# block 1

File: src/rtl/alu_arbiter_ctrl.sv
// ---------------------------------------------------------------------------
// alu_arbiter_ctrl
// Shares one 5-bit ALU between two requesters. A round-robin grant in IDLE
// accepts one operation over valid/ready, the operands and selection are
// registered into the ALU, and after ALU_LAT settle cycles the ALU outputs
// are captured into a held response. The NOT operation leaves ALU result
// bits [9:5] undriven, so they are cleared here and isZero is recomputed.
//
// Ports
//   clk, reset                    clock, asynchronous active-high reset
//   req_valid0/1, req_ready0/1    request handshake per requester
//   req_A0/B0/sel0, req_A1/B1/sel1 operands and ALU selection per requester
//   alu_A, alu_B, alu_selection   registered ALU inputs
//   alu_Result, alu_Cout, alu_AlessB, alu_AgreaterB, alu_isNeg  ALU outputs
//   rsp_valid, rsp_ready          response handshake
//   rsp_id, rsp_Result, rsp_Cout, rsp_AlessB, rsp_AgreaterB,
//   rsp_isNeg, rsp_isZero         captured response
// ---------------------------------------------------------------------------
module alu_arbiter_ctrl #(
    parameter int ALU_LAT = 1  // settle cycles, 1..4
) (
    input  logic       clk,
    input  logic       reset,
    input  logic       req_valid0,
    input  logic       req_valid1,
    output logic       req_ready0,
    output logic       req_ready1,
    input  logic [4:0] req_A0,
    input  logic [4:0] req_B0,
    input  logic [4:0] req_A1,
    input  logic [4:0] req_B1,
    input  logic [1:0] req_sel0,
    input  logic [1:0] req_sel1,
    output logic [4:0] alu_A,
    output logic [4:0] alu_B,
    output logic [1:0] alu_selection,
    input  logic [9:0] alu_Result,
    input  logic       alu_Cout,
    input  logic       alu_AlessB,
    input  logic       alu_AgreaterB,
    input  logic       alu_isNeg,
    output logic       rsp_valid,
    input  logic       rsp_ready,
    output logic       rsp_id,
    output logic [9:0] rsp_Result,
    output logic       rsp_Cout,
    output logic       rsp_AlessB,
    output logic       rsp_AgreaterB,
    output logic       rsp_isNeg,
    output logic       rsp_isZero
);

    typedef enum logic [1:0] {IDLE, WAIT, RESP} state_t;

    localparam logic [1:0] LAT_M1 = 2'(ALU_LAT - 1);

    state_t     state_q;
    logic       last_q;      // requester granted most recently
    logic       id_q;        // requester of the operation in flight
    logic [1:0] cnt_q;
    logic [4:0] alu_a_q, alu_b_q;
    logic [1:0] alu_sel_q;
    logic       rsp_valid_q, rsp_id_q;
    logic [9:0] rsp_result_q;
    logic       rsp_cout_q, rsp_lt_q, rsp_gt_q, rsp_neg_q, rsp_zero_q;

    logic       grant0_d, grant1_d;
    logic [9:0] result_d;
    logic       cout_d;

    // NOTE: every signal driven in always_comb gets a default first, so no
    // path leaves it unassigned and no latch is inferred.
    always_comb begin
        grant0_d = 1'b0;
        grant1_d = 1'b0;
        if (state_q == IDLE && !reset) begin
            // On a tie, the requester not granted last time wins.
            grant0_d = req_valid0 && (!req_valid1 || last_q);
            grant1_d = req_valid1 && (!req_valid0 || !last_q);
        end

        // NOT drives only the low five result bits; the rest is stale.
        result_d = alu_Result;
        cout_d   = alu_Cout;
        if (alu_sel_q == 2'b11) begin
            result_d = {5'b0, alu_Result[4:0]};
            cout_d   = 1'b0;
        end
    end

    // NOTE: sequential state uses non-blocking assignments so every register
    // samples the pre-edge values regardless of statement order.
    always_ff @(posedge clk or posedge reset) begin
        if (reset) begin
            state_q      <= IDLE;
            last_q       <= 1'b1;
            id_q         <= 1'b0;
            cnt_q        <= '0;
            alu_a_q      <= '0;
            alu_b_q      <= '0;
            alu_sel_q    <= '0;
            rsp_valid_q  <= 1'b0;
            rsp_id_q     <= 1'b0;
            rsp_result_q <= '0;
            rsp_cout_q   <= 1'b0;
            rsp_lt_q     <= 1'b0;
            rsp_gt_q     <= 1'b0;
            rsp_neg_q    <= 1'b0;
            rsp_zero_q   <= 1'b0;
        end else begin
            case (state_q)
                IDLE: begin
                    if (grant0_d || grant1_d) begin
                        alu_a_q   <= grant1_d ? req_A1   : req_A0;
                        alu_b_q   <= grant1_d ? req_B1   : req_B0;
                        alu_sel_q <= grant1_d ? req_sel1 : req_sel0;
                        id_q      <= grant1_d;
                        last_q    <= grant1_d;
                        cnt_q     <= LAT_M1;
                        state_q   <= WAIT;
                    end
                end
                WAIT: begin
                    if (cnt_q == 2'd0) begin
                        rsp_valid_q  <= 1'b1;
                        rsp_id_q     <= id_q;
                        rsp_result_q <= result_d;
                        rsp_cout_q   <= cout_d;
                        rsp_lt_q     <= alu_AlessB;
                        rsp_gt_q     <= alu_AgreaterB;
                        rsp_neg_q    <= alu_isNeg;
                        rsp_zero_q   <= (result_d == 10'd0);
                        state_q      <= RESP;
                    end else begin
                        cnt_q <= cnt_q - 2'd1;
                    end
                end
                RESP: begin
                    if (rsp_ready) begin
                        rsp_valid_q <= 1'b0;
                        state_q     <= IDLE;
                    end
                end
                default: state_q <= IDLE;
            endcase
        end
    end

    assign req_ready0    = grant0_d;
    assign req_ready1    = grant1_d;
    assign alu_A         = alu_a_q;
    assign alu_B         = alu_b_q;
    assign alu_selection = alu_sel_q;
    assign rsp_valid     = rsp_valid_q;
    assign rsp_id        = rsp_id_q;
    assign rsp_Result    = rsp_result_q;
    assign rsp_Cout      = rsp_cout_q;
    assign rsp_AlessB    = rsp_lt_q;
    assign rsp_AgreaterB = rsp_gt_q;
    assign rsp_isNeg     = rsp_neg_q;
    assign rsp_isZero    = rsp_zero_q;

endmodule
File: config.mk
export PLATFORM = sky130hd
export DESIGN_NAME = alu_arbiter_ctrl
export DESIGN_NICKNAME = d
export VERILOG_FILES = /design/src/rtl/alu_arbiter_ctrl.sv
export SDC_FILE = /design/constraint.sdc
export NUM_CORES = 1
export LEC_CHECK = 0
export CORE_AREA = 10 10 58 95
export CTS_BUF_LIST = sky130_fd_sc_hd__clkbuf_4 sky130_fd_sc_hd__clkbuf_8
export CTS_CLUSTER_DIAMETER = 200
export DETAILED_ROUTE_END_ITERATION = 12
export DIE_AREA = 0 0 68 105
export GPL_ROUTABILITY_DRIVEN = 1
export PLACE_DENSITY = 0.8
export SLEW_MARGIN = 20
export SYNTH_ARGS = -nofsm -noshare
export SYNTH_HDL_FRONTEND = slang
export SYNTH_SLANG_ARGS = --single-unit
File: constraint.sdc
create_clock -name clk -period 1.6 [get_ports clk]
set_input_delay 0.24 -clock clk [delete_from_list [all_inputs] [get_ports clk]]
set_output_delay 0.24 -clock clk [all_outputs]
set_load 0.005 [all_outputs]
# block 2

===== config.mk =====
export PLATFORM = sky130hd
export DESIGN_NAME = regfile_wb_arbiter
export DESIGN_NICKNAME = d
export VERILOG_FILES = /design/src/rtl/regfile_wb_arbiter.sv
export SDC_FILE = /design/constraint.sdc
export NUM_CORES = 1
export LEC_CHECK = 0
export ABC_AREA = 1
export CORE_AREA = 2 2 99 101
export CTS_CLUSTER_DIAMETER = 80
export DETAILED_ROUTE_END_ITERATION = 16
export DIE_AREA = 0 0 101 103
export PLACE_DENSITY = 0.76
export SLEW_MARGIN = 0
export SYNTH_ARGS = -nofsm -noshare
export SYNTH_HDL_FRONTEND = slang
export SYNTH_SLANG_ARGS = --single-unit

===== constraint.sdc =====
create_clock -name clk -period 1.64 [get_ports clk]
set_clock_uncertainty 0.15 [all_clocks]
set_input_delay 0.328 -clock clk [delete_from_list [all_inputs] [get_ports clk]]
set_output_delay 0.328 -clock clk [all_outputs]
set_load 0.02 [all_outputs]

===== src/rtl/regfile_wb_arbiter.sv =====
// regfile_wb_arbiter: round-robin write-back arbiter for the register bank's
// single write port. Two requesters (A: ALU, B: load/multi-cycle unit) are
// granted at most one per cycle, and the winning write is registered into a
// one-stage output that drives RegWrite/WriteRegister/WriteData.
//
// Optional feature macro: WB_ARB_BYPASS_EN
//   defined   -> the in-flight write is forwarded onto ReadData1/ReadData2
//   undefined -> ReadDataK is a plain passthrough of RfReadDataK
module regfile_wb_arbiter #(
  parameter int N  = 32,
  parameter int BR = 5
) (
  input  logic          clk,
  input  logic          rst,
  input  logic          AValid,
  input  logic [BR-1:0] AReg,
  input  logic [N-1:0]  AData,
  output logic          AReady,
  input  logic          BValid,
  input  logic [BR-1:0] BReg,
  input  logic [N-1:0]  BData,
  output logic          BReady,
  output logic          RegWrite,
  output logic [BR-1:0] WriteRegister,
  output logic [N-1:0]  WriteData,
  input  logic [BR-1:0] ReadRegister1,
  input  logic [BR-1:0] ReadRegister2,
  input  logic [N-1:0]  RfReadData1,
  input  logic [N-1:0]  RfReadData2,
  output logic [N-1:0]  ReadData1,
  output logic [N-1:0]  ReadData2
);

  // Round-robin preference: which requester wins when both are valid.
  typedef enum logic {
    PREF_A = 1'b0,
    PREF_B = 1'b1
  } pref_t;

  pref_t pref;
  pref_t pref_next;

  // Grant decode and next preference; nothing is granted while in reset.
  always_comb begin
    // NOTE: every output of a combinational block gets a default first, so no
    // path through the if/else chain leaves a signal unassigned (no latch).
    AReady    = 1'b0;
    BReady    = 1'b0;
    pref_next = pref;
    if (!rst) begin
      if (AValid && (!BValid || pref == PREF_A)) begin
        AReady    = 1'b1;
        pref_next = PREF_B;
      end else if (BValid) begin
        BReady    = 1'b1;
        pref_next = PREF_A;
      end
    end
  end

  // Preference register and registered write-port stage.
  always_ff @(posedge clk) begin
    // NOTE: sequential state uses non-blocking assignments so every register
    // samples pre-edge values regardless of statement order.
    if (rst) begin
      pref          <= PREF_A;
      RegWrite      <= 1'b0;
      WriteRegister <= '0;
      WriteData     <= '0;
    end else begin
      pref <= pref_next;
      if (AReady) begin
        RegWrite      <= (AReg != '0);
        WriteRegister <= AReg;
        WriteData     <= AData;
      end else if (BReady) begin
        RegWrite      <= (BReg != '0);
        WriteRegister <= BReg;
        WriteData     <= BData;
      end else begin
        // Idle cycle: no write; address/data hold their last values.
        RegWrite <= 1'b0;
      end
    end
  end

`ifdef WB_ARB_BYPASS_EN
  // Forward the write being committed this cycle to a matching read port.
  // Register 0 is never forwarded since it never holds a written value.
  assign ReadData1 = (RegWrite && WriteRegister == ReadRegister1 && ReadRegister1 != '0)
                     ? WriteData : RfReadData1;
  assign ReadData2 = (RegWrite && WriteRegister == ReadRegister2 && ReadRegister2 != '0)
                     ? WriteData : RfReadData2;
`else
  // No forwarding: the datapath schedules around the write-to-read gap.
  logic unused_read_regs;
  assign unused_read_regs = ^{ReadRegister1, ReadRegister2};
  assign ReadData1 = RfReadData1;
  assign ReadData2 = RfReadData2;
`endif

endmodule


# block 3

**config.mk**
```make
export PLATFORM = sky130hd
export DESIGN_NAME = regfile_wb_scheduler
export DESIGN_NICKNAME = d
export VERILOG_FILES = /design/src/rtl/regfile_ctrl_pkg.sv /design/src/rtl/wb_rr_arbiter.sv /design/src/rtl/regfile_wb_scheduler.sv
export SDC_FILE = /design/constraint.sdc
export NUM_CORES = 1
export LEC_CHECK = 0
export ABC_AREA = 0
export CAP_MARGIN = 5
export CORE_ASPECT_RATIO = 1.5
export CORE_MARGIN = 3
export CORE_UTILIZATION = 45
export CTS_BUF_LIST = sky130_fd_sc_hd__clkbuf_8
export CTS_CLUSTER_SIZE = 40
export DETAILED_ROUTE_END_ITERATION = 10
export PLACE_DENSITY = 0.74
export SLEW_MARGIN = 20
export SYNTH_ARGS = -nofsm -noshare
export SYNTH_HDL_FRONTEND = slang
export SYNTH_HIERARCHICAL = 1
export SYNTH_SLANG_ARGS = --single-unit
```
**constraint.sdc**
```tcl
create_clock -name clk -period 9.2 [get_ports clk]
set_input_delay 1.84 -clock clk [delete_from_list [all_inputs] [get_ports clk]]
set_output_delay 1.84 -clock clk [all_outputs]
set_load 0.1 [all_outputs]
```
**src/rtl/regfile_ctrl_pkg.sv**
```systemverilog
// -----------------------------------------------------------------------------
// regfile_ctrl_pkg
// Shared constants and types for the RegisterFile writeback scheduler:
//   DATA_W / ADDR_W / CNT_W - default datapath, register index and
//                             pending-counter widths
//   NUM_REGS / ZERO_REG     - register count and the hard-wired zero register
//   wb_src_e                - encoding of the two writeback sources
// -----------------------------------------------------------------------------
package regfile_ctrl_pkg;

  localparam int DATA_W   = 32;
  localparam int ADDR_W   = 5;
  localparam int CNT_W    = 2;
  localparam int NUM_REGS = 32;

  localparam logic [ADDR_W-1:0] ZERO_REG = '0;

  typedef enum logic {
    SRC_ALU = 1'b0,
    SRC_MEM = 1'b1
  } wb_src_e;

endpackage

```
**src/rtl/wb_rr_arbiter.sv**
```systemverilog
// -----------------------------------------------------------------------------
// wb_rr_arbiter
// Two-way round-robin arbiter for the ALU and MEM writeback sources.
// Ports:
//   clk         - clock, state on posedge
//   reset_i     - synchronous active-high reset (pointer -> MEM, grants 0)
//   alu_valid_i - ALU requests the write port
//   mem_valid_i - MEM requests the write port
//   grant_alu_o - one-hot grant to ALU (combinational)
//   grant_mem_o - one-hot grant to MEM (combinational)
// -----------------------------------------------------------------------------
module wb_rr_arbiter
  import regfile_ctrl_pkg::*;
(
  input  logic clk,
  input  logic reset_i,
  input  logic alu_valid_i,
  input  logic mem_valid_i,
  output logic grant_alu_o,
  output logic grant_mem_o
);

  wb_src_e rr_q;
  logic    both_valid;

  assign both_valid = alu_valid_i && mem_valid_i;

  // NOTE: every output of a combinational block gets a default first, so no
  // path through the if/else can leave it unassigned and infer a latch.
  always_comb begin
    grant_alu_o = 1'b0;
    grant_mem_o = 1'b0;
    if (!reset_i) begin
      if (both_valid) begin
        grant_mem_o = (rr_q == SRC_MEM);
        grant_alu_o = (rr_q == SRC_ALU);
      end else begin
        grant_mem_o = mem_valid_i;
        grant_alu_o = alu_valid_i;
      end
    end
  end

  // The pointer only moves after real contention; a lone requester never
  // steals the other source's turn.
  // NOTE: sequential state is always updated with non-blocking assignments so
  // every flop samples pre-edge values regardless of block ordering.
  always_ff @(posedge clk) begin
    if (reset_i) begin
      rr_q <= SRC_MEM;
    end else if (both_valid) begin
      rr_q <= (rr_q == SRC_MEM) ? SRC_ALU : SRC_MEM;
    end
  end

endmodule

```
**src/rtl/regfile_wb_scheduler.sv**
```systemverilog
// -----------------------------------------------------------------------------
// regfile_wb_scheduler
// Shares the single RegisterFile write port between the ALU and MEM writeback
// sources, drives the write port from a registered stage, and keeps a
// per-register pending-write scoreboard for decode hazard detection.
// Ports:
//   clk, reset                - clock; synchronous active-high reset
//   alu_valid/reg/data, alu_ready - ALU writeback handshake
//   mem_valid/reg/data, mem_ready - MEM (load) writeback handshake
//   issue_valid/reg, issue_ready  - decode announces a future write
//   read_reg1..3, hazard1..3      - decode source registers / RAW hazards
//   EnableWrite, write_reg, write_data - registered RegisterFile write port
//   sb_error                  - sticky: writeback with zero pending count
// -----------------------------------------------------------------------------
module regfile_wb_scheduler #(
  parameter int DATA_W = regfile_ctrl_pkg::DATA_W,
  parameter int ADDR_W = regfile_ctrl_pkg::ADDR_W,
  parameter int CNT_W  = regfile_ctrl_pkg::CNT_W
) (
  input  logic              clk,
  input  logic              reset,
  input  logic              alu_valid,
  input  logic [ADDR_W-1:0] alu_reg,
  input  logic [DATA_W-1:0] alu_data,
  output logic              alu_ready,
  input  logic              mem_valid,
  input  logic [ADDR_W-1:0] mem_reg,
  input  logic [DATA_W-1:0] mem_data,
  output logic              mem_ready,
  input  logic              issue_valid,
  input  logic [ADDR_W-1:0] issue_reg,
  output logic              issue_ready,
  input  logic [ADDR_W-1:0] read_reg1,
  input  logic [ADDR_W-1:0] read_reg2,
  input  logic [ADDR_W-1:0] read_reg3,
  output logic              hazard1,
  output logic              hazard2,
  output logic              hazard3,
  output logic              EnableWrite,
  output logic [ADDR_W-1:0] write_reg,
  output logic [DATA_W-1:0] write_data,
  output logic              sb_error
);

  import regfile_ctrl_pkg::*;

  localparam int                NREGS   = 1 << ADDR_W;
  localparam logic [CNT_W-1:0]  CNT_MAX = '1;
  localparam logic [ADDR_W-1:0] REG0    = ADDR_W'(ZERO_REG);

  // ---------------------------------------------------------------- arbitration
  logic grant_alu, grant_mem;

  wb_rr_arbiter u_arb (
    .clk         (clk),
    .reset_i     (reset),
    .alu_valid_i (alu_valid),
    .mem_valid_i (mem_valid),
    .grant_alu_o (grant_alu),
    .grant_mem_o (grant_mem)
  );

  assign alu_ready = grant_alu;
  assign mem_ready = grant_mem;

  // Grants are only ever raised for a valid source, so a grant is a transfer.
  logic              xfer;
  logic [ADDR_W-1:0] xfer_reg;
  logic [DATA_W-1:0] xfer_data;

  assign xfer      = grant_alu || grant_mem;
  assign xfer_reg  = grant_mem ? mem_reg  : alu_reg;
  assign xfer_data = grant_mem ? mem_data : alu_data;

  // ----------------------------------------------------------------- scoreboard
  logic [CNT_W-1:0] cnt_q [NREGS];
  logic [CNT_W-1:0] cnt_d [NREGS];
  logic             sb_error_q, sb_error_d;
  logic             do_inc, do_dec;

  assign issue_ready = !reset && ((issue_reg == REG0) || (cnt_q[issue_reg] != CNT_MAX));

  // Writes to register 0 are accepted but never reach the RegisterFile and
  // never touch the scoreboard.
  assign do_inc = issue_valid && issue_ready && (issue_reg != REG0);
  assign do_dec = xfer && (xfer_reg != REG0);

  always_comb begin
    sb_error_d = sb_error_q;
    for (int r = 0; r < NREGS; r++) begin
      cnt_d[r] = cnt_q[r];
      // An issue and a retire of the same register on one edge cancel out.
      if (do_inc && (issue_reg == ADDR_W'(r)) && !(do_dec && (xfer_reg == ADDR_W'(r)))) begin
        cnt_d[r] = cnt_q[r] + 1'b1;
      end else if (do_dec && (xfer_reg == ADDR_W'(r)) && !(do_inc && (issue_reg == ADDR_W'(r)))) begin
        if (cnt_q[r] == '0) begin
          sb_error_d = 1'b1;
        end else begin
          cnt_d[r] = cnt_q[r] - 1'b1;
        end
      end
    end
  end

  assign hazard1 = !reset && (read_reg1 != REG0) && (cnt_q[read_reg1] != '0);
  assign hazard2 = !reset && (read_reg2 != REG0) && (cnt_q[read_reg2] != '0);
  assign hazard3 = !reset && (read_reg3 != REG0) && (cnt_q[read_reg3] != '0);

  // --------------------------------------------------- state and output stage
  logic              write_en_q;
  logic [ADDR_W-1:0] write_reg_q;
  logic [DATA_W-1:0] write_data_q;

  // NOTE: the counter array is reset like any other register: hazard outputs
  // read it directly, so stale counts after reset would stall decode forever.
  always_ff @(posedge clk) begin
    if (reset) begin
      for (int r = 0; r < NREGS; r++) cnt_q[r] <= '0;
      sb_error_q   <= 1'b0;
      write_en_q   <= 1'b0;
      write_reg_q  <= '0;
      write_data_q <= '0;
    end else begin
      for (int r = 0; r < NREGS; r++) cnt_q[r] <= cnt_d[r];
      sb_error_q <= sb_error_d;
      write_en_q <= do_dec;
      if (do_dec) begin
        write_reg_q  <= xfer_reg;
        write_data_q <= xfer_data;
      end
    end
  end

  assign EnableWrite = write_en_q;
  assign write_reg   = write_reg_q;
  assign write_data  = write_data_q;
  assign sb_error    = sb_error_q;

endmodule

```
# block 4

==> config.mk <==
export PLATFORM = sky130hd
export DESIGN_NAME = hub_requester_flat
export DESIGN_NICKNAME = d
export VERILOG_FILES = /design/src/rtl/hub_pkg.sv /design/src/rtl/hub_requester_if.sv /design/src/rtl/hub_lane_align.sv /design/src/rtl/hub_requester.sv /design/src/flat_wrapper.sv
export SDC_FILE = /design/constraint.sdc
export NUM_CORES = 1
export LEC_CHECK = 0
export ABC_AREA = 1
export CAP_MARGIN = 10
export CORE_AREA = 5 5 208 210
export DETAILED_ROUTE_END_ITERATION = 8
export DIE_AREA = 0 0 213 215
export SLEW_MARGIN = 20
export SYNTH_ARGS = -nofsm -noshare
export SYNTH_HDL_FRONTEND = slang
export SYNTH_SLANG_ARGS = --single-unit
==> constraint.sdc <==
create_clock -name clk_cog -period 7.5 [get_ports clk_cog]
set_input_delay 1.5 -clock clk_cog [delete_from_list [all_inputs] [get_ports clk_cog]]
set_output_delay 1.5 -clock clk_cog [all_outputs]
set_load 0.03 [all_outputs]
==> src/rtl/hub_pkg.sv <==
// Shared definitions for the hub requester: access sizes, hub geometry
// and the read-lane selection helper.
package hub_pkg;

  typedef enum logic [1:0] {
    SZ_BYTE = 2'b00,
    SZ_WORD = 2'b01,
    SZ_LONG = 2'b10,
    SZ_RSVD = 2'b11
  } hub_sz_e;

  localparam int HUB_LONG_AW = 14;
  localparam int ROM_BIT     = 15;

  typedef struct packed {
    logic [1:0] sz;
    logic [1:0] lane;
  } hub_pend_t;

  function automatic logic [7:0] byte_lane(input logic [31:0] v, input logic [1:0] lane);
    logic [7:0] b;
    case (lane)
      2'd0:    b = v[7:0];
      2'd1:    b = v[15:8];
      2'd2:    b = v[23:16];
      default: b = v[31:24];
    endcase
    return b;
  endfunction

endpackage

==> src/rtl/hub_requester_if.sv <==
// Cog request ports plus hub memory port of the hub requester.
// master = cogs/memory environment, slave = the requester itself.
interface hub_requester_if #(
  parameter int NUM_COGS = 8,
  parameter int ADDR_W   = 16
);
  import hub_pkg::*;

  logic                       ena_bus;
  logic [NUM_COGS-1:0]        req;
  logic [NUM_COGS-1:0]        we;
  logic [2*NUM_COGS-1:0]      sz;
  logic [ADDR_W*NUM_COGS-1:0] addr;
  logic [32*NUM_COGS-1:0]     wdata;
  logic [NUM_COGS-1:0]        ack;
  logic [31:0]                rdata;
  logic                       mem_w;
  logic [3:0]                 mem_wb;
  logic [HUB_LONG_AW-1:0]     mem_a;
  logic [31:0]                mem_d;
  logic [31:0]                mem_q;

  modport master (
    output ena_bus, req, we, sz, addr, wdata, mem_q,
    input  ack, rdata, mem_w, mem_wb, mem_a, mem_d
  );

  modport slave (
    input  ena_bus, req, we, sz, addr, wdata, mem_q,
    output ack, rdata, mem_w, mem_wb, mem_a, mem_d
  );

endinterface

==> src/rtl/hub_lane_align.sv <==
// Byte-lane steering: write enables/replicated data for an outgoing access,
// and lane extraction with zero extension for returning read data.
module hub_lane_align
  import hub_pkg::*;
(
  input  logic [1:0]  i_wr_sz,
  input  logic [1:0]  i_wr_lane,
  input  logic [31:0] i_wdata,
  output logic [3:0]  o_wb,
  output logic [31:0] o_d,
  input  logic [1:0]  i_rd_sz,
  input  logic [1:0]  i_rd_lane,
  input  logic [31:0] i_q,
  output logic [31:0] o_rdata
);

  // write lane enables and replicated write data
  always_comb begin
    o_wb = 4'b0000;
    o_d  = 32'h0000_0000;
    case (i_wr_sz)
      SZ_BYTE: begin
        o_wb = 4'b0001 << i_wr_lane;
        o_d  = {4{i_wdata[7:0]}};
      end
      SZ_WORD: begin
        o_wb = i_wr_lane[1] ? 4'b1100 : 4'b0011;
        o_d  = {2{i_wdata[15:0]}};
      end
      default: begin
        o_wb = 4'b1111;
        o_d  = i_wdata;
      end
    endcase
  end

  // read lane selection, zero-extended
  always_comb begin
    o_rdata = 32'h0000_0000;
    case (i_rd_sz)
      SZ_BYTE: o_rdata = {24'h00_0000, byte_lane(i_q, i_rd_lane)};
      SZ_WORD: o_rdata = {16'h0000, (i_rd_lane[1] ? i_q[31:16] : i_q[15:0])};
      default: o_rdata = i_q;
    endcase
  end

endmodule

==> src/rtl/hub_requester.sv <==
// Round-robin hub initiator: one cog slot per ena_bus edge, access issued in
// the slot, completed (ack + aligned rdata) on the following ena_bus edge.
module hub_requester
  import hub_pkg::*;
#(
  parameter int NUM_COGS = 8,
  parameter int ADDR_W   = 16
) (
  input logic           clk_cog,
  input logic           res,
  hub_requester_if.slave bus
);

  localparam int SW = $clog2(NUM_COGS);

  logic [SW-1:0]       r_slot;
  logic [NUM_COGS-1:0] r_busy;
  logic [NUM_COGS-1:0] r_ack;
  logic                r_pend_v;
  logic [SW-1:0]       r_pend_cog;
  hub_pend_t           r_pend;
  logic [31:0]         r_rdata;

  logic [31:0]         w_slot_i;
  logic [1:0]          w_sz;
  logic [ADDR_W-1:0]   w_addr;
  logic [31:0]         w_wdata;
  logic                w_we;
  logic                w_issue;
  logic [3:0]          w_wb;
  logic [31:0]         w_d;
  logic [31:0]         w_rd_ext;
  logic [NUM_COGS-1:0] w_busy_nxt;

  assign w_slot_i = 32'(r_slot);
  assign w_sz     = bus.sz[w_slot_i*32'd2 +: 2];
  assign w_addr   = bus.addr[w_slot_i*32'(ADDR_W) +: ADDR_W];
  assign w_wdata  = bus.wdata[w_slot_i*32'd32 +: 32];
  assign w_we     = bus.we[r_slot];
  // res gates issue so the memory port stays quiet while reset is held
  assign w_issue  = !res && bus.req[r_slot] && !r_busy[r_slot];

  hub_lane_align u_align (
    .i_wr_sz   (w_sz),
    .i_wr_lane (w_addr[1:0]),
    .i_wdata   (w_wdata),
    .o_wb      (w_wb),
    .o_d       (w_d),
    .i_rd_sz   (r_pend.sz),
    .i_rd_lane (r_pend.lane),
    .i_q       (bus.mem_q),
    .o_rdata   (w_rd_ext)
  );

  assign bus.mem_w  = w_issue && w_we && !w_addr[ROM_BIT];
  assign bus.mem_wb = w_issue ? w_wb : 4'b0000;
  assign bus.mem_a  = w_issue ? w_addr[ADDR_W-1:2] : {HUB_LONG_AW{1'b0}};
  assign bus.mem_d  = w_issue ? w_d : 32'h0000_0000;
  assign bus.ack    = r_ack;
  assign bus.rdata  = r_rdata;

  // busy bits after this edge: completing cog released, issuing cog claimed
  always_comb begin
    w_busy_nxt = r_busy;
    if (r_pend_v) begin
      w_busy_nxt[r_pend_cog] = 1'b0;
    end else begin
      w_busy_nxt = r_busy;
    end
    if (w_issue) begin
      w_busy_nxt[r_slot] = 1'b1;
    end else begin
      w_busy_nxt[r_slot] = w_busy_nxt[r_slot];
    end
  end

  // slot counter, pending access and completion
  always_ff @(posedge clk_cog or posedge res) begin
    if (res) begin
      r_slot     <= {SW{1'b0}};
      r_busy     <= {NUM_COGS{1'b0}};
      r_ack      <= {NUM_COGS{1'b0}};
      r_pend_v   <= 1'b0;
      r_pend_cog <= {SW{1'b0}};
      r_pend     <= '0;
      r_rdata    <= 32'h0000_0000;
    end else begin
      r_ack <= {NUM_COGS{1'b0}};
      if (bus.ena_bus) begin
        r_slot <= r_slot + {{(SW-1){1'b0}}, 1'b1};
        r_busy <= w_busy_nxt;
        if (r_pend_v) begin
          r_rdata           <= w_rd_ext;
          r_ack[r_pend_cog] <= 1'b1;
        end
        if (w_issue) begin
          r_pend_v    <= 1'b1;
          r_pend_cog  <= r_slot;
          r_pend.sz   <= w_sz;
          r_pend.lane <= w_addr[1:0];
        end else begin
          r_pend_v <= 1'b0;
        end
      end
    end
  end

endmodule
==> src/flat_wrapper.sv <==
// flat-port wrapper written by rule: the top's interface ports become plain ports
module hub_requester_flat import hub_pkg::*;
#(
  parameter int NUM_COGS = 8,
  parameter int ADDR_W   = 16
)
  (clk_cog, res, bus_ena_bus, bus_req, bus_we, bus_sz, bus_addr, bus_wdata, bus_mem_q, bus_ack, bus_rdata, bus_mem_w, bus_mem_wb, bus_mem_a, bus_mem_d);
  hub_requester_if #(.NUM_COGS(NUM_COGS), .ADDR_W(ADDR_W)) bus_i ();
  input logic clk_cog;
  input logic res;
  input wire logic [$bits(bus_i.ena_bus)-1:0] bus_ena_bus;
  input wire logic [$bits(bus_i.req)-1:0] bus_req;
  input wire logic [$bits(bus_i.we)-1:0] bus_we;
  input wire logic [$bits(bus_i.sz)-1:0] bus_sz;
  input wire logic [$bits(bus_i.addr)-1:0] bus_addr;
  input wire logic [$bits(bus_i.wdata)-1:0] bus_wdata;
  input wire logic [$bits(bus_i.mem_q)-1:0] bus_mem_q;
  output wire logic [$bits(bus_i.ack)-1:0] bus_ack;
  output wire logic [$bits(bus_i.rdata)-1:0] bus_rdata;
  output wire logic [$bits(bus_i.mem_w)-1:0] bus_mem_w;
  output wire logic [$bits(bus_i.mem_wb)-1:0] bus_mem_wb;
  output wire logic [$bits(bus_i.mem_a)-1:0] bus_mem_a;
  output wire logic [$bits(bus_i.mem_d)-1:0] bus_mem_d;
  assign bus_i.ena_bus = bus_ena_bus;
  assign bus_i.req = bus_req;
  assign bus_i.we = bus_we;
  assign bus_i.sz = bus_sz;
  assign bus_i.addr = bus_addr;
  assign bus_i.wdata = bus_wdata;
  assign bus_i.mem_q = bus_mem_q;
  assign bus_ack = bus_i.ack;
  assign bus_rdata = bus_i.rdata;
  assign bus_mem_w = bus_i.mem_w;
  assign bus_mem_wb = bus_i.mem_wb;
  assign bus_mem_a = bus_i.mem_a;
  assign bus_mem_d = bus_i.mem_d;
  hub_requester #(.NUM_COGS(NUM_COGS), .ADDR_W(ADDR_W)) u_core (.clk_cog(clk_cog), .res(res), .bus(bus_i));
endmodule
### Metal 1, block 3

The bar under the picture is 20 microns long. Cells faint in the background.
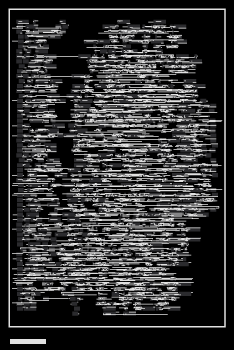
The longest straight run is 41.9 microns. The layer carries 10700 microns of wire. 1186 nets have wire on it. The wires run mostly horizontal.

==> notes.md, block 3 <==
run results: Non-CTS inverters 42, Vias 8473, Max Clock Freq approximately 130 MHz, grt ovf 0, Distinct lib cells used ~54, met2 WL 13400 microns, number of flip-flops in the largest register 64, CP Depth 8, # Max-Cap Violations 0, Clock buf/inv share 0.0196, Total GRT Usage 0.265, NonClk Buf Share 0.147, kind of critical path primary input to output port, pwr dens between 100 and 150 nW/um^2, RSZ-0062 raised after global routing no, vias in the first global route 8156, grt peak-use layer met2, actual slew at the worst max-slew pin 1.02 ns, fillcell total between 1500 and 2000, placement row count 60, Hold Path Sink cnt_q[0][0], worst hold path startpoint cnt_q[0][0], status finished, final reports clean, Post-Synth Adder-Cell Area 0.0919, post-CTS setup buffers 0, met3 wire length 2180 microns, ys flops about 100, CTS-repair resized insts 0, GR Util met2 0.457, CTS tree yes, top cell type by total area after synthesis dfxtp_1, dpl cells 1410, Top pwr grp registers, CP Cell Sequence clkdlybuf4s50_1 -> buf_4 -> mux4_2 -> a22oi_1 -> nand3_1 -> and3_1 -> nor3_1 -> clkdlybuf4s50_1, Max-area cell class combinational gates, Final Util 0.559, Yosys Chip Area 8440 sq um
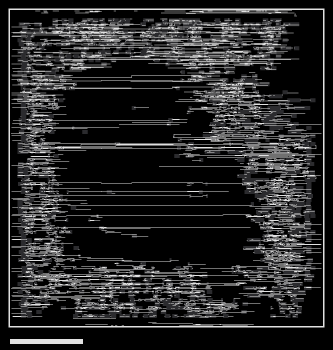
*Metal 1, block 4*
The bar under the picture is 50 microns long. Cells faint in the background.
The longest straight run is 131 microns. The layer carries 19100 microns of wire. The layer holds 41% of the routed length. 1952 nets have wire on it.

==> notes.md, block 4 <==
run results: status finished, final reports clean, ys flops about 59, yosys cell count 1260, Yosys Chip Area 7150 sq um, met2 WL 22500 microns, Leak 5.71 nW, Worst EP required 6.00 ns, internal power 0.00194 W, placement row count 75, top cells, area dfrtp_1, nand2_1, nor2_1, o21ai_0, o22ai_1, routed vias/inst 4.57, CP Depth 8, Clock power frac 0.083, hold_buf cts 0, routability cong. 0.965, worst hold path startpoint u_core.bus.rdata[8], Synth mux share 0, post-CTS setup buffers 0, # DRC 0, Post-Synthesis Net Count 1712, ratio of cells with drive above 1 in the final layout 0.0482, Non-CTS inverters 71, Routed WL about 46000 microns, R2R Path Start u_core.r_slot[0], Synth Cell Area around 7100 sq um, hpwl dp 37600 microns, kind of critical path primary input to output port, Total GRT Usage 0.190, Seq pwr share 0.120, slowest CP cell clkdlybuf4s50_1
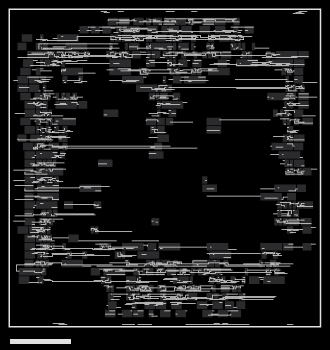
*Metal 1, block 2*
The bar under the picture is 20 microns long. Cells faint in the background.
The wires run mostly horizontal. 440 nets have wire on it. The longest straight run is 42.8 microns. The layer holds 39% of the routed length. The layer carries 3070 microns of wire.

### Cell placement, block 2

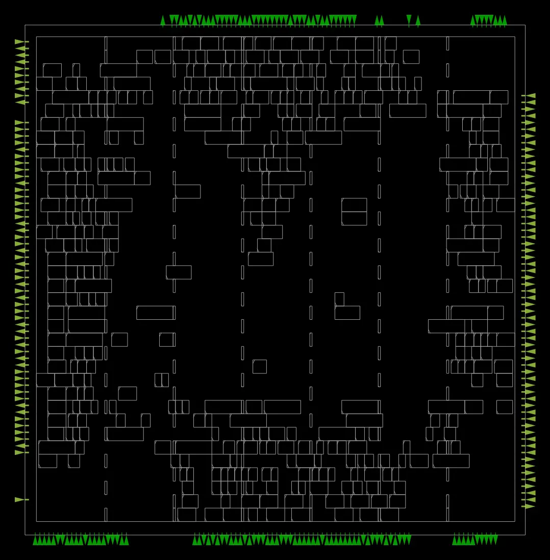
fin cells: 531
Seq cells: 39

==> notes.md, block 2 <==
run results: status finished, final reports clean, Routed WL 7870 microns, Total GRT Usage 0.139, CP Buf/Inv Count 3, CP max stage delay about 0.27 ns, Worst EP required approximately 1.2 ns, met2 WL slightly above 4000 microns, switching share of total power 0.307, Leak 1.52 nW, Yosys warning total 0, signal arrival time at the worst endpoint 1.05 ns, routed vias/inst 4.91, Antenna Nets Post-Route 0, VDD IR-drop max 303 uV, critical path endpoint AReady, Synth mux share 0, Seq area share 0.232
### Cell placement, block 1

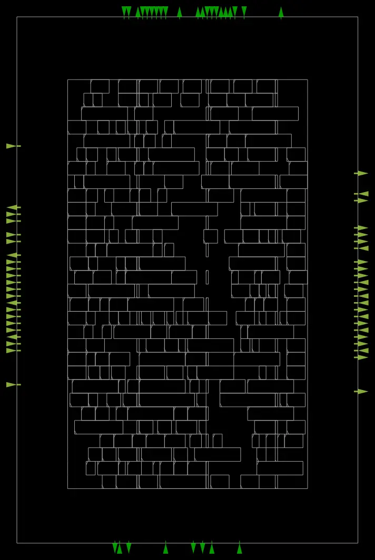
Taps Inserted: 48
Core ar.: 3900 sq um
placement row count: 30
fin cells: 295
Final Util: 0.691

==> notes.md, block 1 <==
run results: syn_area_per_cell 10.6 sq um, Post-Synth Adder-Cell Area 0.00768, Clock buf/inv share 0.0506, Non-CTS inverters 5, violated checks setup timing, # diodes 0, # DRC 0, top cell type by total area after synthesis dfrtp_1, starting density of the core 0.417, status finished, violations left, global-route wire length before repair 7760 microns, minimum clock period 1.61 ns, clock sink count 35, CTS-repair resized insts 12, r2r worst-path depth 6, xor/xnor share 0, Clock power frac 0.198, Top-area cell share 0.522, Synth mux share 0.0822, die height approximately 110 microns, asr flop ratio synth 1.00, Synth Instances 154, Worst EP required between 1 and 1.5 ns, largest net degree at the start of global routing 25, and-or/or-and share of the synthesized area 0.188, tool warnings 28, routed vias/inst 5.14, clock root cell clkbuf_8, post-CTS setup buffers 3, number of flip-flops in the largest register 10, Max Clock Freq 622 MHz, total die size 7140 sq um, kind of critical path register to output port, hpwl dp 3690 microns, VDD IR-drop max 1270 uV, pwr dens ~1800 nW/um^2, Total GRT Usage 0.137, Layout Skew roughly 0.0059 ns, Routed WL 4700 microns, Placement Cell Area 2510 sq um, vias in the first global route 1606, Critical Path Source Type register, top cells, area dfrtp_1, mux2_4, a31oi_1, a21oi_1, nand3_1, top-count cell post-synth dfrtp_1, # Max-Cap Violations 0, # setup viols final 1, die width roughly 68 microns, Critical Path End Type output port, CP Cell Sequence buf_6 -> or3_4 -> nor2_4 -> buf_2, worst setup margin -0.00696 ns, clk latency of the worst-skew pair roughly 0.29 ns

==> notes/layouts.md <==
Pictures saved along the way, in no particular order.

Met2 routing.
Cells faint in the background.
(a)
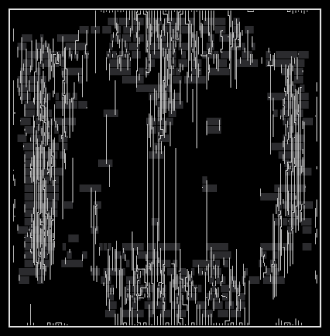
(b)
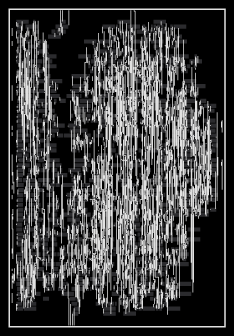
(c)
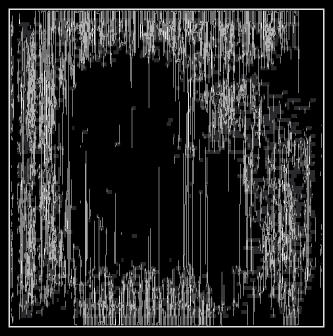
(d)
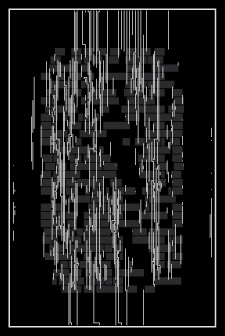
| picture | from |
|---|---|
| (a) | block 2 |
| (c) | block 4 |
| (d) | block 1 |
| (b) | block 3 |


# block 5

<file path="src/rtl/fetch_pkg.sv">
// Shared state encoding and constants for the instruction fetch unit.
package fetch_pkg;

  typedef enum logic [1:0] {
    ST_ISSUE = 2'd0,
    ST_HOLD  = 2'd1,
    ST_FAULT = 2'd2
  } fetch_state_e;

  localparam logic [31:0] FETCH_NOP_WORD = 32'h0000_0000;
  localparam logic [31:0] FETCH_RESET_PC = 32'h0040_0000;

  function automatic logic [31:0] pc_plus4(input logic [31:0] pc);
    return pc + 32'd4;
  endfunction

endpackage

</file>
<file path="src/rtl/fetch_hold_buf.sv">
// One-entry buffer holding an instruction word and its PC while ID is frozen.
module fetch_hold_buf (
  input  logic        CLK,
  input  logic        RESET,
  input  logic        i_load,
  input  logic        i_clear,
  input  logic [31:0] i_word,
  input  logic [31:0] i_pc,
  output logic        o_valid,
  output logic [31:0] o_word,
  output logic [31:0] o_pc
);
  logic        r_valid;
  logic [31:0] r_word;
  logic [31:0] r_pc;

  always_ff @(posedge CLK or negedge RESET) begin
    if (!RESET) begin
      r_valid <= 1'b0;
      r_word  <= '0;
      r_pc    <= '0;
    end else if (i_clear) begin
      r_valid <= 1'b0;
    end else if (i_load) begin
      r_valid <= 1'b1;
      r_word  <= i_word;
      r_pc    <= i_pc;
    end
  end

  assign o_valid = r_valid;
  assign o_word  = r_word;
  assign o_pc    = r_pc;

endmodule

</file>
<file path="src/rtl/fetch_unit.sv">
// Instruction fetch: one outstanding IMem request, word presented to ID one cycle after ack.
// Build option FETCH_ALIGN_CHECK_EN: misaligned redirects raise a sticky Fetch_Fault instead of being truncated.
module fetch_unit
  import fetch_pkg::*;
#(
  parameter logic [31:0] RESET_PC = FETCH_RESET_PC,
  parameter logic [31:0] NOP_WORD = FETCH_NOP_WORD
) (
  input  logic        CLK,
  input  logic        RESET,
  input  logic [1:0]  Cache_ready,
  output logic        IMem_Req,
  output logic [31:0] IMem_Addr,
  input  logic        IMem_Ack,
  input  logic [31:0] IMem_Data,
  input  logic [31:0] Alt_PC,
  input  logic        Request_Alt_PC,
  input  logic        WANT_FREEZE,
  output logic [31:0] Instr1_OUT,
  output logic [31:0] Instr_PC_OUT,
  output logic [31:0] Instr_PC_Plus4_OUT,
  output logic        Fetch_Fault
);
  fetch_state_e r_state;
  fetch_state_e w_state_nxt;
  logic        r_started;
  logic        r_squash;
  logic [31:0] r_pc;
  logic [31:0] r_sq_addr;
  logic [31:0] r_instr;
  logic [31:0] r_ipc;
  logic [31:0] r_ipc4;
  logic        w_cache_ok;
  logic        w_xfer;
  logic        w_take;
  logic        w_misalign;
  logic        w_hb_load;
  logic        w_hb_clear;
  logic        w_hb_vld;
  logic [31:0] w_alt;
  logic [31:0] w_hb_word;
  logic [31:0] w_hb_pc;

`ifdef FETCH_ALIGN_CHECK_EN
  logic r_fault;
  assign w_alt       = Alt_PC;
  assign w_misalign  = Request_Alt_PC && (Alt_PC[1:0] != 2'b00);
  assign Fetch_Fault = r_fault;

  always_ff @(posedge CLK or negedge RESET) begin
    if (!RESET)          r_fault <= 1'b0;
    else if (w_misalign) r_fault <= 1'b1;
  end
`else
  assign w_alt       = Alt_PC & 32'hFFFF_FFFC;
  assign w_misalign  = 1'b0;
  assign Fetch_Fault = 1'b0;
`endif

  assign w_cache_ok = |Cache_ready;
  assign w_xfer     = IMem_Req & IMem_Ack;
  // A word is kept only if it was not requested before a redirect.
  assign w_take     = w_xfer & ~r_squash & ~Request_Alt_PC;
  assign w_hb_load  = (r_state == ST_ISSUE) & w_take & WANT_FREEZE;
  assign w_hb_clear = Request_Alt_PC | ~w_cache_ok | ((r_state == ST_HOLD) & ~WANT_FREEZE);

  always_ff @(posedge CLK or negedge RESET) begin
    if (!RESET) r_state <= ST_ISSUE;
    else        r_state <= w_state_nxt;
  end

  always_comb begin
    w_state_nxt = r_state;
    case (r_state)
      ST_ISSUE: begin
        if (w_misalign)                 w_state_nxt = ST_FAULT;
        else if (w_take && WANT_FREEZE) w_state_nxt = ST_HOLD;
      end
      ST_HOLD: begin
        if (w_misalign)                                          w_state_nxt = ST_FAULT;
        else if (Request_Alt_PC || !w_cache_ok || !WANT_FREEZE) w_state_nxt = ST_ISSUE;
      end
      default: w_state_nxt = ST_FAULT;
    endcase
  end

  // While squashing, the address stays on the abandoned request until its ack arrives.
  always_comb begin
    IMem_Req  = r_started && (r_state == ST_ISSUE) && w_cache_ok;
    IMem_Addr = r_squash ? r_sq_addr : r_pc;
  end

  always_ff @(posedge CLK or negedge RESET) begin
    if (!RESET) begin
      r_started <= 1'b0;
      r_pc      <= RESET_PC;
      r_squash  <= 1'b0;
      r_sq_addr <= '0;
      r_instr   <= NOP_WORD;
      r_ipc     <= '0;
      r_ipc4    <= '0;
    end else begin
      r_started <= 1'b1;

      if (Request_Alt_PC) r_pc <= w_alt;
      else if (w_take)    r_pc <= pc_plus4(r_pc);

      if (!w_cache_ok || w_misalign) begin
        r_squash <= 1'b0;
      end else if (Request_Alt_PC && IMem_Req && !IMem_Ack) begin
        r_squash <= 1'b1;
        if (!r_squash) r_sq_addr <= r_pc;
      end else if (w_xfer) begin
        r_squash <= 1'b0;
      end

      if ((r_state == ST_FAULT) || w_misalign || !w_cache_ok) begin
        r_instr <= NOP_WORD;
      end else if (!WANT_FREEZE) begin
        if ((r_state == ST_HOLD) && w_hb_vld && !Request_Alt_PC) begin
          r_instr <= w_hb_word;
          r_ipc   <= w_hb_pc;
          r_ipc4  <= pc_plus4(w_hb_pc);
        end else if (w_take) begin
          r_instr <= IMem_Data;
          r_ipc   <= r_pc;
          r_ipc4  <= pc_plus4(r_pc);
        end else begin
          r_instr <= NOP_WORD;
        end
      end
    end
  end

  fetch_hold_buf u_hold_buf (
    .CLK     (CLK),
    .RESET   (RESET),
    .i_load  (w_hb_load),
    .i_clear (w_hb_clear),
    .i_word  (IMem_Data),
    .i_pc    (r_pc),
    .o_valid (w_hb_vld),
    .o_word  (w_hb_word),
    .o_pc    (w_hb_pc)
  );

  assign Instr1_OUT         = r_instr;
  assign Instr_PC_OUT       = r_ipc;
  assign Instr_PC_Plus4_OUT = r_ipc4;

endmodule

</file>
<file path="config.mk">
export PLATFORM = sky130hd
export DESIGN_NAME = fetch_unit
export DESIGN_NICKNAME = d
export VERILOG_FILES = /design/src/rtl/fetch_pkg.sv /design/src/rtl/fetch_hold_buf.sv /design/src/rtl/fetch_unit.sv
export SDC_FILE = /design/constraint.sdc
export NUM_CORES = 1
export LEC_CHECK = 0
export ABC_AREA = 0
export CAP_MARGIN = 30
export CORE_MARGIN = 5
export CORE_UTILIZATION = 45
export CTS_CLUSTER_SIZE = 8
export DETAILED_ROUTE_END_ITERATION = 10
export HOLD_SLACK_MARGIN = 0.06
export MAX_ROUTING_LAYER = met4
export PLACE_DENSITY = 0.67
export SYNTH_ARGS = -nofsm -noshare
export SYNTH_HDL_FRONTEND = slang
export SYNTH_SLANG_ARGS = --single-unit
</file>
<file path="constraint.sdc">
create_clock -name CLK -period 7.1 [get_ports CLK]
set_clock_uncertainty 0.2 [all_clocks]
set_input_delay 1.42 -clock CLK [delete_from_list [all_inputs] [get_ports CLK]]
set_output_delay 1.42 -clock CLK [all_outputs]
set_load 0.02 [all_outputs]
</file>
# block 6

$ cat src/rtl/term_buf_writer.sv
// term_buf_writer: UART byte stream to terminal text buffer writes.
// Tracks the cursor, wraps lines and scrolls through a ring of rows.
`timescale 1ns/1ps
module term_buf_writer #(
   parameter int         COLS  = 80,
   parameter int         ROWS  = 30,
   parameter logic [6:0] BLANK = 7'h20
) (
   input  logic        clk,
   input  logic        rst_n,
   input  logic [7:0]  in_data,
   input  logic        in_valid,
   output logic        in_ready,
   input  logic        clr,
   output logic        wr_ce,
   output logic [13:0] wr_addr,
   output logic [6:0]  wr_data,
   output logic [6:0]  top_row,
   output logic [6:0]  cur_col,
   output logic [6:0]  cur_row,
   output logic        busy
);
   typedef enum logic [1:0] {
      S_FILL,
      S_IDLE,
      S_LCLR
   } state_t;

   localparam logic [6:0] LAST_COL = 7'(COLS - 1);
   localparam logic [6:0] LAST_ROW = 7'(ROWS - 1);
   localparam logic [7:0] NROWS    = 8'(ROWS);

   state_t      state_q, state_d;
   logic        wr_ce_q, wr_ce_d;
   logic [13:0] wr_addr_q, wr_addr_d;
   logic [6:0]  wr_data_q, wr_data_d;
   logic [6:0]  top_row_q, top_row_d;
   logic [6:0]  cur_col_q, cur_col_d;
   logic [6:0]  cur_row_q, cur_row_d;
   logic [6:0]  cnt_r_q, cnt_r_d;
   logic [6:0]  cnt_c_q, cnt_c_d;
   logic [7:0]  row_sum;
   logic [6:0]  phys_row;
   logic        accept;
   logic        printable;
   logic        nl;

   assign in_ready  = (state_q == S_IDLE) && !clr;
   assign accept    = in_valid && in_ready;
   assign printable = (in_data >= 8'h20) && (in_data <= 8'h7E);
   assign busy      = (state_q != S_IDLE);
   assign wr_ce     = wr_ce_q;
   assign wr_addr   = wr_addr_q;
   assign wr_data   = wr_data_q;
   assign top_row   = top_row_q;
   assign cur_col   = cur_col_q;
   assign cur_row   = cur_row_q;

   // Map logical cursor row onto the ring; one conditional subtract.
   always_comb begin
      row_sum  = {1'b0, top_row_q} + {1'b0, cur_row_q};
      phys_row = (row_sum >= NROWS) ? 7'(row_sum - NROWS) : row_sum[6:0];
   end

   // Next state: fill sweep, byte handling, recycled-row clear.
   always_comb begin
      state_d   = state_q;
      wr_ce_d   = 1'b0;
      wr_addr_d = wr_addr_q;
      wr_data_d = wr_data_q;
      top_row_d = top_row_q;
      cur_col_d = cur_col_q;
      cur_row_d = cur_row_q;
      cnt_r_d   = cnt_r_q;
      cnt_c_d   = cnt_c_q;
      nl        = 1'b0;
      if (clr) begin
         state_d   = S_FILL;
         top_row_d = '0;
         cur_col_d = '0;
         cur_row_d = '0;
         cnt_r_d   = '0;
         cnt_c_d   = '0;
      end else begin
         unique case (state_q)
            S_FILL: begin
               wr_ce_d   = 1'b1;
               wr_addr_d = {cnt_r_q, cnt_c_q};
               wr_data_d = BLANK;
               if (cnt_c_q == LAST_COL) begin
                  cnt_c_d = '0;
                  if (cnt_r_q == LAST_ROW) begin
                     cnt_r_d = '0;
                     state_d = S_IDLE;
                  end else begin
                     cnt_r_d = cnt_r_q + 7'd1;
                  end
               end else begin
                  cnt_c_d = cnt_c_q + 7'd1;
               end
            end
            S_IDLE: begin
               if (accept) begin
                  unique case (1'b1)
                     printable: begin
                        wr_ce_d   = 1'b1;
                        wr_addr_d = {phys_row, cur_col_q};
                        wr_data_d = in_data[6:0];
                        if (cur_col_q == LAST_COL) begin
                           cur_col_d = '0;
                           nl        = 1'b1;
                        end else begin
                           cur_col_d = cur_col_q + 7'd1;
                        end
                     end
                     (in_data == 8'h0D): cur_col_d = '0;
                     (in_data == 8'h0A): begin
                        cur_col_d = '0;
                        nl        = 1'b1;
                     end
                     (in_data == 8'h08): begin
                        if (cur_col_q != '0)
                           cur_col_d = cur_col_q - 7'd1;
                     end
                     default: ;
                  endcase
               end
               if (nl) begin
                  if (cur_row_q != LAST_ROW) begin
                     cur_row_d = cur_row_q + 7'd1;
                  end else begin
                     top_row_d = (top_row_q == LAST_ROW) ?
                                 '0 : top_row_q + 7'd1;
                     cnt_r_d   = top_row_q;
                     cnt_c_d   = '0;
                     state_d   = S_LCLR;
                  end
               end
            end
            S_LCLR: begin
               wr_ce_d   = 1'b1;
               wr_addr_d = {cnt_r_q, cnt_c_q};
               wr_data_d = BLANK;
               if (cnt_c_q == LAST_COL) begin
                  cnt_c_d = '0;
                  state_d = S_IDLE;
               end else begin
                  cnt_c_d = cnt_c_q + 7'd1;
               end
            end
            default: state_d = S_FILL;
         endcase
      end
   end

   // State and output registers; reset restarts the fill sweep.
   always_ff @(posedge clk or negedge rst_n) begin
      if (!rst_n) begin
         state_q   <= S_FILL;
         wr_ce_q   <= 1'b0;
         wr_addr_q <= '0;
         wr_data_q <= '0;
         top_row_q <= '0;
         cur_col_q <= '0;
         cur_row_q <= '0;
         cnt_r_q   <= '0;
         cnt_c_q   <= '0;
      end else begin
         state_q   <= state_d;
         wr_ce_q   <= wr_ce_d;
         wr_addr_q <= wr_addr_d;
         wr_data_q <= wr_data_d;
         top_row_q <= top_row_d;
         cur_col_q <= cur_col_d;
         cur_row_q <= cur_row_d;
         cnt_r_q   <= cnt_r_d;
         cnt_c_q   <= cnt_c_d;
      end
   end
endmodule

$ cat config.mk
export PLATFORM = sky130hd
export DESIGN_NAME = term_buf_writer
export DESIGN_NICKNAME = d
export VERILOG_FILES = /design/src/rtl/term_buf_writer.sv
export SDC_FILE = /design/constraint.sdc
export NUM_CORES = 1
export LEC_CHECK = 0
export CORE_AREA = 2 2 109 111
export DETAILED_ROUTE_END_ITERATION = 7
export DIE_AREA = 0 0 111 113
export GPL_TIMING_DRIVEN = 1
export SYNTH_ARGS = -nofsm -noshare
export SYNTH_HDL_FRONTEND = slang
export SYNTH_SLANG_ARGS = --single-unit
$ cat constraint.sdc
create_clock -name clk -period 2.6 [get_ports clk]
set_input_delay 0.39 -clock clk [delete_from_list [all_inputs] [get_ports clk]]
set_output_delay 0.39 -clock clk [all_outputs]
set_load 0.03 [all_outputs]
# block 7

### src/rtl/mem_if_pkg.sv
// Shared widths and state encoding for the memory access unit and its helpers.
package mem_if_pkg;

   localparam int ADR_W  = 4;
   localparam int CMD_W  = 16;
   localparam int DATA_W = 4;

   typedef enum logic [1:0] {
      ST_IDLE      = 2'd0,
      ST_CMD_WAIT  = 2'd1,
      ST_DATA_WAIT = 2'd2,
      ST_STORE     = 2'd3
   } mau_state_t;

endpackage

### src/rtl/mem_timeout_cnt.sv
// Wait-cycle counter for the access unit: cleared on request issue, counts while waiting,
// and raises hit once TIMEOUT wait cycles have gone by without a response.
module mem_timeout_cnt #(
   parameter int TIMEOUT = 8
) (
   input  logic clk,
   input  logic rst,
   input  logic clear,
   input  logic enable,
   output logic hit
);

   localparam int CW = $clog2(TIMEOUT + 1);

   logic [CW-1:0] cnt_q, cnt_d;

   // Saturates at TIMEOUT so a stalled enable can never wrap back to a small count.
   always_comb begin
      cnt_d = cnt_q;
      if (clear) begin
         cnt_d = '0;
      end else if (enable && (cnt_q != CW'(TIMEOUT))) begin
         cnt_d = cnt_q + 1'b1;
      end
   end

   always_ff @(posedge clk) begin
      if (rst) begin
         cnt_q <= '0;
      end else begin
         cnt_q <= cnt_d;
      end
   end

   assign hit = (cnt_q == CW'(TIMEOUT));

endmodule

### src/rtl/mem_access_unit.sv
// Initiator side of the instruction/data memory handshake; one outstanding transaction,
// registered strobes towards memory and registered result pulses towards the core.
module mem_access_unit
   import mem_if_pkg::*;
#(
   parameter int TIMEOUT = 8
) (
   input  logic              clk,
   input  logic              rst,
   input  logic              fetch_req,
   input  logic [ADR_W-1:0]  fetch_adr,
   input  logic              ld_req,
   input  logic [ADR_W-1:0]  ld_adr,
   input  logic              st_req,
   input  logic [DATA_W-1:0] st_data,
   output logic              busy,
   output logic              instr_valid,
   output logic [CMD_W-1:0]  instr,
   output logic              ld_valid,
   output logic [DATA_W-1:0] ld_data,
   output logic              st_done,
   output logic              timeout_err,
   output logic              giveC,
   output logic              giveD,
   output logic              write_data,
   output logic [ADR_W-1:0]  ADR_1,
   input  logic [CMD_W-1:0]  com,
   input  logic [DATA_W-1:0] data_t,
   input  logic              dv
);

   mau_state_t        state_q, state_d;
   logic [ADR_W-1:0]  adr_q, adr_d;
   logic [CMD_W-1:0]  instr_q, instr_d;
   logic [DATA_W-1:0] ld_data_q, ld_data_d;
   logic              give_c_q, give_c_d;
   logic              give_d_q, give_d_d;
   logic              write_q, write_d;
   logic              instr_valid_q, instr_valid_d;
   logic              ld_valid_q, ld_valid_d;
   logic              st_done_q, st_done_d;
   logic              timeout_err_q, timeout_err_d;
   logic              cnt_clear, cnt_hit, pulse_any;

   assign pulse_any = instr_valid_q | ld_valid_q | st_done_q | timeout_err_q;

   mem_timeout_cnt #(.TIMEOUT(TIMEOUT)) u_timeout (
      .clk    (clk),
      .rst    (rst),
      .clear  (cnt_clear),
      .enable ((state_q == ST_CMD_WAIT) || (state_q == ST_DATA_WAIT)),
      .hit    (cnt_hit)
   );

   // Requests are only taken once the previous result pulse has cleared, so busy covers it too.
   always_comb begin
      state_d       = state_q;
      adr_d         = adr_q;
      instr_d       = instr_q;
      ld_data_d     = ld_data_q;
      give_c_d      = 1'b0;
      give_d_d      = 1'b0;
      write_d       = 1'b0;
      instr_valid_d = 1'b0;
      ld_valid_d    = 1'b0;
      st_done_d     = 1'b0;
      timeout_err_d = 1'b0;
      cnt_clear     = 1'b0;
      case (state_q)
         ST_IDLE: begin
            if (!pulse_any) begin
               if (st_req) begin
                  adr_d   = st_data;
                  write_d = 1'b1;
                  state_d = ST_STORE;
               end else if (ld_req) begin
                  adr_d     = ld_adr;
                  give_d_d  = 1'b1;
                  cnt_clear = 1'b1;
                  state_d   = ST_DATA_WAIT;
               end else if (fetch_req) begin
                  adr_d     = fetch_adr;
                  give_c_d  = 1'b1;
                  cnt_clear = 1'b1;
                  state_d   = ST_CMD_WAIT;
               end
            end
         end
         ST_CMD_WAIT: begin
            if (dv) begin
               instr_d       = com;
               instr_valid_d = 1'b1;
               state_d       = ST_IDLE;
            end else if (cnt_hit) begin
               timeout_err_d = 1'b1;
               state_d       = ST_IDLE;
            end
         end
         ST_DATA_WAIT: begin
            if (dv) begin
               ld_data_d  = data_t;
               ld_valid_d = 1'b1;
               state_d    = ST_IDLE;
            end else if (cnt_hit) begin
               timeout_err_d = 1'b1;
               state_d       = ST_IDLE;
            end
         end
         ST_STORE: begin
            st_done_d = 1'b1;
            state_d   = ST_IDLE;
         end
         default: state_d = ST_IDLE;
      endcase
   end

   always_ff @(posedge clk) begin
      if (rst) begin
         state_q       <= ST_IDLE;
         adr_q         <= '0;
         instr_q       <= '0;
         ld_data_q     <= '0;
         give_c_q      <= 1'b0;
         give_d_q      <= 1'b0;
         write_q       <= 1'b0;
         instr_valid_q <= 1'b0;
         ld_valid_q    <= 1'b0;
         st_done_q     <= 1'b0;
         timeout_err_q <= 1'b0;
      end else begin
         state_q       <= state_d;
         adr_q         <= adr_d;
         instr_q       <= instr_d;
         ld_data_q     <= ld_data_d;
         give_c_q      <= give_c_d;
         give_d_q      <= give_d_d;
         write_q       <= write_d;
         instr_valid_q <= instr_valid_d;
         ld_valid_q    <= ld_valid_d;
         st_done_q     <= st_done_d;
         timeout_err_q <= timeout_err_d;
      end
   end

   assign busy        = (state_q != ST_IDLE) | pulse_any;
   assign instr_valid = instr_valid_q;
   assign instr       = instr_q;
   assign ld_valid    = ld_valid_q;
   assign ld_data     = ld_data_q;
   assign st_done     = st_done_q;
   assign timeout_err = timeout_err_q;
   assign giveC       = give_c_q;
   assign giveD       = give_d_q;
   assign write_data  = write_q;
   assign ADR_1       = adr_q;

endmodule

### config.mk
export PLATFORM = sky130hd
export DESIGN_NAME = mem_access_unit
export DESIGN_NICKNAME = d
export VERILOG_FILES = /design/src/rtl/mem_if_pkg.sv /design/src/rtl/mem_timeout_cnt.sv /design/src/rtl/mem_access_unit.sv
export SDC_FILE = /design/constraint.sdc
export NUM_CORES = 1
export LEC_CHECK = 0
export CAP_MARGIN = 20
export CORE_UTILIZATION = 37
export CTS_CLUSTER_DIAMETER = 100
export CTS_CLUSTER_SIZE = 12
export DETAILED_ROUTE_END_ITERATION = 16
export PLACE_DENSITY = 0.75
export SLEW_MARGIN = 20
export SYNTH_ARGS = -nofsm -noshare
export SYNTH_HDL_FRONTEND = slang
export SYNTH_SLANG_ARGS = --single-unit
### constraint.sdc
create_clock -name clk -period 1.29 [get_ports clk]
set_input_delay 0.1935 -clock clk [delete_from_list [all_inputs] [get_ports clk]]
set_output_delay 0.1935 -clock clk [all_outputs]
set_load 0.02 [all_outputs]
### Register map, names as in the netlist, block 6

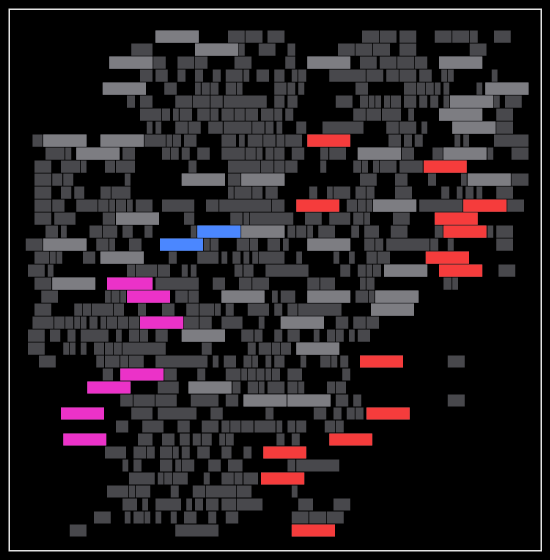
Key: magenta = top_row [sequential cells 7]; red = wr_addr [sequential cells 14]; blue = state_q [sequential cells 2]
Another 36 sequential cells are not colored.

==> notes.md, block 6 <==
run results: Main logic family simple AND/OR/NAND/NOR gates, Comb pwr share 0.112, # Max-Cap Violations 0, switching share of total power 0.239, Max-area cell class combinational gates, NonClk Buf Share 0.187, vias in the first global route approximately 3700, Worst R2R Setup Slack 0.11 ns, Post-Synth Adder-Cell Area 0.0625, Design Area, Final 5440 sq um, worst hold path startpoint wr_data[6], Rel. slew slack 0.634, Buffers, non-clock between 100 and 150, ratio of cells with drive above 1 in the final layout 0.182, Final Util 0.482, tool warnings 32, Max Clock Freq 401 MHz, initial antenna violation count 0, pwr dens 465 nW/um^2, clock slew at reported path FFs 0.05 ns, Hold Crit Class register to register, fin cells roughly 710, Synth Seq Share 0.377, R2R Path Start top_row[0], Seq cells approximately 59, CP Cell Sequence ha_1 -> fa_2 -> a21oi_2 -> o2111ai_2 -> nor4bb_4 -> buf_4 -> buf_4 -> o211ai_1 -> a21oi_1 -> o21ai_0, sequential cell power 0.000977 W, actual slew at the worst max-slew pin around 0.54 ns, syn_area_per_cell 8.66 sq um, Placement Cell Area 5000 sq um, fillcell total roughly 1100, GR Util met2 0.292, internal power 0.00193 W, top cells, area dfrtp_1, ha_1, o21ai_0, nor2_1, a21oi_1, Post-Synthesis Net Count 484, CP Launch Point top_row[0], Distinct lib cells used 75, status finished, final reports clean, largest net degree at the start of global routing 29, Clock power frac 0.502, clock root cell clkbuf_16, hpwl dp around 8600 microns, clock sink count a little under 60, CTS-repair resized insts 2, total die size 12500 sq um
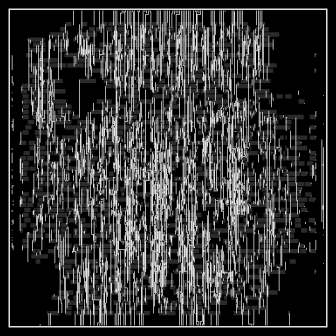
*Met2 routing, block 5*
Cells faint in the background.
The layer holds 44% of the routed length. The longest straight run is 70.0 microns. The layer carries 14000 microns of wire. 1063 nets have wire on it. The wires run mostly vertical.

==> notes.md, block 5 <==
run results: status finished, final reports clean, GR Util met2 0.330, # DRC 0, Routed WL 31600 microns, met1 Use GR 0.331, Power Clock 0.00130 W, count of flip-flops with a built-in enable after synthesis 0, Rel. slew slack 0.370, Worst EP required 5.48 ns, actual slew at the worst max-slew pin 0.942 ns, grt ovf 0, placement row count 57, starting density of the core 0.455, cts bufs inserted 31, hpwl dp 21600 microns, Final Util 0.575, Top-area cell share 0.499, DRT met1 WL 14400 microns, dominant logic cell types in the final layout dfrtp_1, clkdlybuf4s50_1, nand2_1, clock sink count 221, # setup viols final 0, fillcell total 2155, Clock buf/inv share 0.0595, switching share of total power 0.310, critical path endpoint IMem_Req, Final Hold Viols 0, clkbuf count 44, worst hold path startpoint r_state[1], clock slew at reported path FFs 0.05 ns, pre-CTS setup slack 2.40 ns, worst-path maximum fanout 10, total die size approximately 28000 sq um, Starting DRT DRC Count 706, Synth Cell Area 11000 sq um, NonClk Buf Share 0.148, Synth Instances 1093, Taps Inserted 324, Seq area share 0.397, combinational gate power 0.00110 W, max-slew violations 0, WHS Path Cells 0, CP Buf/Inv Count 3, input/output buffers 193, Seq pwr share 0.435, Hold Path Sink r_state[1], top cell type by total area after synthesis dfrtp_1, Vias 8872, grt met3 use 0.0436, die height 167 microns, clock root cell clkbuf_16, top layer used by detailed routing met4, most used flip-flop cell dfrtp_1, tool warnings 30, sequential cell power 0.00184 W
### Metal 1, block 7

The bar under the picture is 20 microns long. Cells faint in the background.
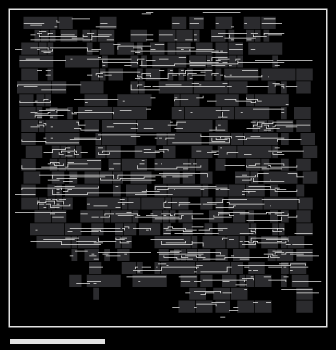
The layer holds 43% of the routed length. The layer carries 1640 microns of wire. The longest straight run is 18.4 microns. The wires run mostly horizontal.

==> notes.md, block 7 <==
run results: CP max stage delay 0.56 ns, Starting DRT DRC Count 36, top-count cell post-synth nand2_1, clock slew at reported path FFs roughly 0.070 ns, area grow syn2layout 69.4%, Tot Pwr 0.00394 W, violated checks setup timing, Clock buf/inv share 0.0368, Top-area cell share 0.479, clock root cell clkbuf_8, Seq area share 0.284, CP Launch Point instr_valid, Seq cells 37, VDD IR-drop max roughly 990 uV, max-slew violations 0, vias in the first global route 1402, syn_area_per_cell 8.31 sq um, status finished, violations left, Max H-tree Level 2, cycle use final 1.09, xor/xnor share 0.0113, FF-to-FF End ADR_1[1], Leak 1.17 nW, die height 66.6 microns, Comb/total area 0.303, top layer used by detailed routing met4, initial antenna violation count 0, count of flip-flops with a built-in enable after synthesis 0, Final Util 0.654, CP Depth 4, Main logic family simple AND/OR/NAND/NOR gates, most instantiated logic cell after routing nand2_1, Setup TNS -0.646 ns, total die size 4440 sq um, worst setup margin -0.118 ns, # setup viols final 12, pwr dens 1510 nW/um^2, # diodes 0, Register Area approximately 740 sq um, dominant logic cell types in the final layout nand2_1, clkdlybuf4s50_1, dfxtp_1, post-CTS setup buffers 1

==> gallery <==
Metal 3.
image #1
The bar under the picture is 20 microns long. Cells faint in the background.
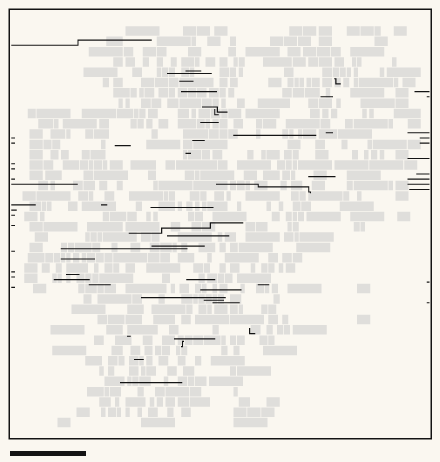
image #2
The bar under the picture is 20 microns long. Cells faint in the background.
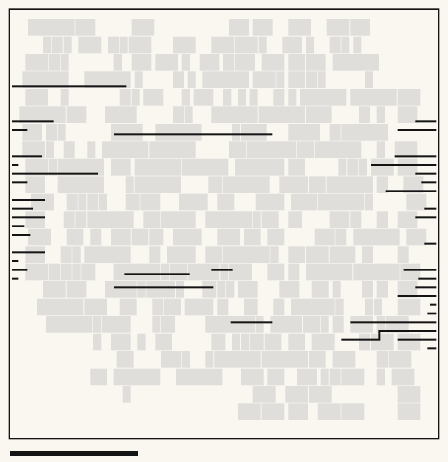
image #3
The bar under the picture is 50 microns long. Cells faint in the background.
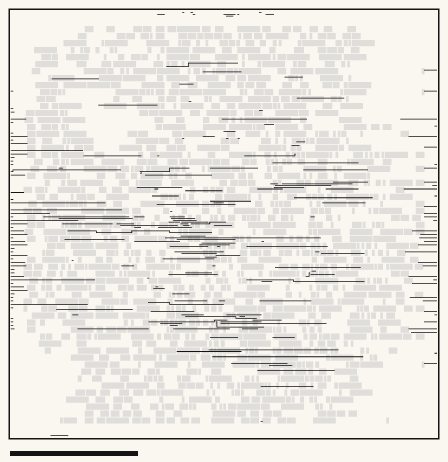
image #3: block 5
image #1: block 6
image #2: block 7
The one with the largest die is image #3.


# block 8

### Metal 3, block 8

The bar under the picture is 20 microns long. Cells faint in the background.
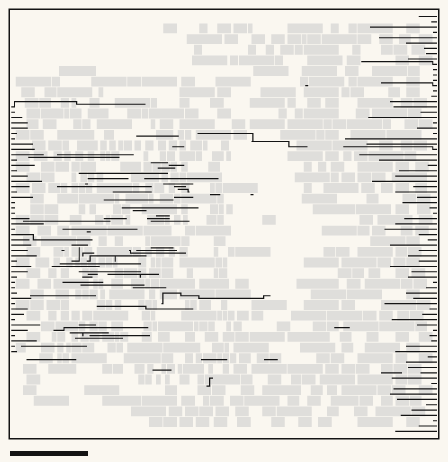

<file path="src/rtl/fetch_stage.sv">
// fetch_stage: IF stage of the pipelined MIPS core.
// Owns the fetch PC, drives the combinational instruction-memory word address,
// and registers each fetched instruction with its PC+4 into the IF/ID register.
// Handles stall, flush and branch/jump redirect. Small BOOT/RUN/HALT controller;
// HALT is entered when the PC leaves the instruction-memory range.
// Ports:
//   clk, reset_n              clock, asynchronous active-low reset
//   stall_f, stall_d, flush_d hazard-unit controls (hold PC, hold IF/ID, bubble IF/ID)
//   redirect, redirect_pc     taken branch/jump and its byte target
//   imem_a, imem_rd           instruction memory word address / read data (combinational)
//   pc_f                      current fetch PC
//   instr_d, pcplus4_d        IF/ID instruction and PC+4
//   valid_d                   IF/ID holds a real instruction
//   fault, misalign           sticky status: PC out of range / misaligned redirect seen
module fetch_stage #(
  parameter logic [31:0] RESET_PC  = 32'h0000_0000,
  parameter int unsigned ADDR_BITS = 6,
  parameter logic [31:0] NOP       = 32'h0000_0000
) (
  input  logic                 clk,
  input  logic                 reset_n,
  input  logic                 stall_f,
  input  logic                 stall_d,
  input  logic                 flush_d,
  input  logic                 redirect,
  input  logic [31:0]          redirect_pc,
  output logic [ADDR_BITS-1:0] imem_a,
  input  logic [31:0]          imem_rd,
  output logic [31:0]          pc_f,
  output logic [31:0]          instr_d,
  output logic [31:0]          pcplus4_d,
  output logic                 valid_d,
  output logic                 fault,
  output logic                 misalign
);

  localparam int unsigned HI_LSB = ADDR_BITS + 2;

  typedef enum logic [1:0] {BOOT, RUN, HALT} state_t;

  typedef struct packed {
    logic [31:0] instr;
    logic [31:0] pcplus4;
    logic        valid;
  } ifid_t;

  localparam ifid_t BUBBLE = {NOP, 32'd0, 1'b0};

  state_t      state_q, state_n;
  ifid_t       ifid_q, ifid_n;
  logic [31:0] pc_n;
  logic        fault_n, misalign_n;

  logic [31:0] pc_plus4;
  logic [31:0] target;
  logic        in_range;
  logic        target_in_range;

  // Word address straight from the PC; the only combinational output path.
  assign imem_a          = pc_f[ADDR_BITS+1:2];
  assign pc_plus4        = pc_f + 32'd4;
  assign target          = {redirect_pc[31:2], 2'b00};
  assign in_range        = (pc_f >> HI_LSB) == 32'd0;
  assign target_in_range = (target >> HI_LSB) == 32'd0;

  assign instr_d   = ifid_q.instr;
  assign pcplus4_d = ifid_q.pcplus4;
  assign valid_d   = ifid_q.valid;

  // State, PC, IF/ID and status registers.
  always_ff @(posedge clk or negedge reset_n) begin
    if (!reset_n) begin
      state_q  <= BOOT;
      pc_f     <= RESET_PC;
      ifid_q   <= BUBBLE;
      fault    <= 1'b0;
      misalign <= 1'b0;
    end else begin
      state_q  <= state_n;
      pc_f     <= pc_n;
      ifid_q   <= ifid_n;
      fault    <= fault_n;
      misalign <= misalign_n;
    end
  end

  // Next-state and next-register values.
  always_comb begin
    state_n    = state_q;
    pc_n       = pc_f;
    ifid_n     = ifid_q;
    fault_n    = fault;
    misalign_n = misalign;

    // Misaligned targets are recorded in every state but BOOT.
    if (state_q != BOOT && redirect && redirect_pc[1:0] != 2'b00) begin
      misalign_n = 1'b1;
    end

    case (state_q)
      BOOT: begin
        ifid_n  = BUBBLE;
        state_n = RUN;
      end

      RUN: begin
        if (redirect) begin
          pc_n = target;
        end else if (!stall_f) begin
          pc_n = pc_plus4;
        end

        if (flush_d) begin
          ifid_n = BUBBLE;
        end else if (stall_d) begin
          ifid_n = ifid_q;
        end else if (in_range) begin
          ifid_n = {imem_rd, pc_plus4, 1'b1};
        end else begin
          ifid_n = BUBBLE;
        end

        // Fetching outside imem without a pending redirect stops the stage.
        if (!in_range && !redirect) begin
          state_n = HALT;
          fault_n = 1'b1;
        end
      end

      HALT: begin
        if (flush_d || !stall_d) begin
          ifid_n = BUBBLE;
        end
        // Only a redirect can move the PC; an in-range target resumes fetching.
        if (redirect) begin
          pc_n = target;
          if (target_in_range) begin
            state_n = RUN;
          end
        end
      end

      default: begin
        state_n = BOOT;
        ifid_n  = BUBBLE;
      end
    endcase
  end

endmodule

</file>
<file path="config.mk">
export PLATFORM = sky130hd
export DESIGN_NAME = fetch_stage
export DESIGN_NICKNAME = d
export VERILOG_FILES = /design/src/rtl/fetch_stage.sv
export SDC_FILE = /design/constraint.sdc
export NUM_CORES = 1
export LEC_CHECK = 0
export CAP_MARGIN = 30
export CORE_UTILIZATION = 40
export DETAILED_ROUTE_END_ITERATION = 6
export GPL_ROUTABILITY_DRIVEN = 0
export GPL_TIMING_DRIVEN = 0
export PLACE_DENSITY = 0.74
export REMOVE_ABC_BUFFERS = 1
export SETUP_SLACK_MARGIN = 0.05
export SYNTH_ARGS = -nofsm -noshare
export SYNTH_HDL_FRONTEND = slang
export SYNTH_SLANG_ARGS = --single-unit
export TNS_END_PERCENT = 5
</file>
<file path="constraint.sdc">
create_clock -name clk -period 2.1 [get_ports clk]
set_input_delay 0.42 -clock clk [delete_from_list [all_inputs] [get_ports clk]]
set_output_delay 0.42 -clock clk [all_outputs]
set_load 0.01 [all_outputs]
</file>
# block 9

File: src/rtl/and_16_pkg.sv
// -----------------------------------------------------------------------------
// and_16_pkg
// Shared types and constants for the 16-bit bitwise AND unit.
//   AND16_WIDTH       data width of operands and result (fixed at 16)
//   and16_data_t      one 16-bit operand/result word
//   and16_result_t    result word plus its zero flag, carried as one payload
//   AND16_RESULT_RST  payload value presented while in reset (y=0, zero=1)
// -----------------------------------------------------------------------------
package and_16_pkg;

   localparam int AND16_WIDTH = 16;

   typedef logic [AND16_WIDTH-1:0] and16_data_t;

   typedef struct packed {
      and16_data_t data;
      logic        zero;
   } and16_result_t;

   localparam and16_result_t AND16_RESULT_RST = '{data: '0, zero: 1'b1};

endpackage

File: src/rtl/and_16_skid.sv
// -----------------------------------------------------------------------------
// and_16_skid
// Generic two-entry valid/ready skid buffer. A main register drives the output;
// a skid register catches one extra item while the main register is stalled,
// so the upstream ready can be a plain register with no path from out_ready.
// Items leave strictly in acceptance order.
//
// Parameters
//   T        payload type
//   RST_VAL  payload value held in both registers after reset
// Ports
//   clk        rising-edge clock
//   rst        synchronous, active-high reset (clears all stored items)
//   in_valid   upstream offers in_data
//   in_ready   registered: buffer can accept this cycle (skid entry empty)
//   in_data    incoming payload
//   out_valid  out_data holds a valid item
//   out_ready  downstream takes out_data this cycle
//   out_data   outgoing payload (held while out_valid && !out_ready)
// -----------------------------------------------------------------------------
module and_16_skid #(
   parameter type T       = logic,
   parameter T    RST_VAL = '0
) (
   input  logic clk,
   input  logic rst,
   input  logic in_valid,
   output logic in_ready,
   input  T     in_data,
   output logic out_valid,
   input  logic out_ready,
   output T     out_data
);

   T     main_p1, main_nxt;
   T     skid_p1, skid_nxt;
   logic vld_p1, vld_nxt;
   logic skid_vld_p1, skid_vld_nxt;
   logic rdy_q;
   logic acc;

   assign acc = in_valid && rdy_q;

   always_comb begin
      main_nxt     = main_p1;
      skid_nxt     = skid_p1;
      vld_nxt      = vld_p1;
      skid_vld_nxt = skid_vld_p1;
      if (!vld_p1 || out_ready) begin
         // Main is free or draining. The skid entry is older than anything
         // arriving now, so it moves first; an accept cannot coincide with a
         // full skid because in_ready is low then.
         if (skid_vld_p1) begin
            main_nxt     = skid_p1;
            vld_nxt      = 1'b1;
            skid_vld_nxt = 1'b0;
         end else if (acc) begin
            main_nxt = in_data;
            vld_nxt  = 1'b1;
         end else begin
            vld_nxt = 1'b0;
         end
      end else if (acc) begin
         skid_nxt     = in_data;
         skid_vld_nxt = 1'b1;
      end
   end

   // ---- output stage (p1) ----
   always_ff @(posedge clk) begin
      if (rst) begin
         main_p1     <= RST_VAL;
         skid_p1     <= RST_VAL;
         vld_p1      <= 1'b0;
         skid_vld_p1 <= 1'b0;
         rdy_q       <= 1'b0;
      end else begin
         main_p1     <= main_nxt;
         skid_p1     <= skid_nxt;
         vld_p1      <= vld_nxt;
         skid_vld_p1 <= skid_vld_nxt;
         rdy_q       <= !skid_vld_nxt;
      end
   end

   assign in_ready  = rdy_q;
   assign out_valid = vld_p1;
   assign out_data  = main_p1;

endmodule

File: src/rtl/and_16.sv
// -----------------------------------------------------------------------------
// and_16
// Registered 16-bit bitwise AND leaf of the ALU: y = a & b, presented one cycle
// after acceptance through a valid/ready output stage with a two-entry skid
// buffer so full throughput is kept under backpressure.
//
// Build option
//   AND16_ZERO_FLAG_EN  when defined, adds y_zero (y == 0), registered with y
//                       and carried through the skid buffer.
//
// Ports
//   clk        rising-edge clock
//   rst        synchronous, active-high reset
//   in_valid   a/b carry a valid operand pair
//   in_ready   registered: unit can accept a pair this cycle
//   a, b       16-bit operands
//   out_valid  y holds a valid result
//   out_ready  downstream accepts y this cycle
//   y          result a & b
//   y_zero     y == 0 (only with AND16_ZERO_FLAG_EN)
// -----------------------------------------------------------------------------
module and_16
   import and_16_pkg::*;
#(
   parameter int WIDTH = AND16_WIDTH
) (
   input  logic             clk,
   input  logic             rst,
   input  logic             in_valid,
   output logic             in_ready,
   input  logic [WIDTH-1:0] a,
   input  logic [WIDTH-1:0] b,
   output logic             out_valid,
   input  logic             out_ready,
   output logic [WIDTH-1:0] y
`ifdef AND16_ZERO_FLAG_EN
   ,
   output logic             y_zero
`endif
);

`ifdef AND16_ZERO_FLAG_EN
   and16_result_t res_p0;
   and16_result_t res_p1;

   // ---- compute stage (p0) ----
   always_comb begin
      res_p0.data = a & b;
      res_p0.zero = ~|(a & b);
   end

   and_16_skid #(
      .T       (and16_result_t),
      .RST_VAL (AND16_RESULT_RST)
   ) u_skid (
      .clk       (clk),
      .rst       (rst),
      .in_valid  (in_valid),
      .in_ready  (in_ready),
      .in_data   (res_p0),
      .out_valid (out_valid),
      .out_ready (out_ready),
      .out_data  (res_p1)
   );

   assign y      = res_p1.data;
   assign y_zero = res_p1.zero;
`else
   and16_data_t res_p0;
   and16_data_t res_p1;

   // ---- compute stage (p0) ----
   assign res_p0 = a & b;

   and_16_skid #(
      .T       (and16_data_t),
      .RST_VAL ('0)
   ) u_skid (
      .clk       (clk),
      .rst       (rst),
      .in_valid  (in_valid),
      .in_ready  (in_ready),
      .in_data   (res_p0),
      .out_valid (out_valid),
      .out_ready (out_ready),
      .out_data  (res_p1)
   );

   assign y = res_p1;
`endif

endmodule

File: config.mk
export PLATFORM = sky130hd
export DESIGN_NAME = and_16
export DESIGN_NICKNAME = d
export VERILOG_FILES = /design/src/rtl/and_16_pkg.sv /design/src/rtl/and_16_skid.sv /design/src/rtl/and_16.sv
export SDC_FILE = /design/constraint.sdc
export NUM_CORES = 1
export LEC_CHECK = 0
export ABC_AREA = 1
export CAP_MARGIN = 40
export CORE_UTILIZATION = 46
export DETAILED_ROUTE_END_ITERATION = 8
export PLACE_DENSITY = 0.8
export SETUP_SLACK_MARGIN = 0.2
export SLEW_MARGIN = 20
export SYNTH_ARGS = -nofsm -noshare
export SYNTH_HDL_FRONTEND = slang
export SYNTH_HIERARCHICAL = 1
export SYNTH_SLANG_ARGS = --single-unit
File: constraint.sdc
create_clock -name clk -period 1.39 [get_ports clk]
set_input_delay 0.3475 -clock clk [delete_from_list [all_inputs] [get_ports clk]]
set_output_delay 0.3475 -clock clk [all_outputs]
set_load 0.01 [all_outputs]
# block 10

## src/rtl/mem_stage.sv

```systemverilog
// Memory stage of the pipeline: retires ALU results directly and runs loads and
// stores as a blocking request/response handshake with a bounded wait. A HALT
// freezes the stage until reset.
module mem_stage #(
   parameter int TIMEOUT = 15
) (
   input  logic        clk,
   input  logic        rst,
   input  logic        in_valid,
   input  logic [15:0] alu_out,
   input  logic [15:0] st_data,
   input  logic        mem_read,
   input  logic        mem_write,
   input  logic        reg_write,
   input  logic [2:0]  wr_reg,
   input  logic        halt,
   input  logic        branch,
   input  logic [15:0] branch_pc,
   output logic        mem_req,
   output logic        mem_wr,
   output logic [15:0] mem_addr,
   output logic [15:0] mem_wdata,
   input  logic [15:0] mem_rdata,
   input  logic        mem_done,
   output logic        stall,
   output logic        out_valid,
   output logic        wb_en,
   output logic [2:0]  wb_reg,
   output logic [15:0] wb_data,
   output logic        redirect,
   output logic [15:0] redirect_pc,
   output logic        halted,
   output logic        mem_err
);

   typedef enum logic [1:0] {IDLE, ACCESS, DONE_HALT} state_t;

   // The abort fires in the wait cycle that would bring the counter up to
   // TIMEOUT, so exactly TIMEOUT stall cycles are seen before mem_err.
   localparam logic [4:0] TimeoutLimit = 5'(TIMEOUT);

   state_t      state_q, state_d;
   logic [3:0]  cnt_q, cnt_d;
   logic        memReq_q, memReq_d;
   logic        memWr_q, memWr_d;
   logic [15:0] memAddr_q, memAddr_d;
   logic [15:0] memWdata_q, memWdata_d;
   logic        holdRegW_q, holdRegW_d;
   logic [2:0]  holdReg_q, holdReg_d;
   logic        holdBr_q, holdBr_d;
   logic [15:0] holdBpc_q, holdBpc_d;
   logic        outValid_q, outValid_d;
   logic        wbEn_q, wbEn_d;
   logic [2:0]  wbReg_q, wbReg_d;
   logic [15:0] wbData_q, wbData_d;
   logic        redirect_q, redirect_d;
   logic [15:0] redirectPc_q, redirectPc_d;
   logic        halted_q, halted_d;
   logic        memErr_q, memErr_d;
   logic        timeoutHit;

   assign timeoutHit = (({1'b0, cnt_q} + 5'd1) == TimeoutLimit);

   // Upstream must hold only while a memory access is still outstanding.
   assign stall = (state_q == ACCESS) && !mem_done;

   // Next-state and registered-output logic; pulse outputs default low each cycle.
   always_comb begin
      state_d      = state_q;
      cnt_d        = cnt_q;
      memReq_d     = memReq_q;
      memWr_d      = memWr_q;
      memAddr_d    = memAddr_q;
      memWdata_d   = memWdata_q;
      holdRegW_d   = holdRegW_q;
      holdReg_d    = holdReg_q;
      holdBr_d     = holdBr_q;
      holdBpc_d    = holdBpc_q;
      outValid_d   = 1'b0;
      wbEn_d       = 1'b0;
      wbReg_d      = wbReg_q;
      wbData_d     = wbData_q;
      redirect_d   = 1'b0;
      redirectPc_d = redirectPc_q;
      halted_d     = halted_q;
      memErr_d     = memErr_q;
      case (state_q)
         IDLE: begin
            if (in_valid) begin
               if (halt) begin
                  outValid_d = 1'b1;
                  halted_d   = 1'b1;
                  state_d    = DONE_HALT;
               end else if (mem_read || mem_write) begin
                  state_d    = ACCESS;
                  cnt_d      = 4'd0;
                  memReq_d   = 1'b1;
                  memWr_d    = mem_write;
                  memAddr_d  = alu_out;
                  memWdata_d = st_data;
                  holdRegW_d = reg_write;
                  holdReg_d  = wr_reg;
                  holdBr_d   = branch;
                  holdBpc_d  = branch_pc;
               end else begin
                  outValid_d   = 1'b1;
                  wbData_d     = alu_out;
                  wbReg_d      = wr_reg;
                  wbEn_d       = reg_write;
                  redirect_d   = branch;
                  redirectPc_d = branch_pc;
               end
            end
         end
         ACCESS: begin
            if (mem_done) begin
               state_d      = IDLE;
               memReq_d     = 1'b0;
               memWr_d      = 1'b0;
               outValid_d   = 1'b1;
               wbData_d     = memWr_q ? memAddr_q : mem_rdata;
               wbReg_d      = holdReg_q;
               wbEn_d       = holdRegW_q && !memWr_q;
               redirect_d   = holdBr_q;
               redirectPc_d = holdBpc_q;
            end else if (timeoutHit) begin
               state_d    = IDLE;
               cnt_d      = cnt_q + 4'd1;
               memReq_d   = 1'b0;
               memWr_d    = 1'b0;
               outValid_d = 1'b1;
               memErr_d   = 1'b1;
            end else begin
               cnt_d = cnt_q + 4'd1;
            end
         end
         DONE_HALT: begin
            state_d = DONE_HALT;
         end
         default: begin
            state_d = IDLE;
         end
      endcase
   end

   // State and output registers with synchronous active-low reset.
   always_ff @(posedge clk) begin
      if (!rst) begin
         state_q      <= IDLE;
         cnt_q        <= 4'd0;
         memReq_q     <= 1'b0;
         memWr_q      <= 1'b0;
         memAddr_q    <= 16'd0;
         memWdata_q   <= 16'd0;
         holdRegW_q   <= 1'b0;
         holdReg_q    <= 3'd0;
         holdBr_q     <= 1'b0;
         holdBpc_q    <= 16'd0;
         outValid_q   <= 1'b0;
         wbEn_q       <= 1'b0;
         wbReg_q      <= 3'd0;
         wbData_q     <= 16'd0;
         redirect_q   <= 1'b0;
         redirectPc_q <= 16'd0;
         halted_q     <= 1'b0;
         memErr_q     <= 1'b0;
      end else begin
         state_q      <= state_d;
         cnt_q        <= cnt_d;
         memReq_q     <= memReq_d;
         memWr_q      <= memWr_d;
         memAddr_q    <= memAddr_d;
         memWdata_q   <= memWdata_d;
         holdRegW_q   <= holdRegW_d;
         holdReg_q    <= holdReg_d;
         holdBr_q     <= holdBr_d;
         holdBpc_q    <= holdBpc_d;
         outValid_q   <= outValid_d;
         wbEn_q       <= wbEn_d;
         wbReg_q      <= wbReg_d;
         wbData_q     <= wbData_d;
         redirect_q   <= redirect_d;
         redirectPc_q <= redirectPc_d;
         halted_q     <= halted_d;
         memErr_q     <= memErr_d;
      end
   end

   assign mem_req     = memReq_q;
   assign mem_wr      = memWr_q;
   assign mem_addr    = memAddr_q;
   assign mem_wdata   = memWdata_q;
   assign out_valid   = outValid_q;
   assign wb_en       = wbEn_q;
   assign wb_reg      = wbReg_q;
   assign wb_data     = wbData_q;
   assign redirect    = redirect_q;
   assign redirect_pc = redirectPc_q;
   assign halted      = halted_q;
   assign mem_err     = memErr_q;

endmodule

```

## config.mk

```make
export PLATFORM = sky130hd
export DESIGN_NAME = mem_stage
export DESIGN_NICKNAME = d
export VERILOG_FILES = /design/src/rtl/mem_stage.sv
export SDC_FILE = /design/constraint.sdc
export NUM_CORES = 1
export LEC_CHECK = 0
export CAP_MARGIN = 20
export CORE_MARGIN = 3
export CORE_UTILIZATION = 45
export DETAILED_ROUTE_END_ITERATION = 8
export PLACE_DENSITY = 0.83
export SETUP_SLACK_MARGIN = 0.15
export SLEW_MARGIN = 15
export SYNTH_ARGS = -nofsm -noshare
export SYNTH_HDL_FRONTEND = slang
export SYNTH_SLANG_ARGS = --single-unit
export TNS_END_PERCENT = 1
```

## constraint.sdc

```tcl
create_clock -name clk -period 2.6 [get_ports clk]
set_clock_uncertainty 0.2 [all_clocks]
set_input_delay 0.39 -clock clk [delete_from_list [all_inputs] [get_ports clk]]
set_output_delay 0.39 -clock clk [all_outputs]
set_load 0.05 [all_outputs]
```

# block 11

$ cat src/rtl/rx_control.sv
// UART receiver (16x oversampled, LSB-first) feeding a byte FIFO read over MMIO.
// Optional even-parity frame checking is enabled by defining RX_PARITY_EN.
module rx_control #(
    parameter int BAUD_DIV = 54,
    parameter int DEPTH    = 16
) (
    input  logic                     clk,
    input  logic                     rst,
    input  logic                     rx,
    input  logic                     rd_en,
    input  logic                     clr_err,
    output logic [31:0]              rd_data,
    output logic                     rd_valid,
    output logic                     rx_empty,
    output logic                     rx_full,
    output logic [$clog2(DEPTH):0]   rx_count,
    output logic                     overrun,
    output logic                     frame_err
`ifdef RX_PARITY_EN
    ,
    output logic                     parity_err
`endif
);

    localparam int BW = (BAUD_DIV > 1) ? $clog2(BAUD_DIV) : 1;
    localparam int AW = (DEPTH > 1) ? $clog2(DEPTH) : 1;
    localparam int CW = $clog2(DEPTH) + 1;

`ifdef RX_PARITY_EN
    typedef enum logic [2:0] {IDLE, START, DATA, PARITY, STOP} state_t;
`else
    typedef enum logic [2:0] {IDLE, START, DATA, STOP} state_t;
`endif

    logic          r_rx_meta;
    logic          r_rx_s;
    logic [BW-1:0] r_baud_cnt;
    logic          w_tick;

    state_t        r_state, w_state_next;
    logic [3:0]    r_sample_cnt, w_sample_next;
    logic [2:0]    r_bit_cnt, w_bit_next;
    logic [7:0]    r_shift, w_shift_next;
    logic          w_push;
    logic          w_frame_set;
`ifdef RX_PARITY_EN
    logic          r_par_bad, w_par_bad_next;
    logic          w_parity_set;
    logic          r_parity_err;
`endif

    logic [7:0]    r_mem [DEPTH];
    logic [AW-1:0] r_wr_ptr;
    logic [AW-1:0] r_rd_ptr;
    logic [CW-1:0] r_count;
    logic          w_empty;
    logic          w_full;
    logic          w_pop;
    logic          w_wr;
    logic          w_overrun_set;
    logic [31:0]   r_rd_data;
    logic          r_rd_valid;
    logic          r_overrun;
    logic          r_frame_err;

    // Synchronizer idles high so reset never looks like a start edge.
    always_ff @(posedge clk) begin
        if (rst) begin
            r_rx_meta <= 1'b1;
            r_rx_s    <= 1'b1;
        end else begin
            r_rx_meta <= rx;
            r_rx_s    <= r_rx_meta;
        end
    end

    assign w_tick = (r_baud_cnt == BW'(BAUD_DIV - 1));

    always_ff @(posedge clk) begin
        if (rst)
            r_baud_cnt <= '0;
        else if (w_tick)
            r_baud_cnt <= '0;
        else
            r_baud_cnt <= r_baud_cnt + BW'(1);
    end

    always_ff @(posedge clk) begin
        if (rst) begin
            r_state      <= IDLE;
            r_sample_cnt <= '0;
            r_bit_cnt    <= '0;
            r_shift      <= '0;
`ifdef RX_PARITY_EN
            r_par_bad    <= 1'b0;
`endif
        end else begin
            r_state      <= w_state_next;
            r_sample_cnt <= w_sample_next;
            r_bit_cnt    <= w_bit_next;
            r_shift      <= w_shift_next;
`ifdef RX_PARITY_EN
            r_par_bad    <= w_par_bad_next;
`endif
        end
    end

    always_comb begin
        w_state_next  = r_state;
        w_sample_next = r_sample_cnt;
        w_bit_next    = r_bit_cnt;
        w_shift_next  = r_shift;
        w_push        = 1'b0;
        w_frame_set   = 1'b0;
`ifdef RX_PARITY_EN
        w_par_bad_next = r_par_bad;
        w_parity_set   = 1'b0;
`endif
        if (w_tick) begin
            case (r_state)
                IDLE: begin
                    if (!r_rx_s) begin
                        w_state_next  = START;
                        w_sample_next = '0;
                    end
                end
                // Mid-start recheck rejects pulses shorter than half a bit.
                START: begin
                    if (r_sample_cnt == 4'd7) begin
                        w_sample_next = '0;
                        if (!r_rx_s) begin
                            w_state_next = DATA;
                            w_bit_next   = '0;
                        end else begin
                            w_state_next = IDLE;
                        end
                    end else begin
                        w_sample_next = r_sample_cnt + 4'd1;
                    end
                end
                DATA: begin
                    w_sample_next = r_sample_cnt + 4'd1;
                    if (r_sample_cnt == 4'd15) begin
                        w_shift_next = {r_rx_s, r_shift[7:1]};
                        w_bit_next   = r_bit_cnt + 3'd1;
                        if (r_bit_cnt == 3'd7) begin
`ifdef RX_PARITY_EN
                            w_state_next = PARITY;
`else
                            w_state_next = STOP;
`endif
                        end
                    end
                end
`ifdef RX_PARITY_EN
                PARITY: begin
                    w_sample_next = r_sample_cnt + 4'd1;
                    if (r_sample_cnt == 4'd15) begin
                        w_par_bad_next = (^r_shift) ^ r_rx_s;
                        w_state_next   = STOP;
                    end
                end
`endif
                STOP: begin
                    w_sample_next = r_sample_cnt + 4'd1;
                    if (r_sample_cnt == 4'd15) begin
                        w_state_next = IDLE;
                        w_frame_set  = !r_rx_s;
`ifdef RX_PARITY_EN
                        w_parity_set = r_par_bad;
                        w_push       = r_rx_s && !r_par_bad;
`else
                        w_push       = r_rx_s;
`endif
                    end
                end
                default: w_state_next = IDLE;
            endcase
        end
    end

    assign w_empty       = (r_count == '0);
    assign w_full        = (r_count == CW'(DEPTH));
    assign w_pop         = rd_en && !w_empty;
    // A pop in the same cycle frees the slot, so a full FIFO still accepts.
    assign w_wr          = w_push && (!w_full || w_pop);
    assign w_overrun_set = w_push && w_full && !w_pop;

    always_ff @(posedge clk) begin
        if (w_wr)
            r_mem[r_wr_ptr] <= r_shift;
    end

    always_ff @(posedge clk) begin
        if (rst) begin
            r_wr_ptr   <= '0;
            r_rd_ptr   <= '0;
            r_count    <= '0;
            r_rd_data  <= '0;
            r_rd_valid <= 1'b0;
        end else begin
            if (w_wr)
                r_wr_ptr <= r_wr_ptr + AW'(1);
            if (w_pop)
                r_rd_ptr <= r_rd_ptr + AW'(1);
            r_count    <= r_count + CW'(w_wr) - CW'(w_pop);
            r_rd_valid <= rd_en;
            if (w_pop)
                r_rd_data <= {24'b0, r_mem[r_rd_ptr]};
            else if (rd_en)
                r_rd_data <= '0;
        end
    end

    // Sticky flags: a set in the same cycle as clr_err takes priority.
    always_ff @(posedge clk) begin
        if (rst) begin
            r_overrun   <= 1'b0;
            r_frame_err <= 1'b0;
`ifdef RX_PARITY_EN
            r_parity_err <= 1'b0;
`endif
        end else begin
            if (w_overrun_set)
                r_overrun <= 1'b1;
            else if (clr_err)
                r_overrun <= 1'b0;
            if (w_frame_set)
                r_frame_err <= 1'b1;
            else if (clr_err)
                r_frame_err <= 1'b0;
`ifdef RX_PARITY_EN
            if (w_parity_set)
                r_parity_err <= 1'b1;
            else if (clr_err)
                r_parity_err <= 1'b0;
`endif
        end
    end

    assign rd_data   = r_rd_data;
    assign rd_valid  = r_rd_valid;
    assign rx_empty  = w_empty;
    assign rx_full   = w_full;
    assign rx_count  = r_count;
    assign overrun   = r_overrun;
    assign frame_err = r_frame_err;
`ifdef RX_PARITY_EN
    assign parity_err = r_parity_err;
`endif

endmodule

$ cat config.mk
export PLATFORM = sky130hd
export DESIGN_NAME = rx_control
export DESIGN_NICKNAME = d
export VERILOG_FILES = /design/src/rtl/rx_control.sv
export SDC_FILE = /design/constraint.sdc
export NUM_CORES = 1
export LEC_CHECK = 0
export ABC_AREA = 1
export CAP_MARGIN = 15
export CORE_MARGIN = 2
export CORE_UTILIZATION = 60
export CTS_BUF_LIST = sky130_fd_sc_hd__clkbuf_2
export DETAILED_ROUTE_END_ITERATION = 7
export GPL_TIMING_DRIVEN = 0
export PLACE_DENSITY = 0.83
export SETUP_SLACK_MARGIN = 0.15
export SYNTH_ARGS = -nofsm -noshare
export SYNTH_HDL_FRONTEND = slang
export SYNTH_SLANG_ARGS = --single-unit
$ cat constraint.sdc
create_clock -name clk -period 5.1 [get_ports clk]
set_clock_uncertainty 0.1 [all_clocks]
set_input_delay 0.765 -clock clk [delete_from_list [all_inputs] [get_ports clk]]
set_output_delay 0.765 -clock clk [all_outputs]
set_load 0.01 [all_outputs]
### Cell placement, block 10

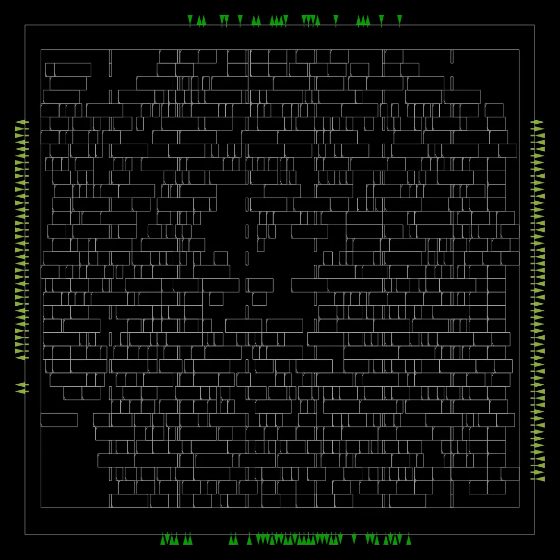
Seq area share: 0.331
placement row count: 34
fin cells: 770

### Metal 3, block 10

The bar under the picture is 20 microns long. Cells faint in the background.
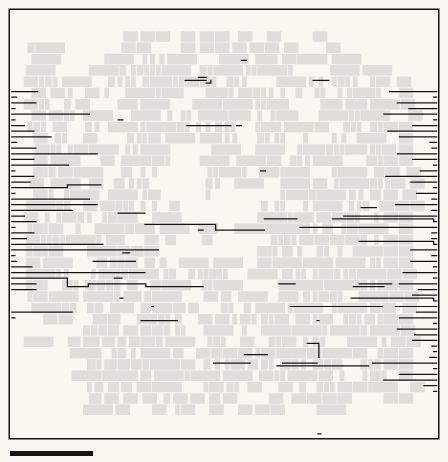
110 nets have wire on it. The layer carries 948 microns of wire. The longest straight run is 35.2 microns. The wires run mostly horizontal. The layer holds 8.0% of the routed length.

==> notes.md, block 10 <==
run results: input/output buffers ~150, CP top delay family simple AND/OR/NAND/NOR gates, global-route wire length before repair 19100 microns, Leak 2.08 nW, internal power between 0.002 and 0.0025 W, Placement Cell Area between 5000 and 6000 sq um, Core ar. 8930 sq um, tool warnings 27, Total GRT Usage 0.226, CP Cell Sequence and2b_2 -> nand2b_1 -> inv_1 -> buf_12, status finished, final reports clean, dpl cells 754, top-count cell post-synth nand2_1, clock slew at reported path FFs roughly 0.1 ns, Critical Path Source Type register
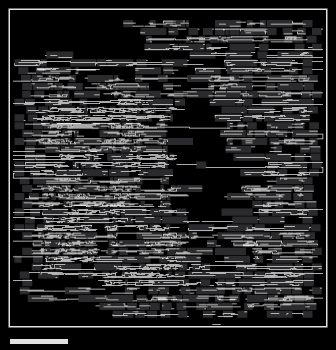
*Metal 1, block 8*
The bar under the picture is 20 microns long. Cells faint in the background.
563 nets have wire on it. The longest straight run is 31.7 microns. The wires run mostly horizontal. The layer holds 43% of the routed length. The layer carries 5940 microns of wire.

Notes on 'Metal 3' of block 8 above:
170 nets have wire on it. The layer carries 1450 microns of wire. The layer holds 11% of the routed length. The longest straight run is 23.9 microns. The wires run mostly horizontal.

==> notes.md, block 8 <==
run results: status finished, final reports clean, Worst R2R Setup Slack 0.06 ns, Non-CTS inverters 4, tool warnings 27, vias in the first global route 4034, simple share 0.196, 1st-pass router iterations 5, Setup TNS 0 ns, slowest CP cell nor2_2, CP Launch Point state_q[1], CTS-repair resized insts 6, Comb pwr share 0.376, total die size 12000 sq um, Top-area cell share 0.531, FF-to-FF End pc_f[13], Critical Path End Type register, clock root cell clkbuf_16, CP max stage delay between 0.8 and 0.9 ns, top cells, area dfrtp_1, a22o_1, and2_1, a21oi_1, nand2_1, clock slew at reported path FFs 0.07 ns, Design Area, Final 6890 sq um, Distinct lib cells used 66, internal power ~0.0048 W, Clock power frac 0.251, combinational gate power roughly 0.0029 W, Clock buf/inv share 0.0511, # setup viols final 0
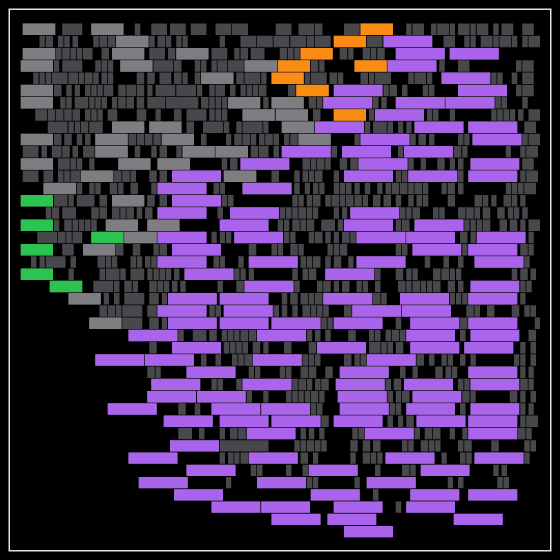
*Register map, names as in the netlist, block 11*
Key: orange = rd_data [sequential cells 8, where top middle]; purple = r_mem [sequential cells 128]; green = r_baud_cnt [sequential cells 6, where left middle]

==> notes.md, block 11 <==
run results: status finished, final reports clean, switching share of total power 0.337, combinational gate power approximately 0.00082 W, CTS tree yes, Wirelength per Cell 16.0 microns, Routed WL around 18000 microns, cts bufs inserted 17, total die size 14400 sq um, pwr dens 355 nW/um^2, Starting DRT DRC Count 645, Top pwr grp registers, Synth Seq Share 0.609, area grow syn2layout 9.09%, grt ovf 0, grt met3 use 0.0551, worst setup margin roughly 2.0 ns, Worst EP required 5.75 ns, die height roughly 120 microns, Final Hold Viols 0, Buffers, non-clock roughly 77, worst hold path startpoint r_rx_meta, Vias a little under 6000, Distinct lib cells used 34, Most flops, register r_mem, Top-area cell share 0.477, Yosys Chip Area 8060 sq um, number of flip-flops in the largest register 128, Core ar. roughly 13000 sq um, most instantiated logic cell after routing nand2_1, VDD IR-drop max 190 uV, minimum clock period 3.07 ns, yosys cell count 872, DRT met1 WL slightly above 7000 microns, Critical Path End Type register, kind of critical path register to register, and-or/or-and share of the synthesized area 0.0346, die width 120 microns, Hold Crit Class register to register, clock root cell clkbuf_2, max-slew violations 0, # setup viols final 0, Synth Cell Area roughly 8100 sq um, Main logic family simple AND/OR/NAND/NOR gates
### Close-up of the layout, block 9

Window x 1 to 31, y 1 to 31 microns. Cells in gray, sequential cells in the stronger gray; small squares are vias.
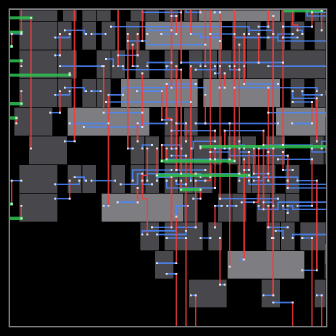
Key: red = M2; blue = M1; green = M3
Netlist names of flops here include u_skid/skid_p1 (5), u_skid/out_data (2). Sequential cells in the window: 7. Most frequent: nand2_1 (22), nor2_1 (13), inv_1 (11). 74 logic cells have their middle in the window.

### Metal 3, block 9

The bar under the picture is 20 microns long. Cells faint in the background.
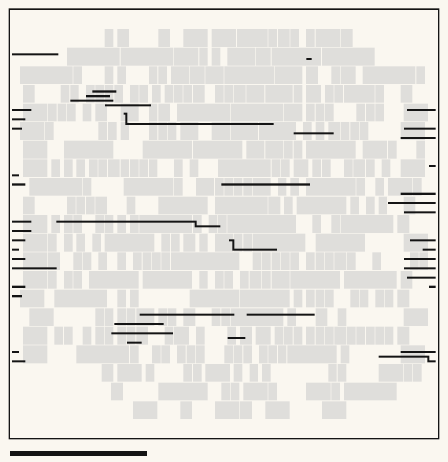
The layer carries 232 microns of wire. The wires run mostly horizontal. The layer holds 6.0% of the routed length. 42 nets have wire on it.

==> notes.md, block 9 <==
run results: Post-Synthesis Net Count 320, asr flop ratio synth 0, Vias 1735, Register Area 723 sq um, minimum clock period roughly 1.1 ns, top layer used by detailed routing met4, Synth mux share 0, R2R Path Start u_skid/in_ready, hold_buf cts 0, syn_area_per_cell between 5 and 6 sq um, input/output buffers 53, met3 wire length 231 microns, worst-path maximum fanout 2, clk latency of the worst-skew pair 0.33 ns, hpwl dp roughly 2300 microns, Comb gates ~190, status finished, final reports clean, grt met3 use 0.0566, VDD IR-drop max approximately 440 uV


==> gallery <==
Metal 3.
picture 1
The bar under the picture is 20 microns long. Cells faint in the background.
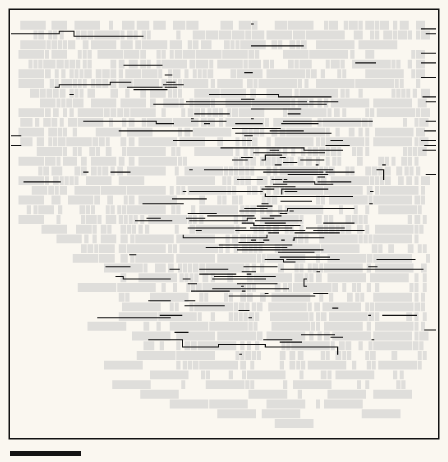
picture 2
The bar under the picture is 20 microns long. Cells faint in the background.
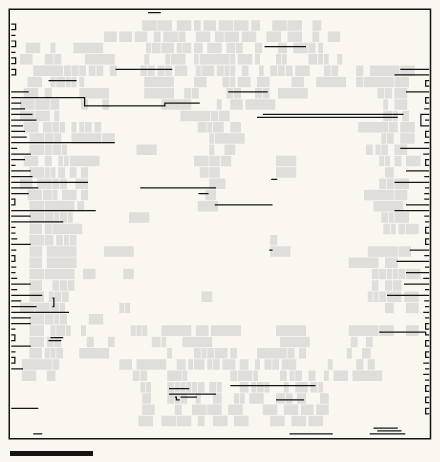
picture 3
The bar under the picture is 50 microns long. Cells faint in the background.
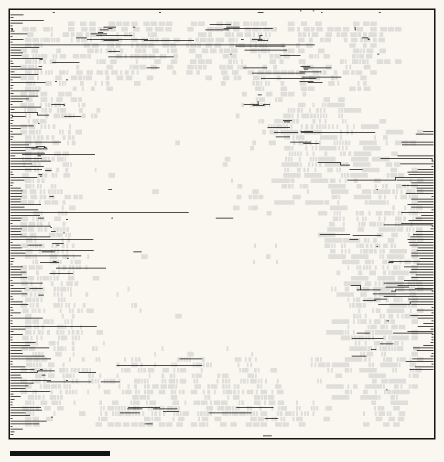
picture 4
The bar under the picture is 20 microns long. Cells faint in the background.
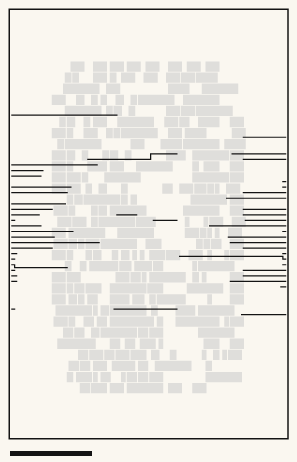
picture 5
The bar under the picture is 20 microns long. Cells faint in the background.
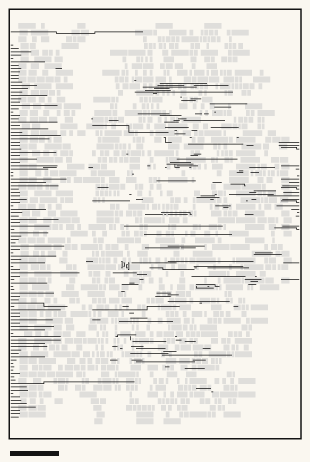
Picture 3 comes from block 4.
Picture 1 comes from block 11.
Picture 5 comes from block 3.
Picture 4 comes from block 1.
Picture 2 comes from block 2.
The one with the largest die is picture 3.

Key to picture 3:
325 nets have wire on it. The longest straight run is 153 microns. The layer holds 7.4% of the routed length. The wires run mostly horizontal. The layer carries 3450 microns of wire.


==> notes/layouts.md <==
Pictures saved along the way, in no particular order.

Cell placement.
Plate I
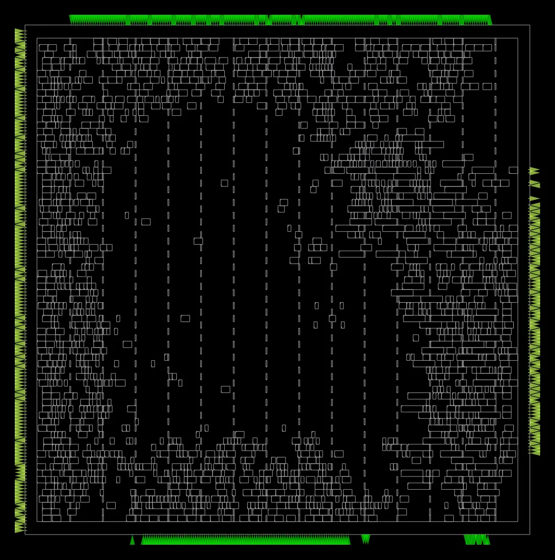
Plate II
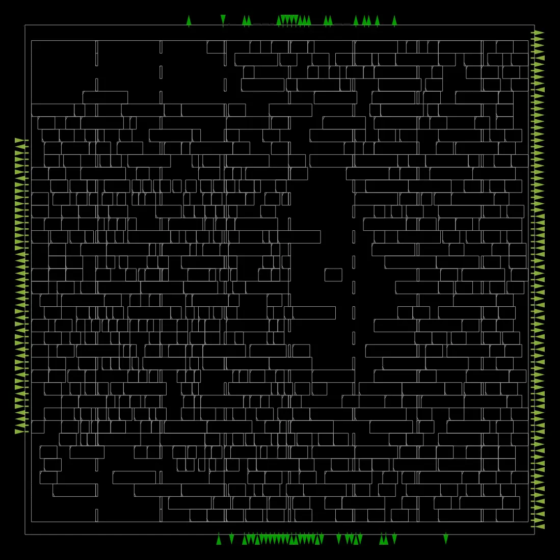
Plate III
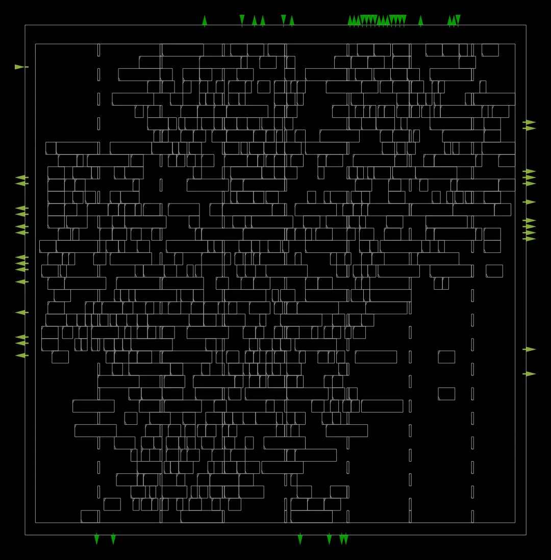
Plate IV
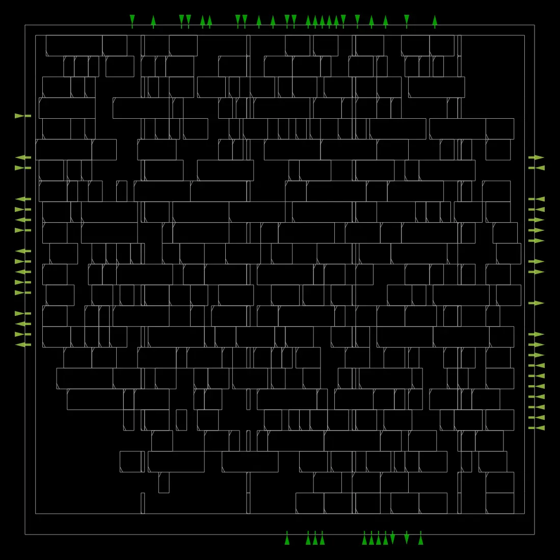
Plate V
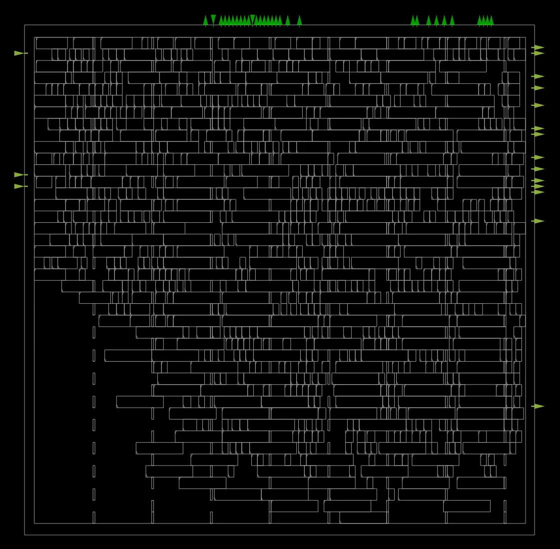
Plate VI
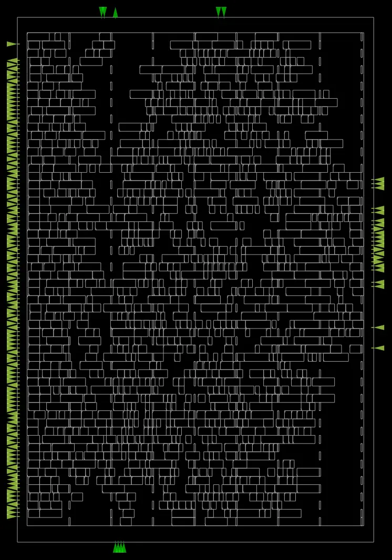
block 11: Plate V
block 3: Plate VI
block 6: Plate III
block 4: Plate I
block 8: Plate II
block 7: Plate IV
Of these, lowest utilization: Plate I
Of these, fewest cells: Plate IV

No activity file was given, so power comes from the tool's default toggle rates.
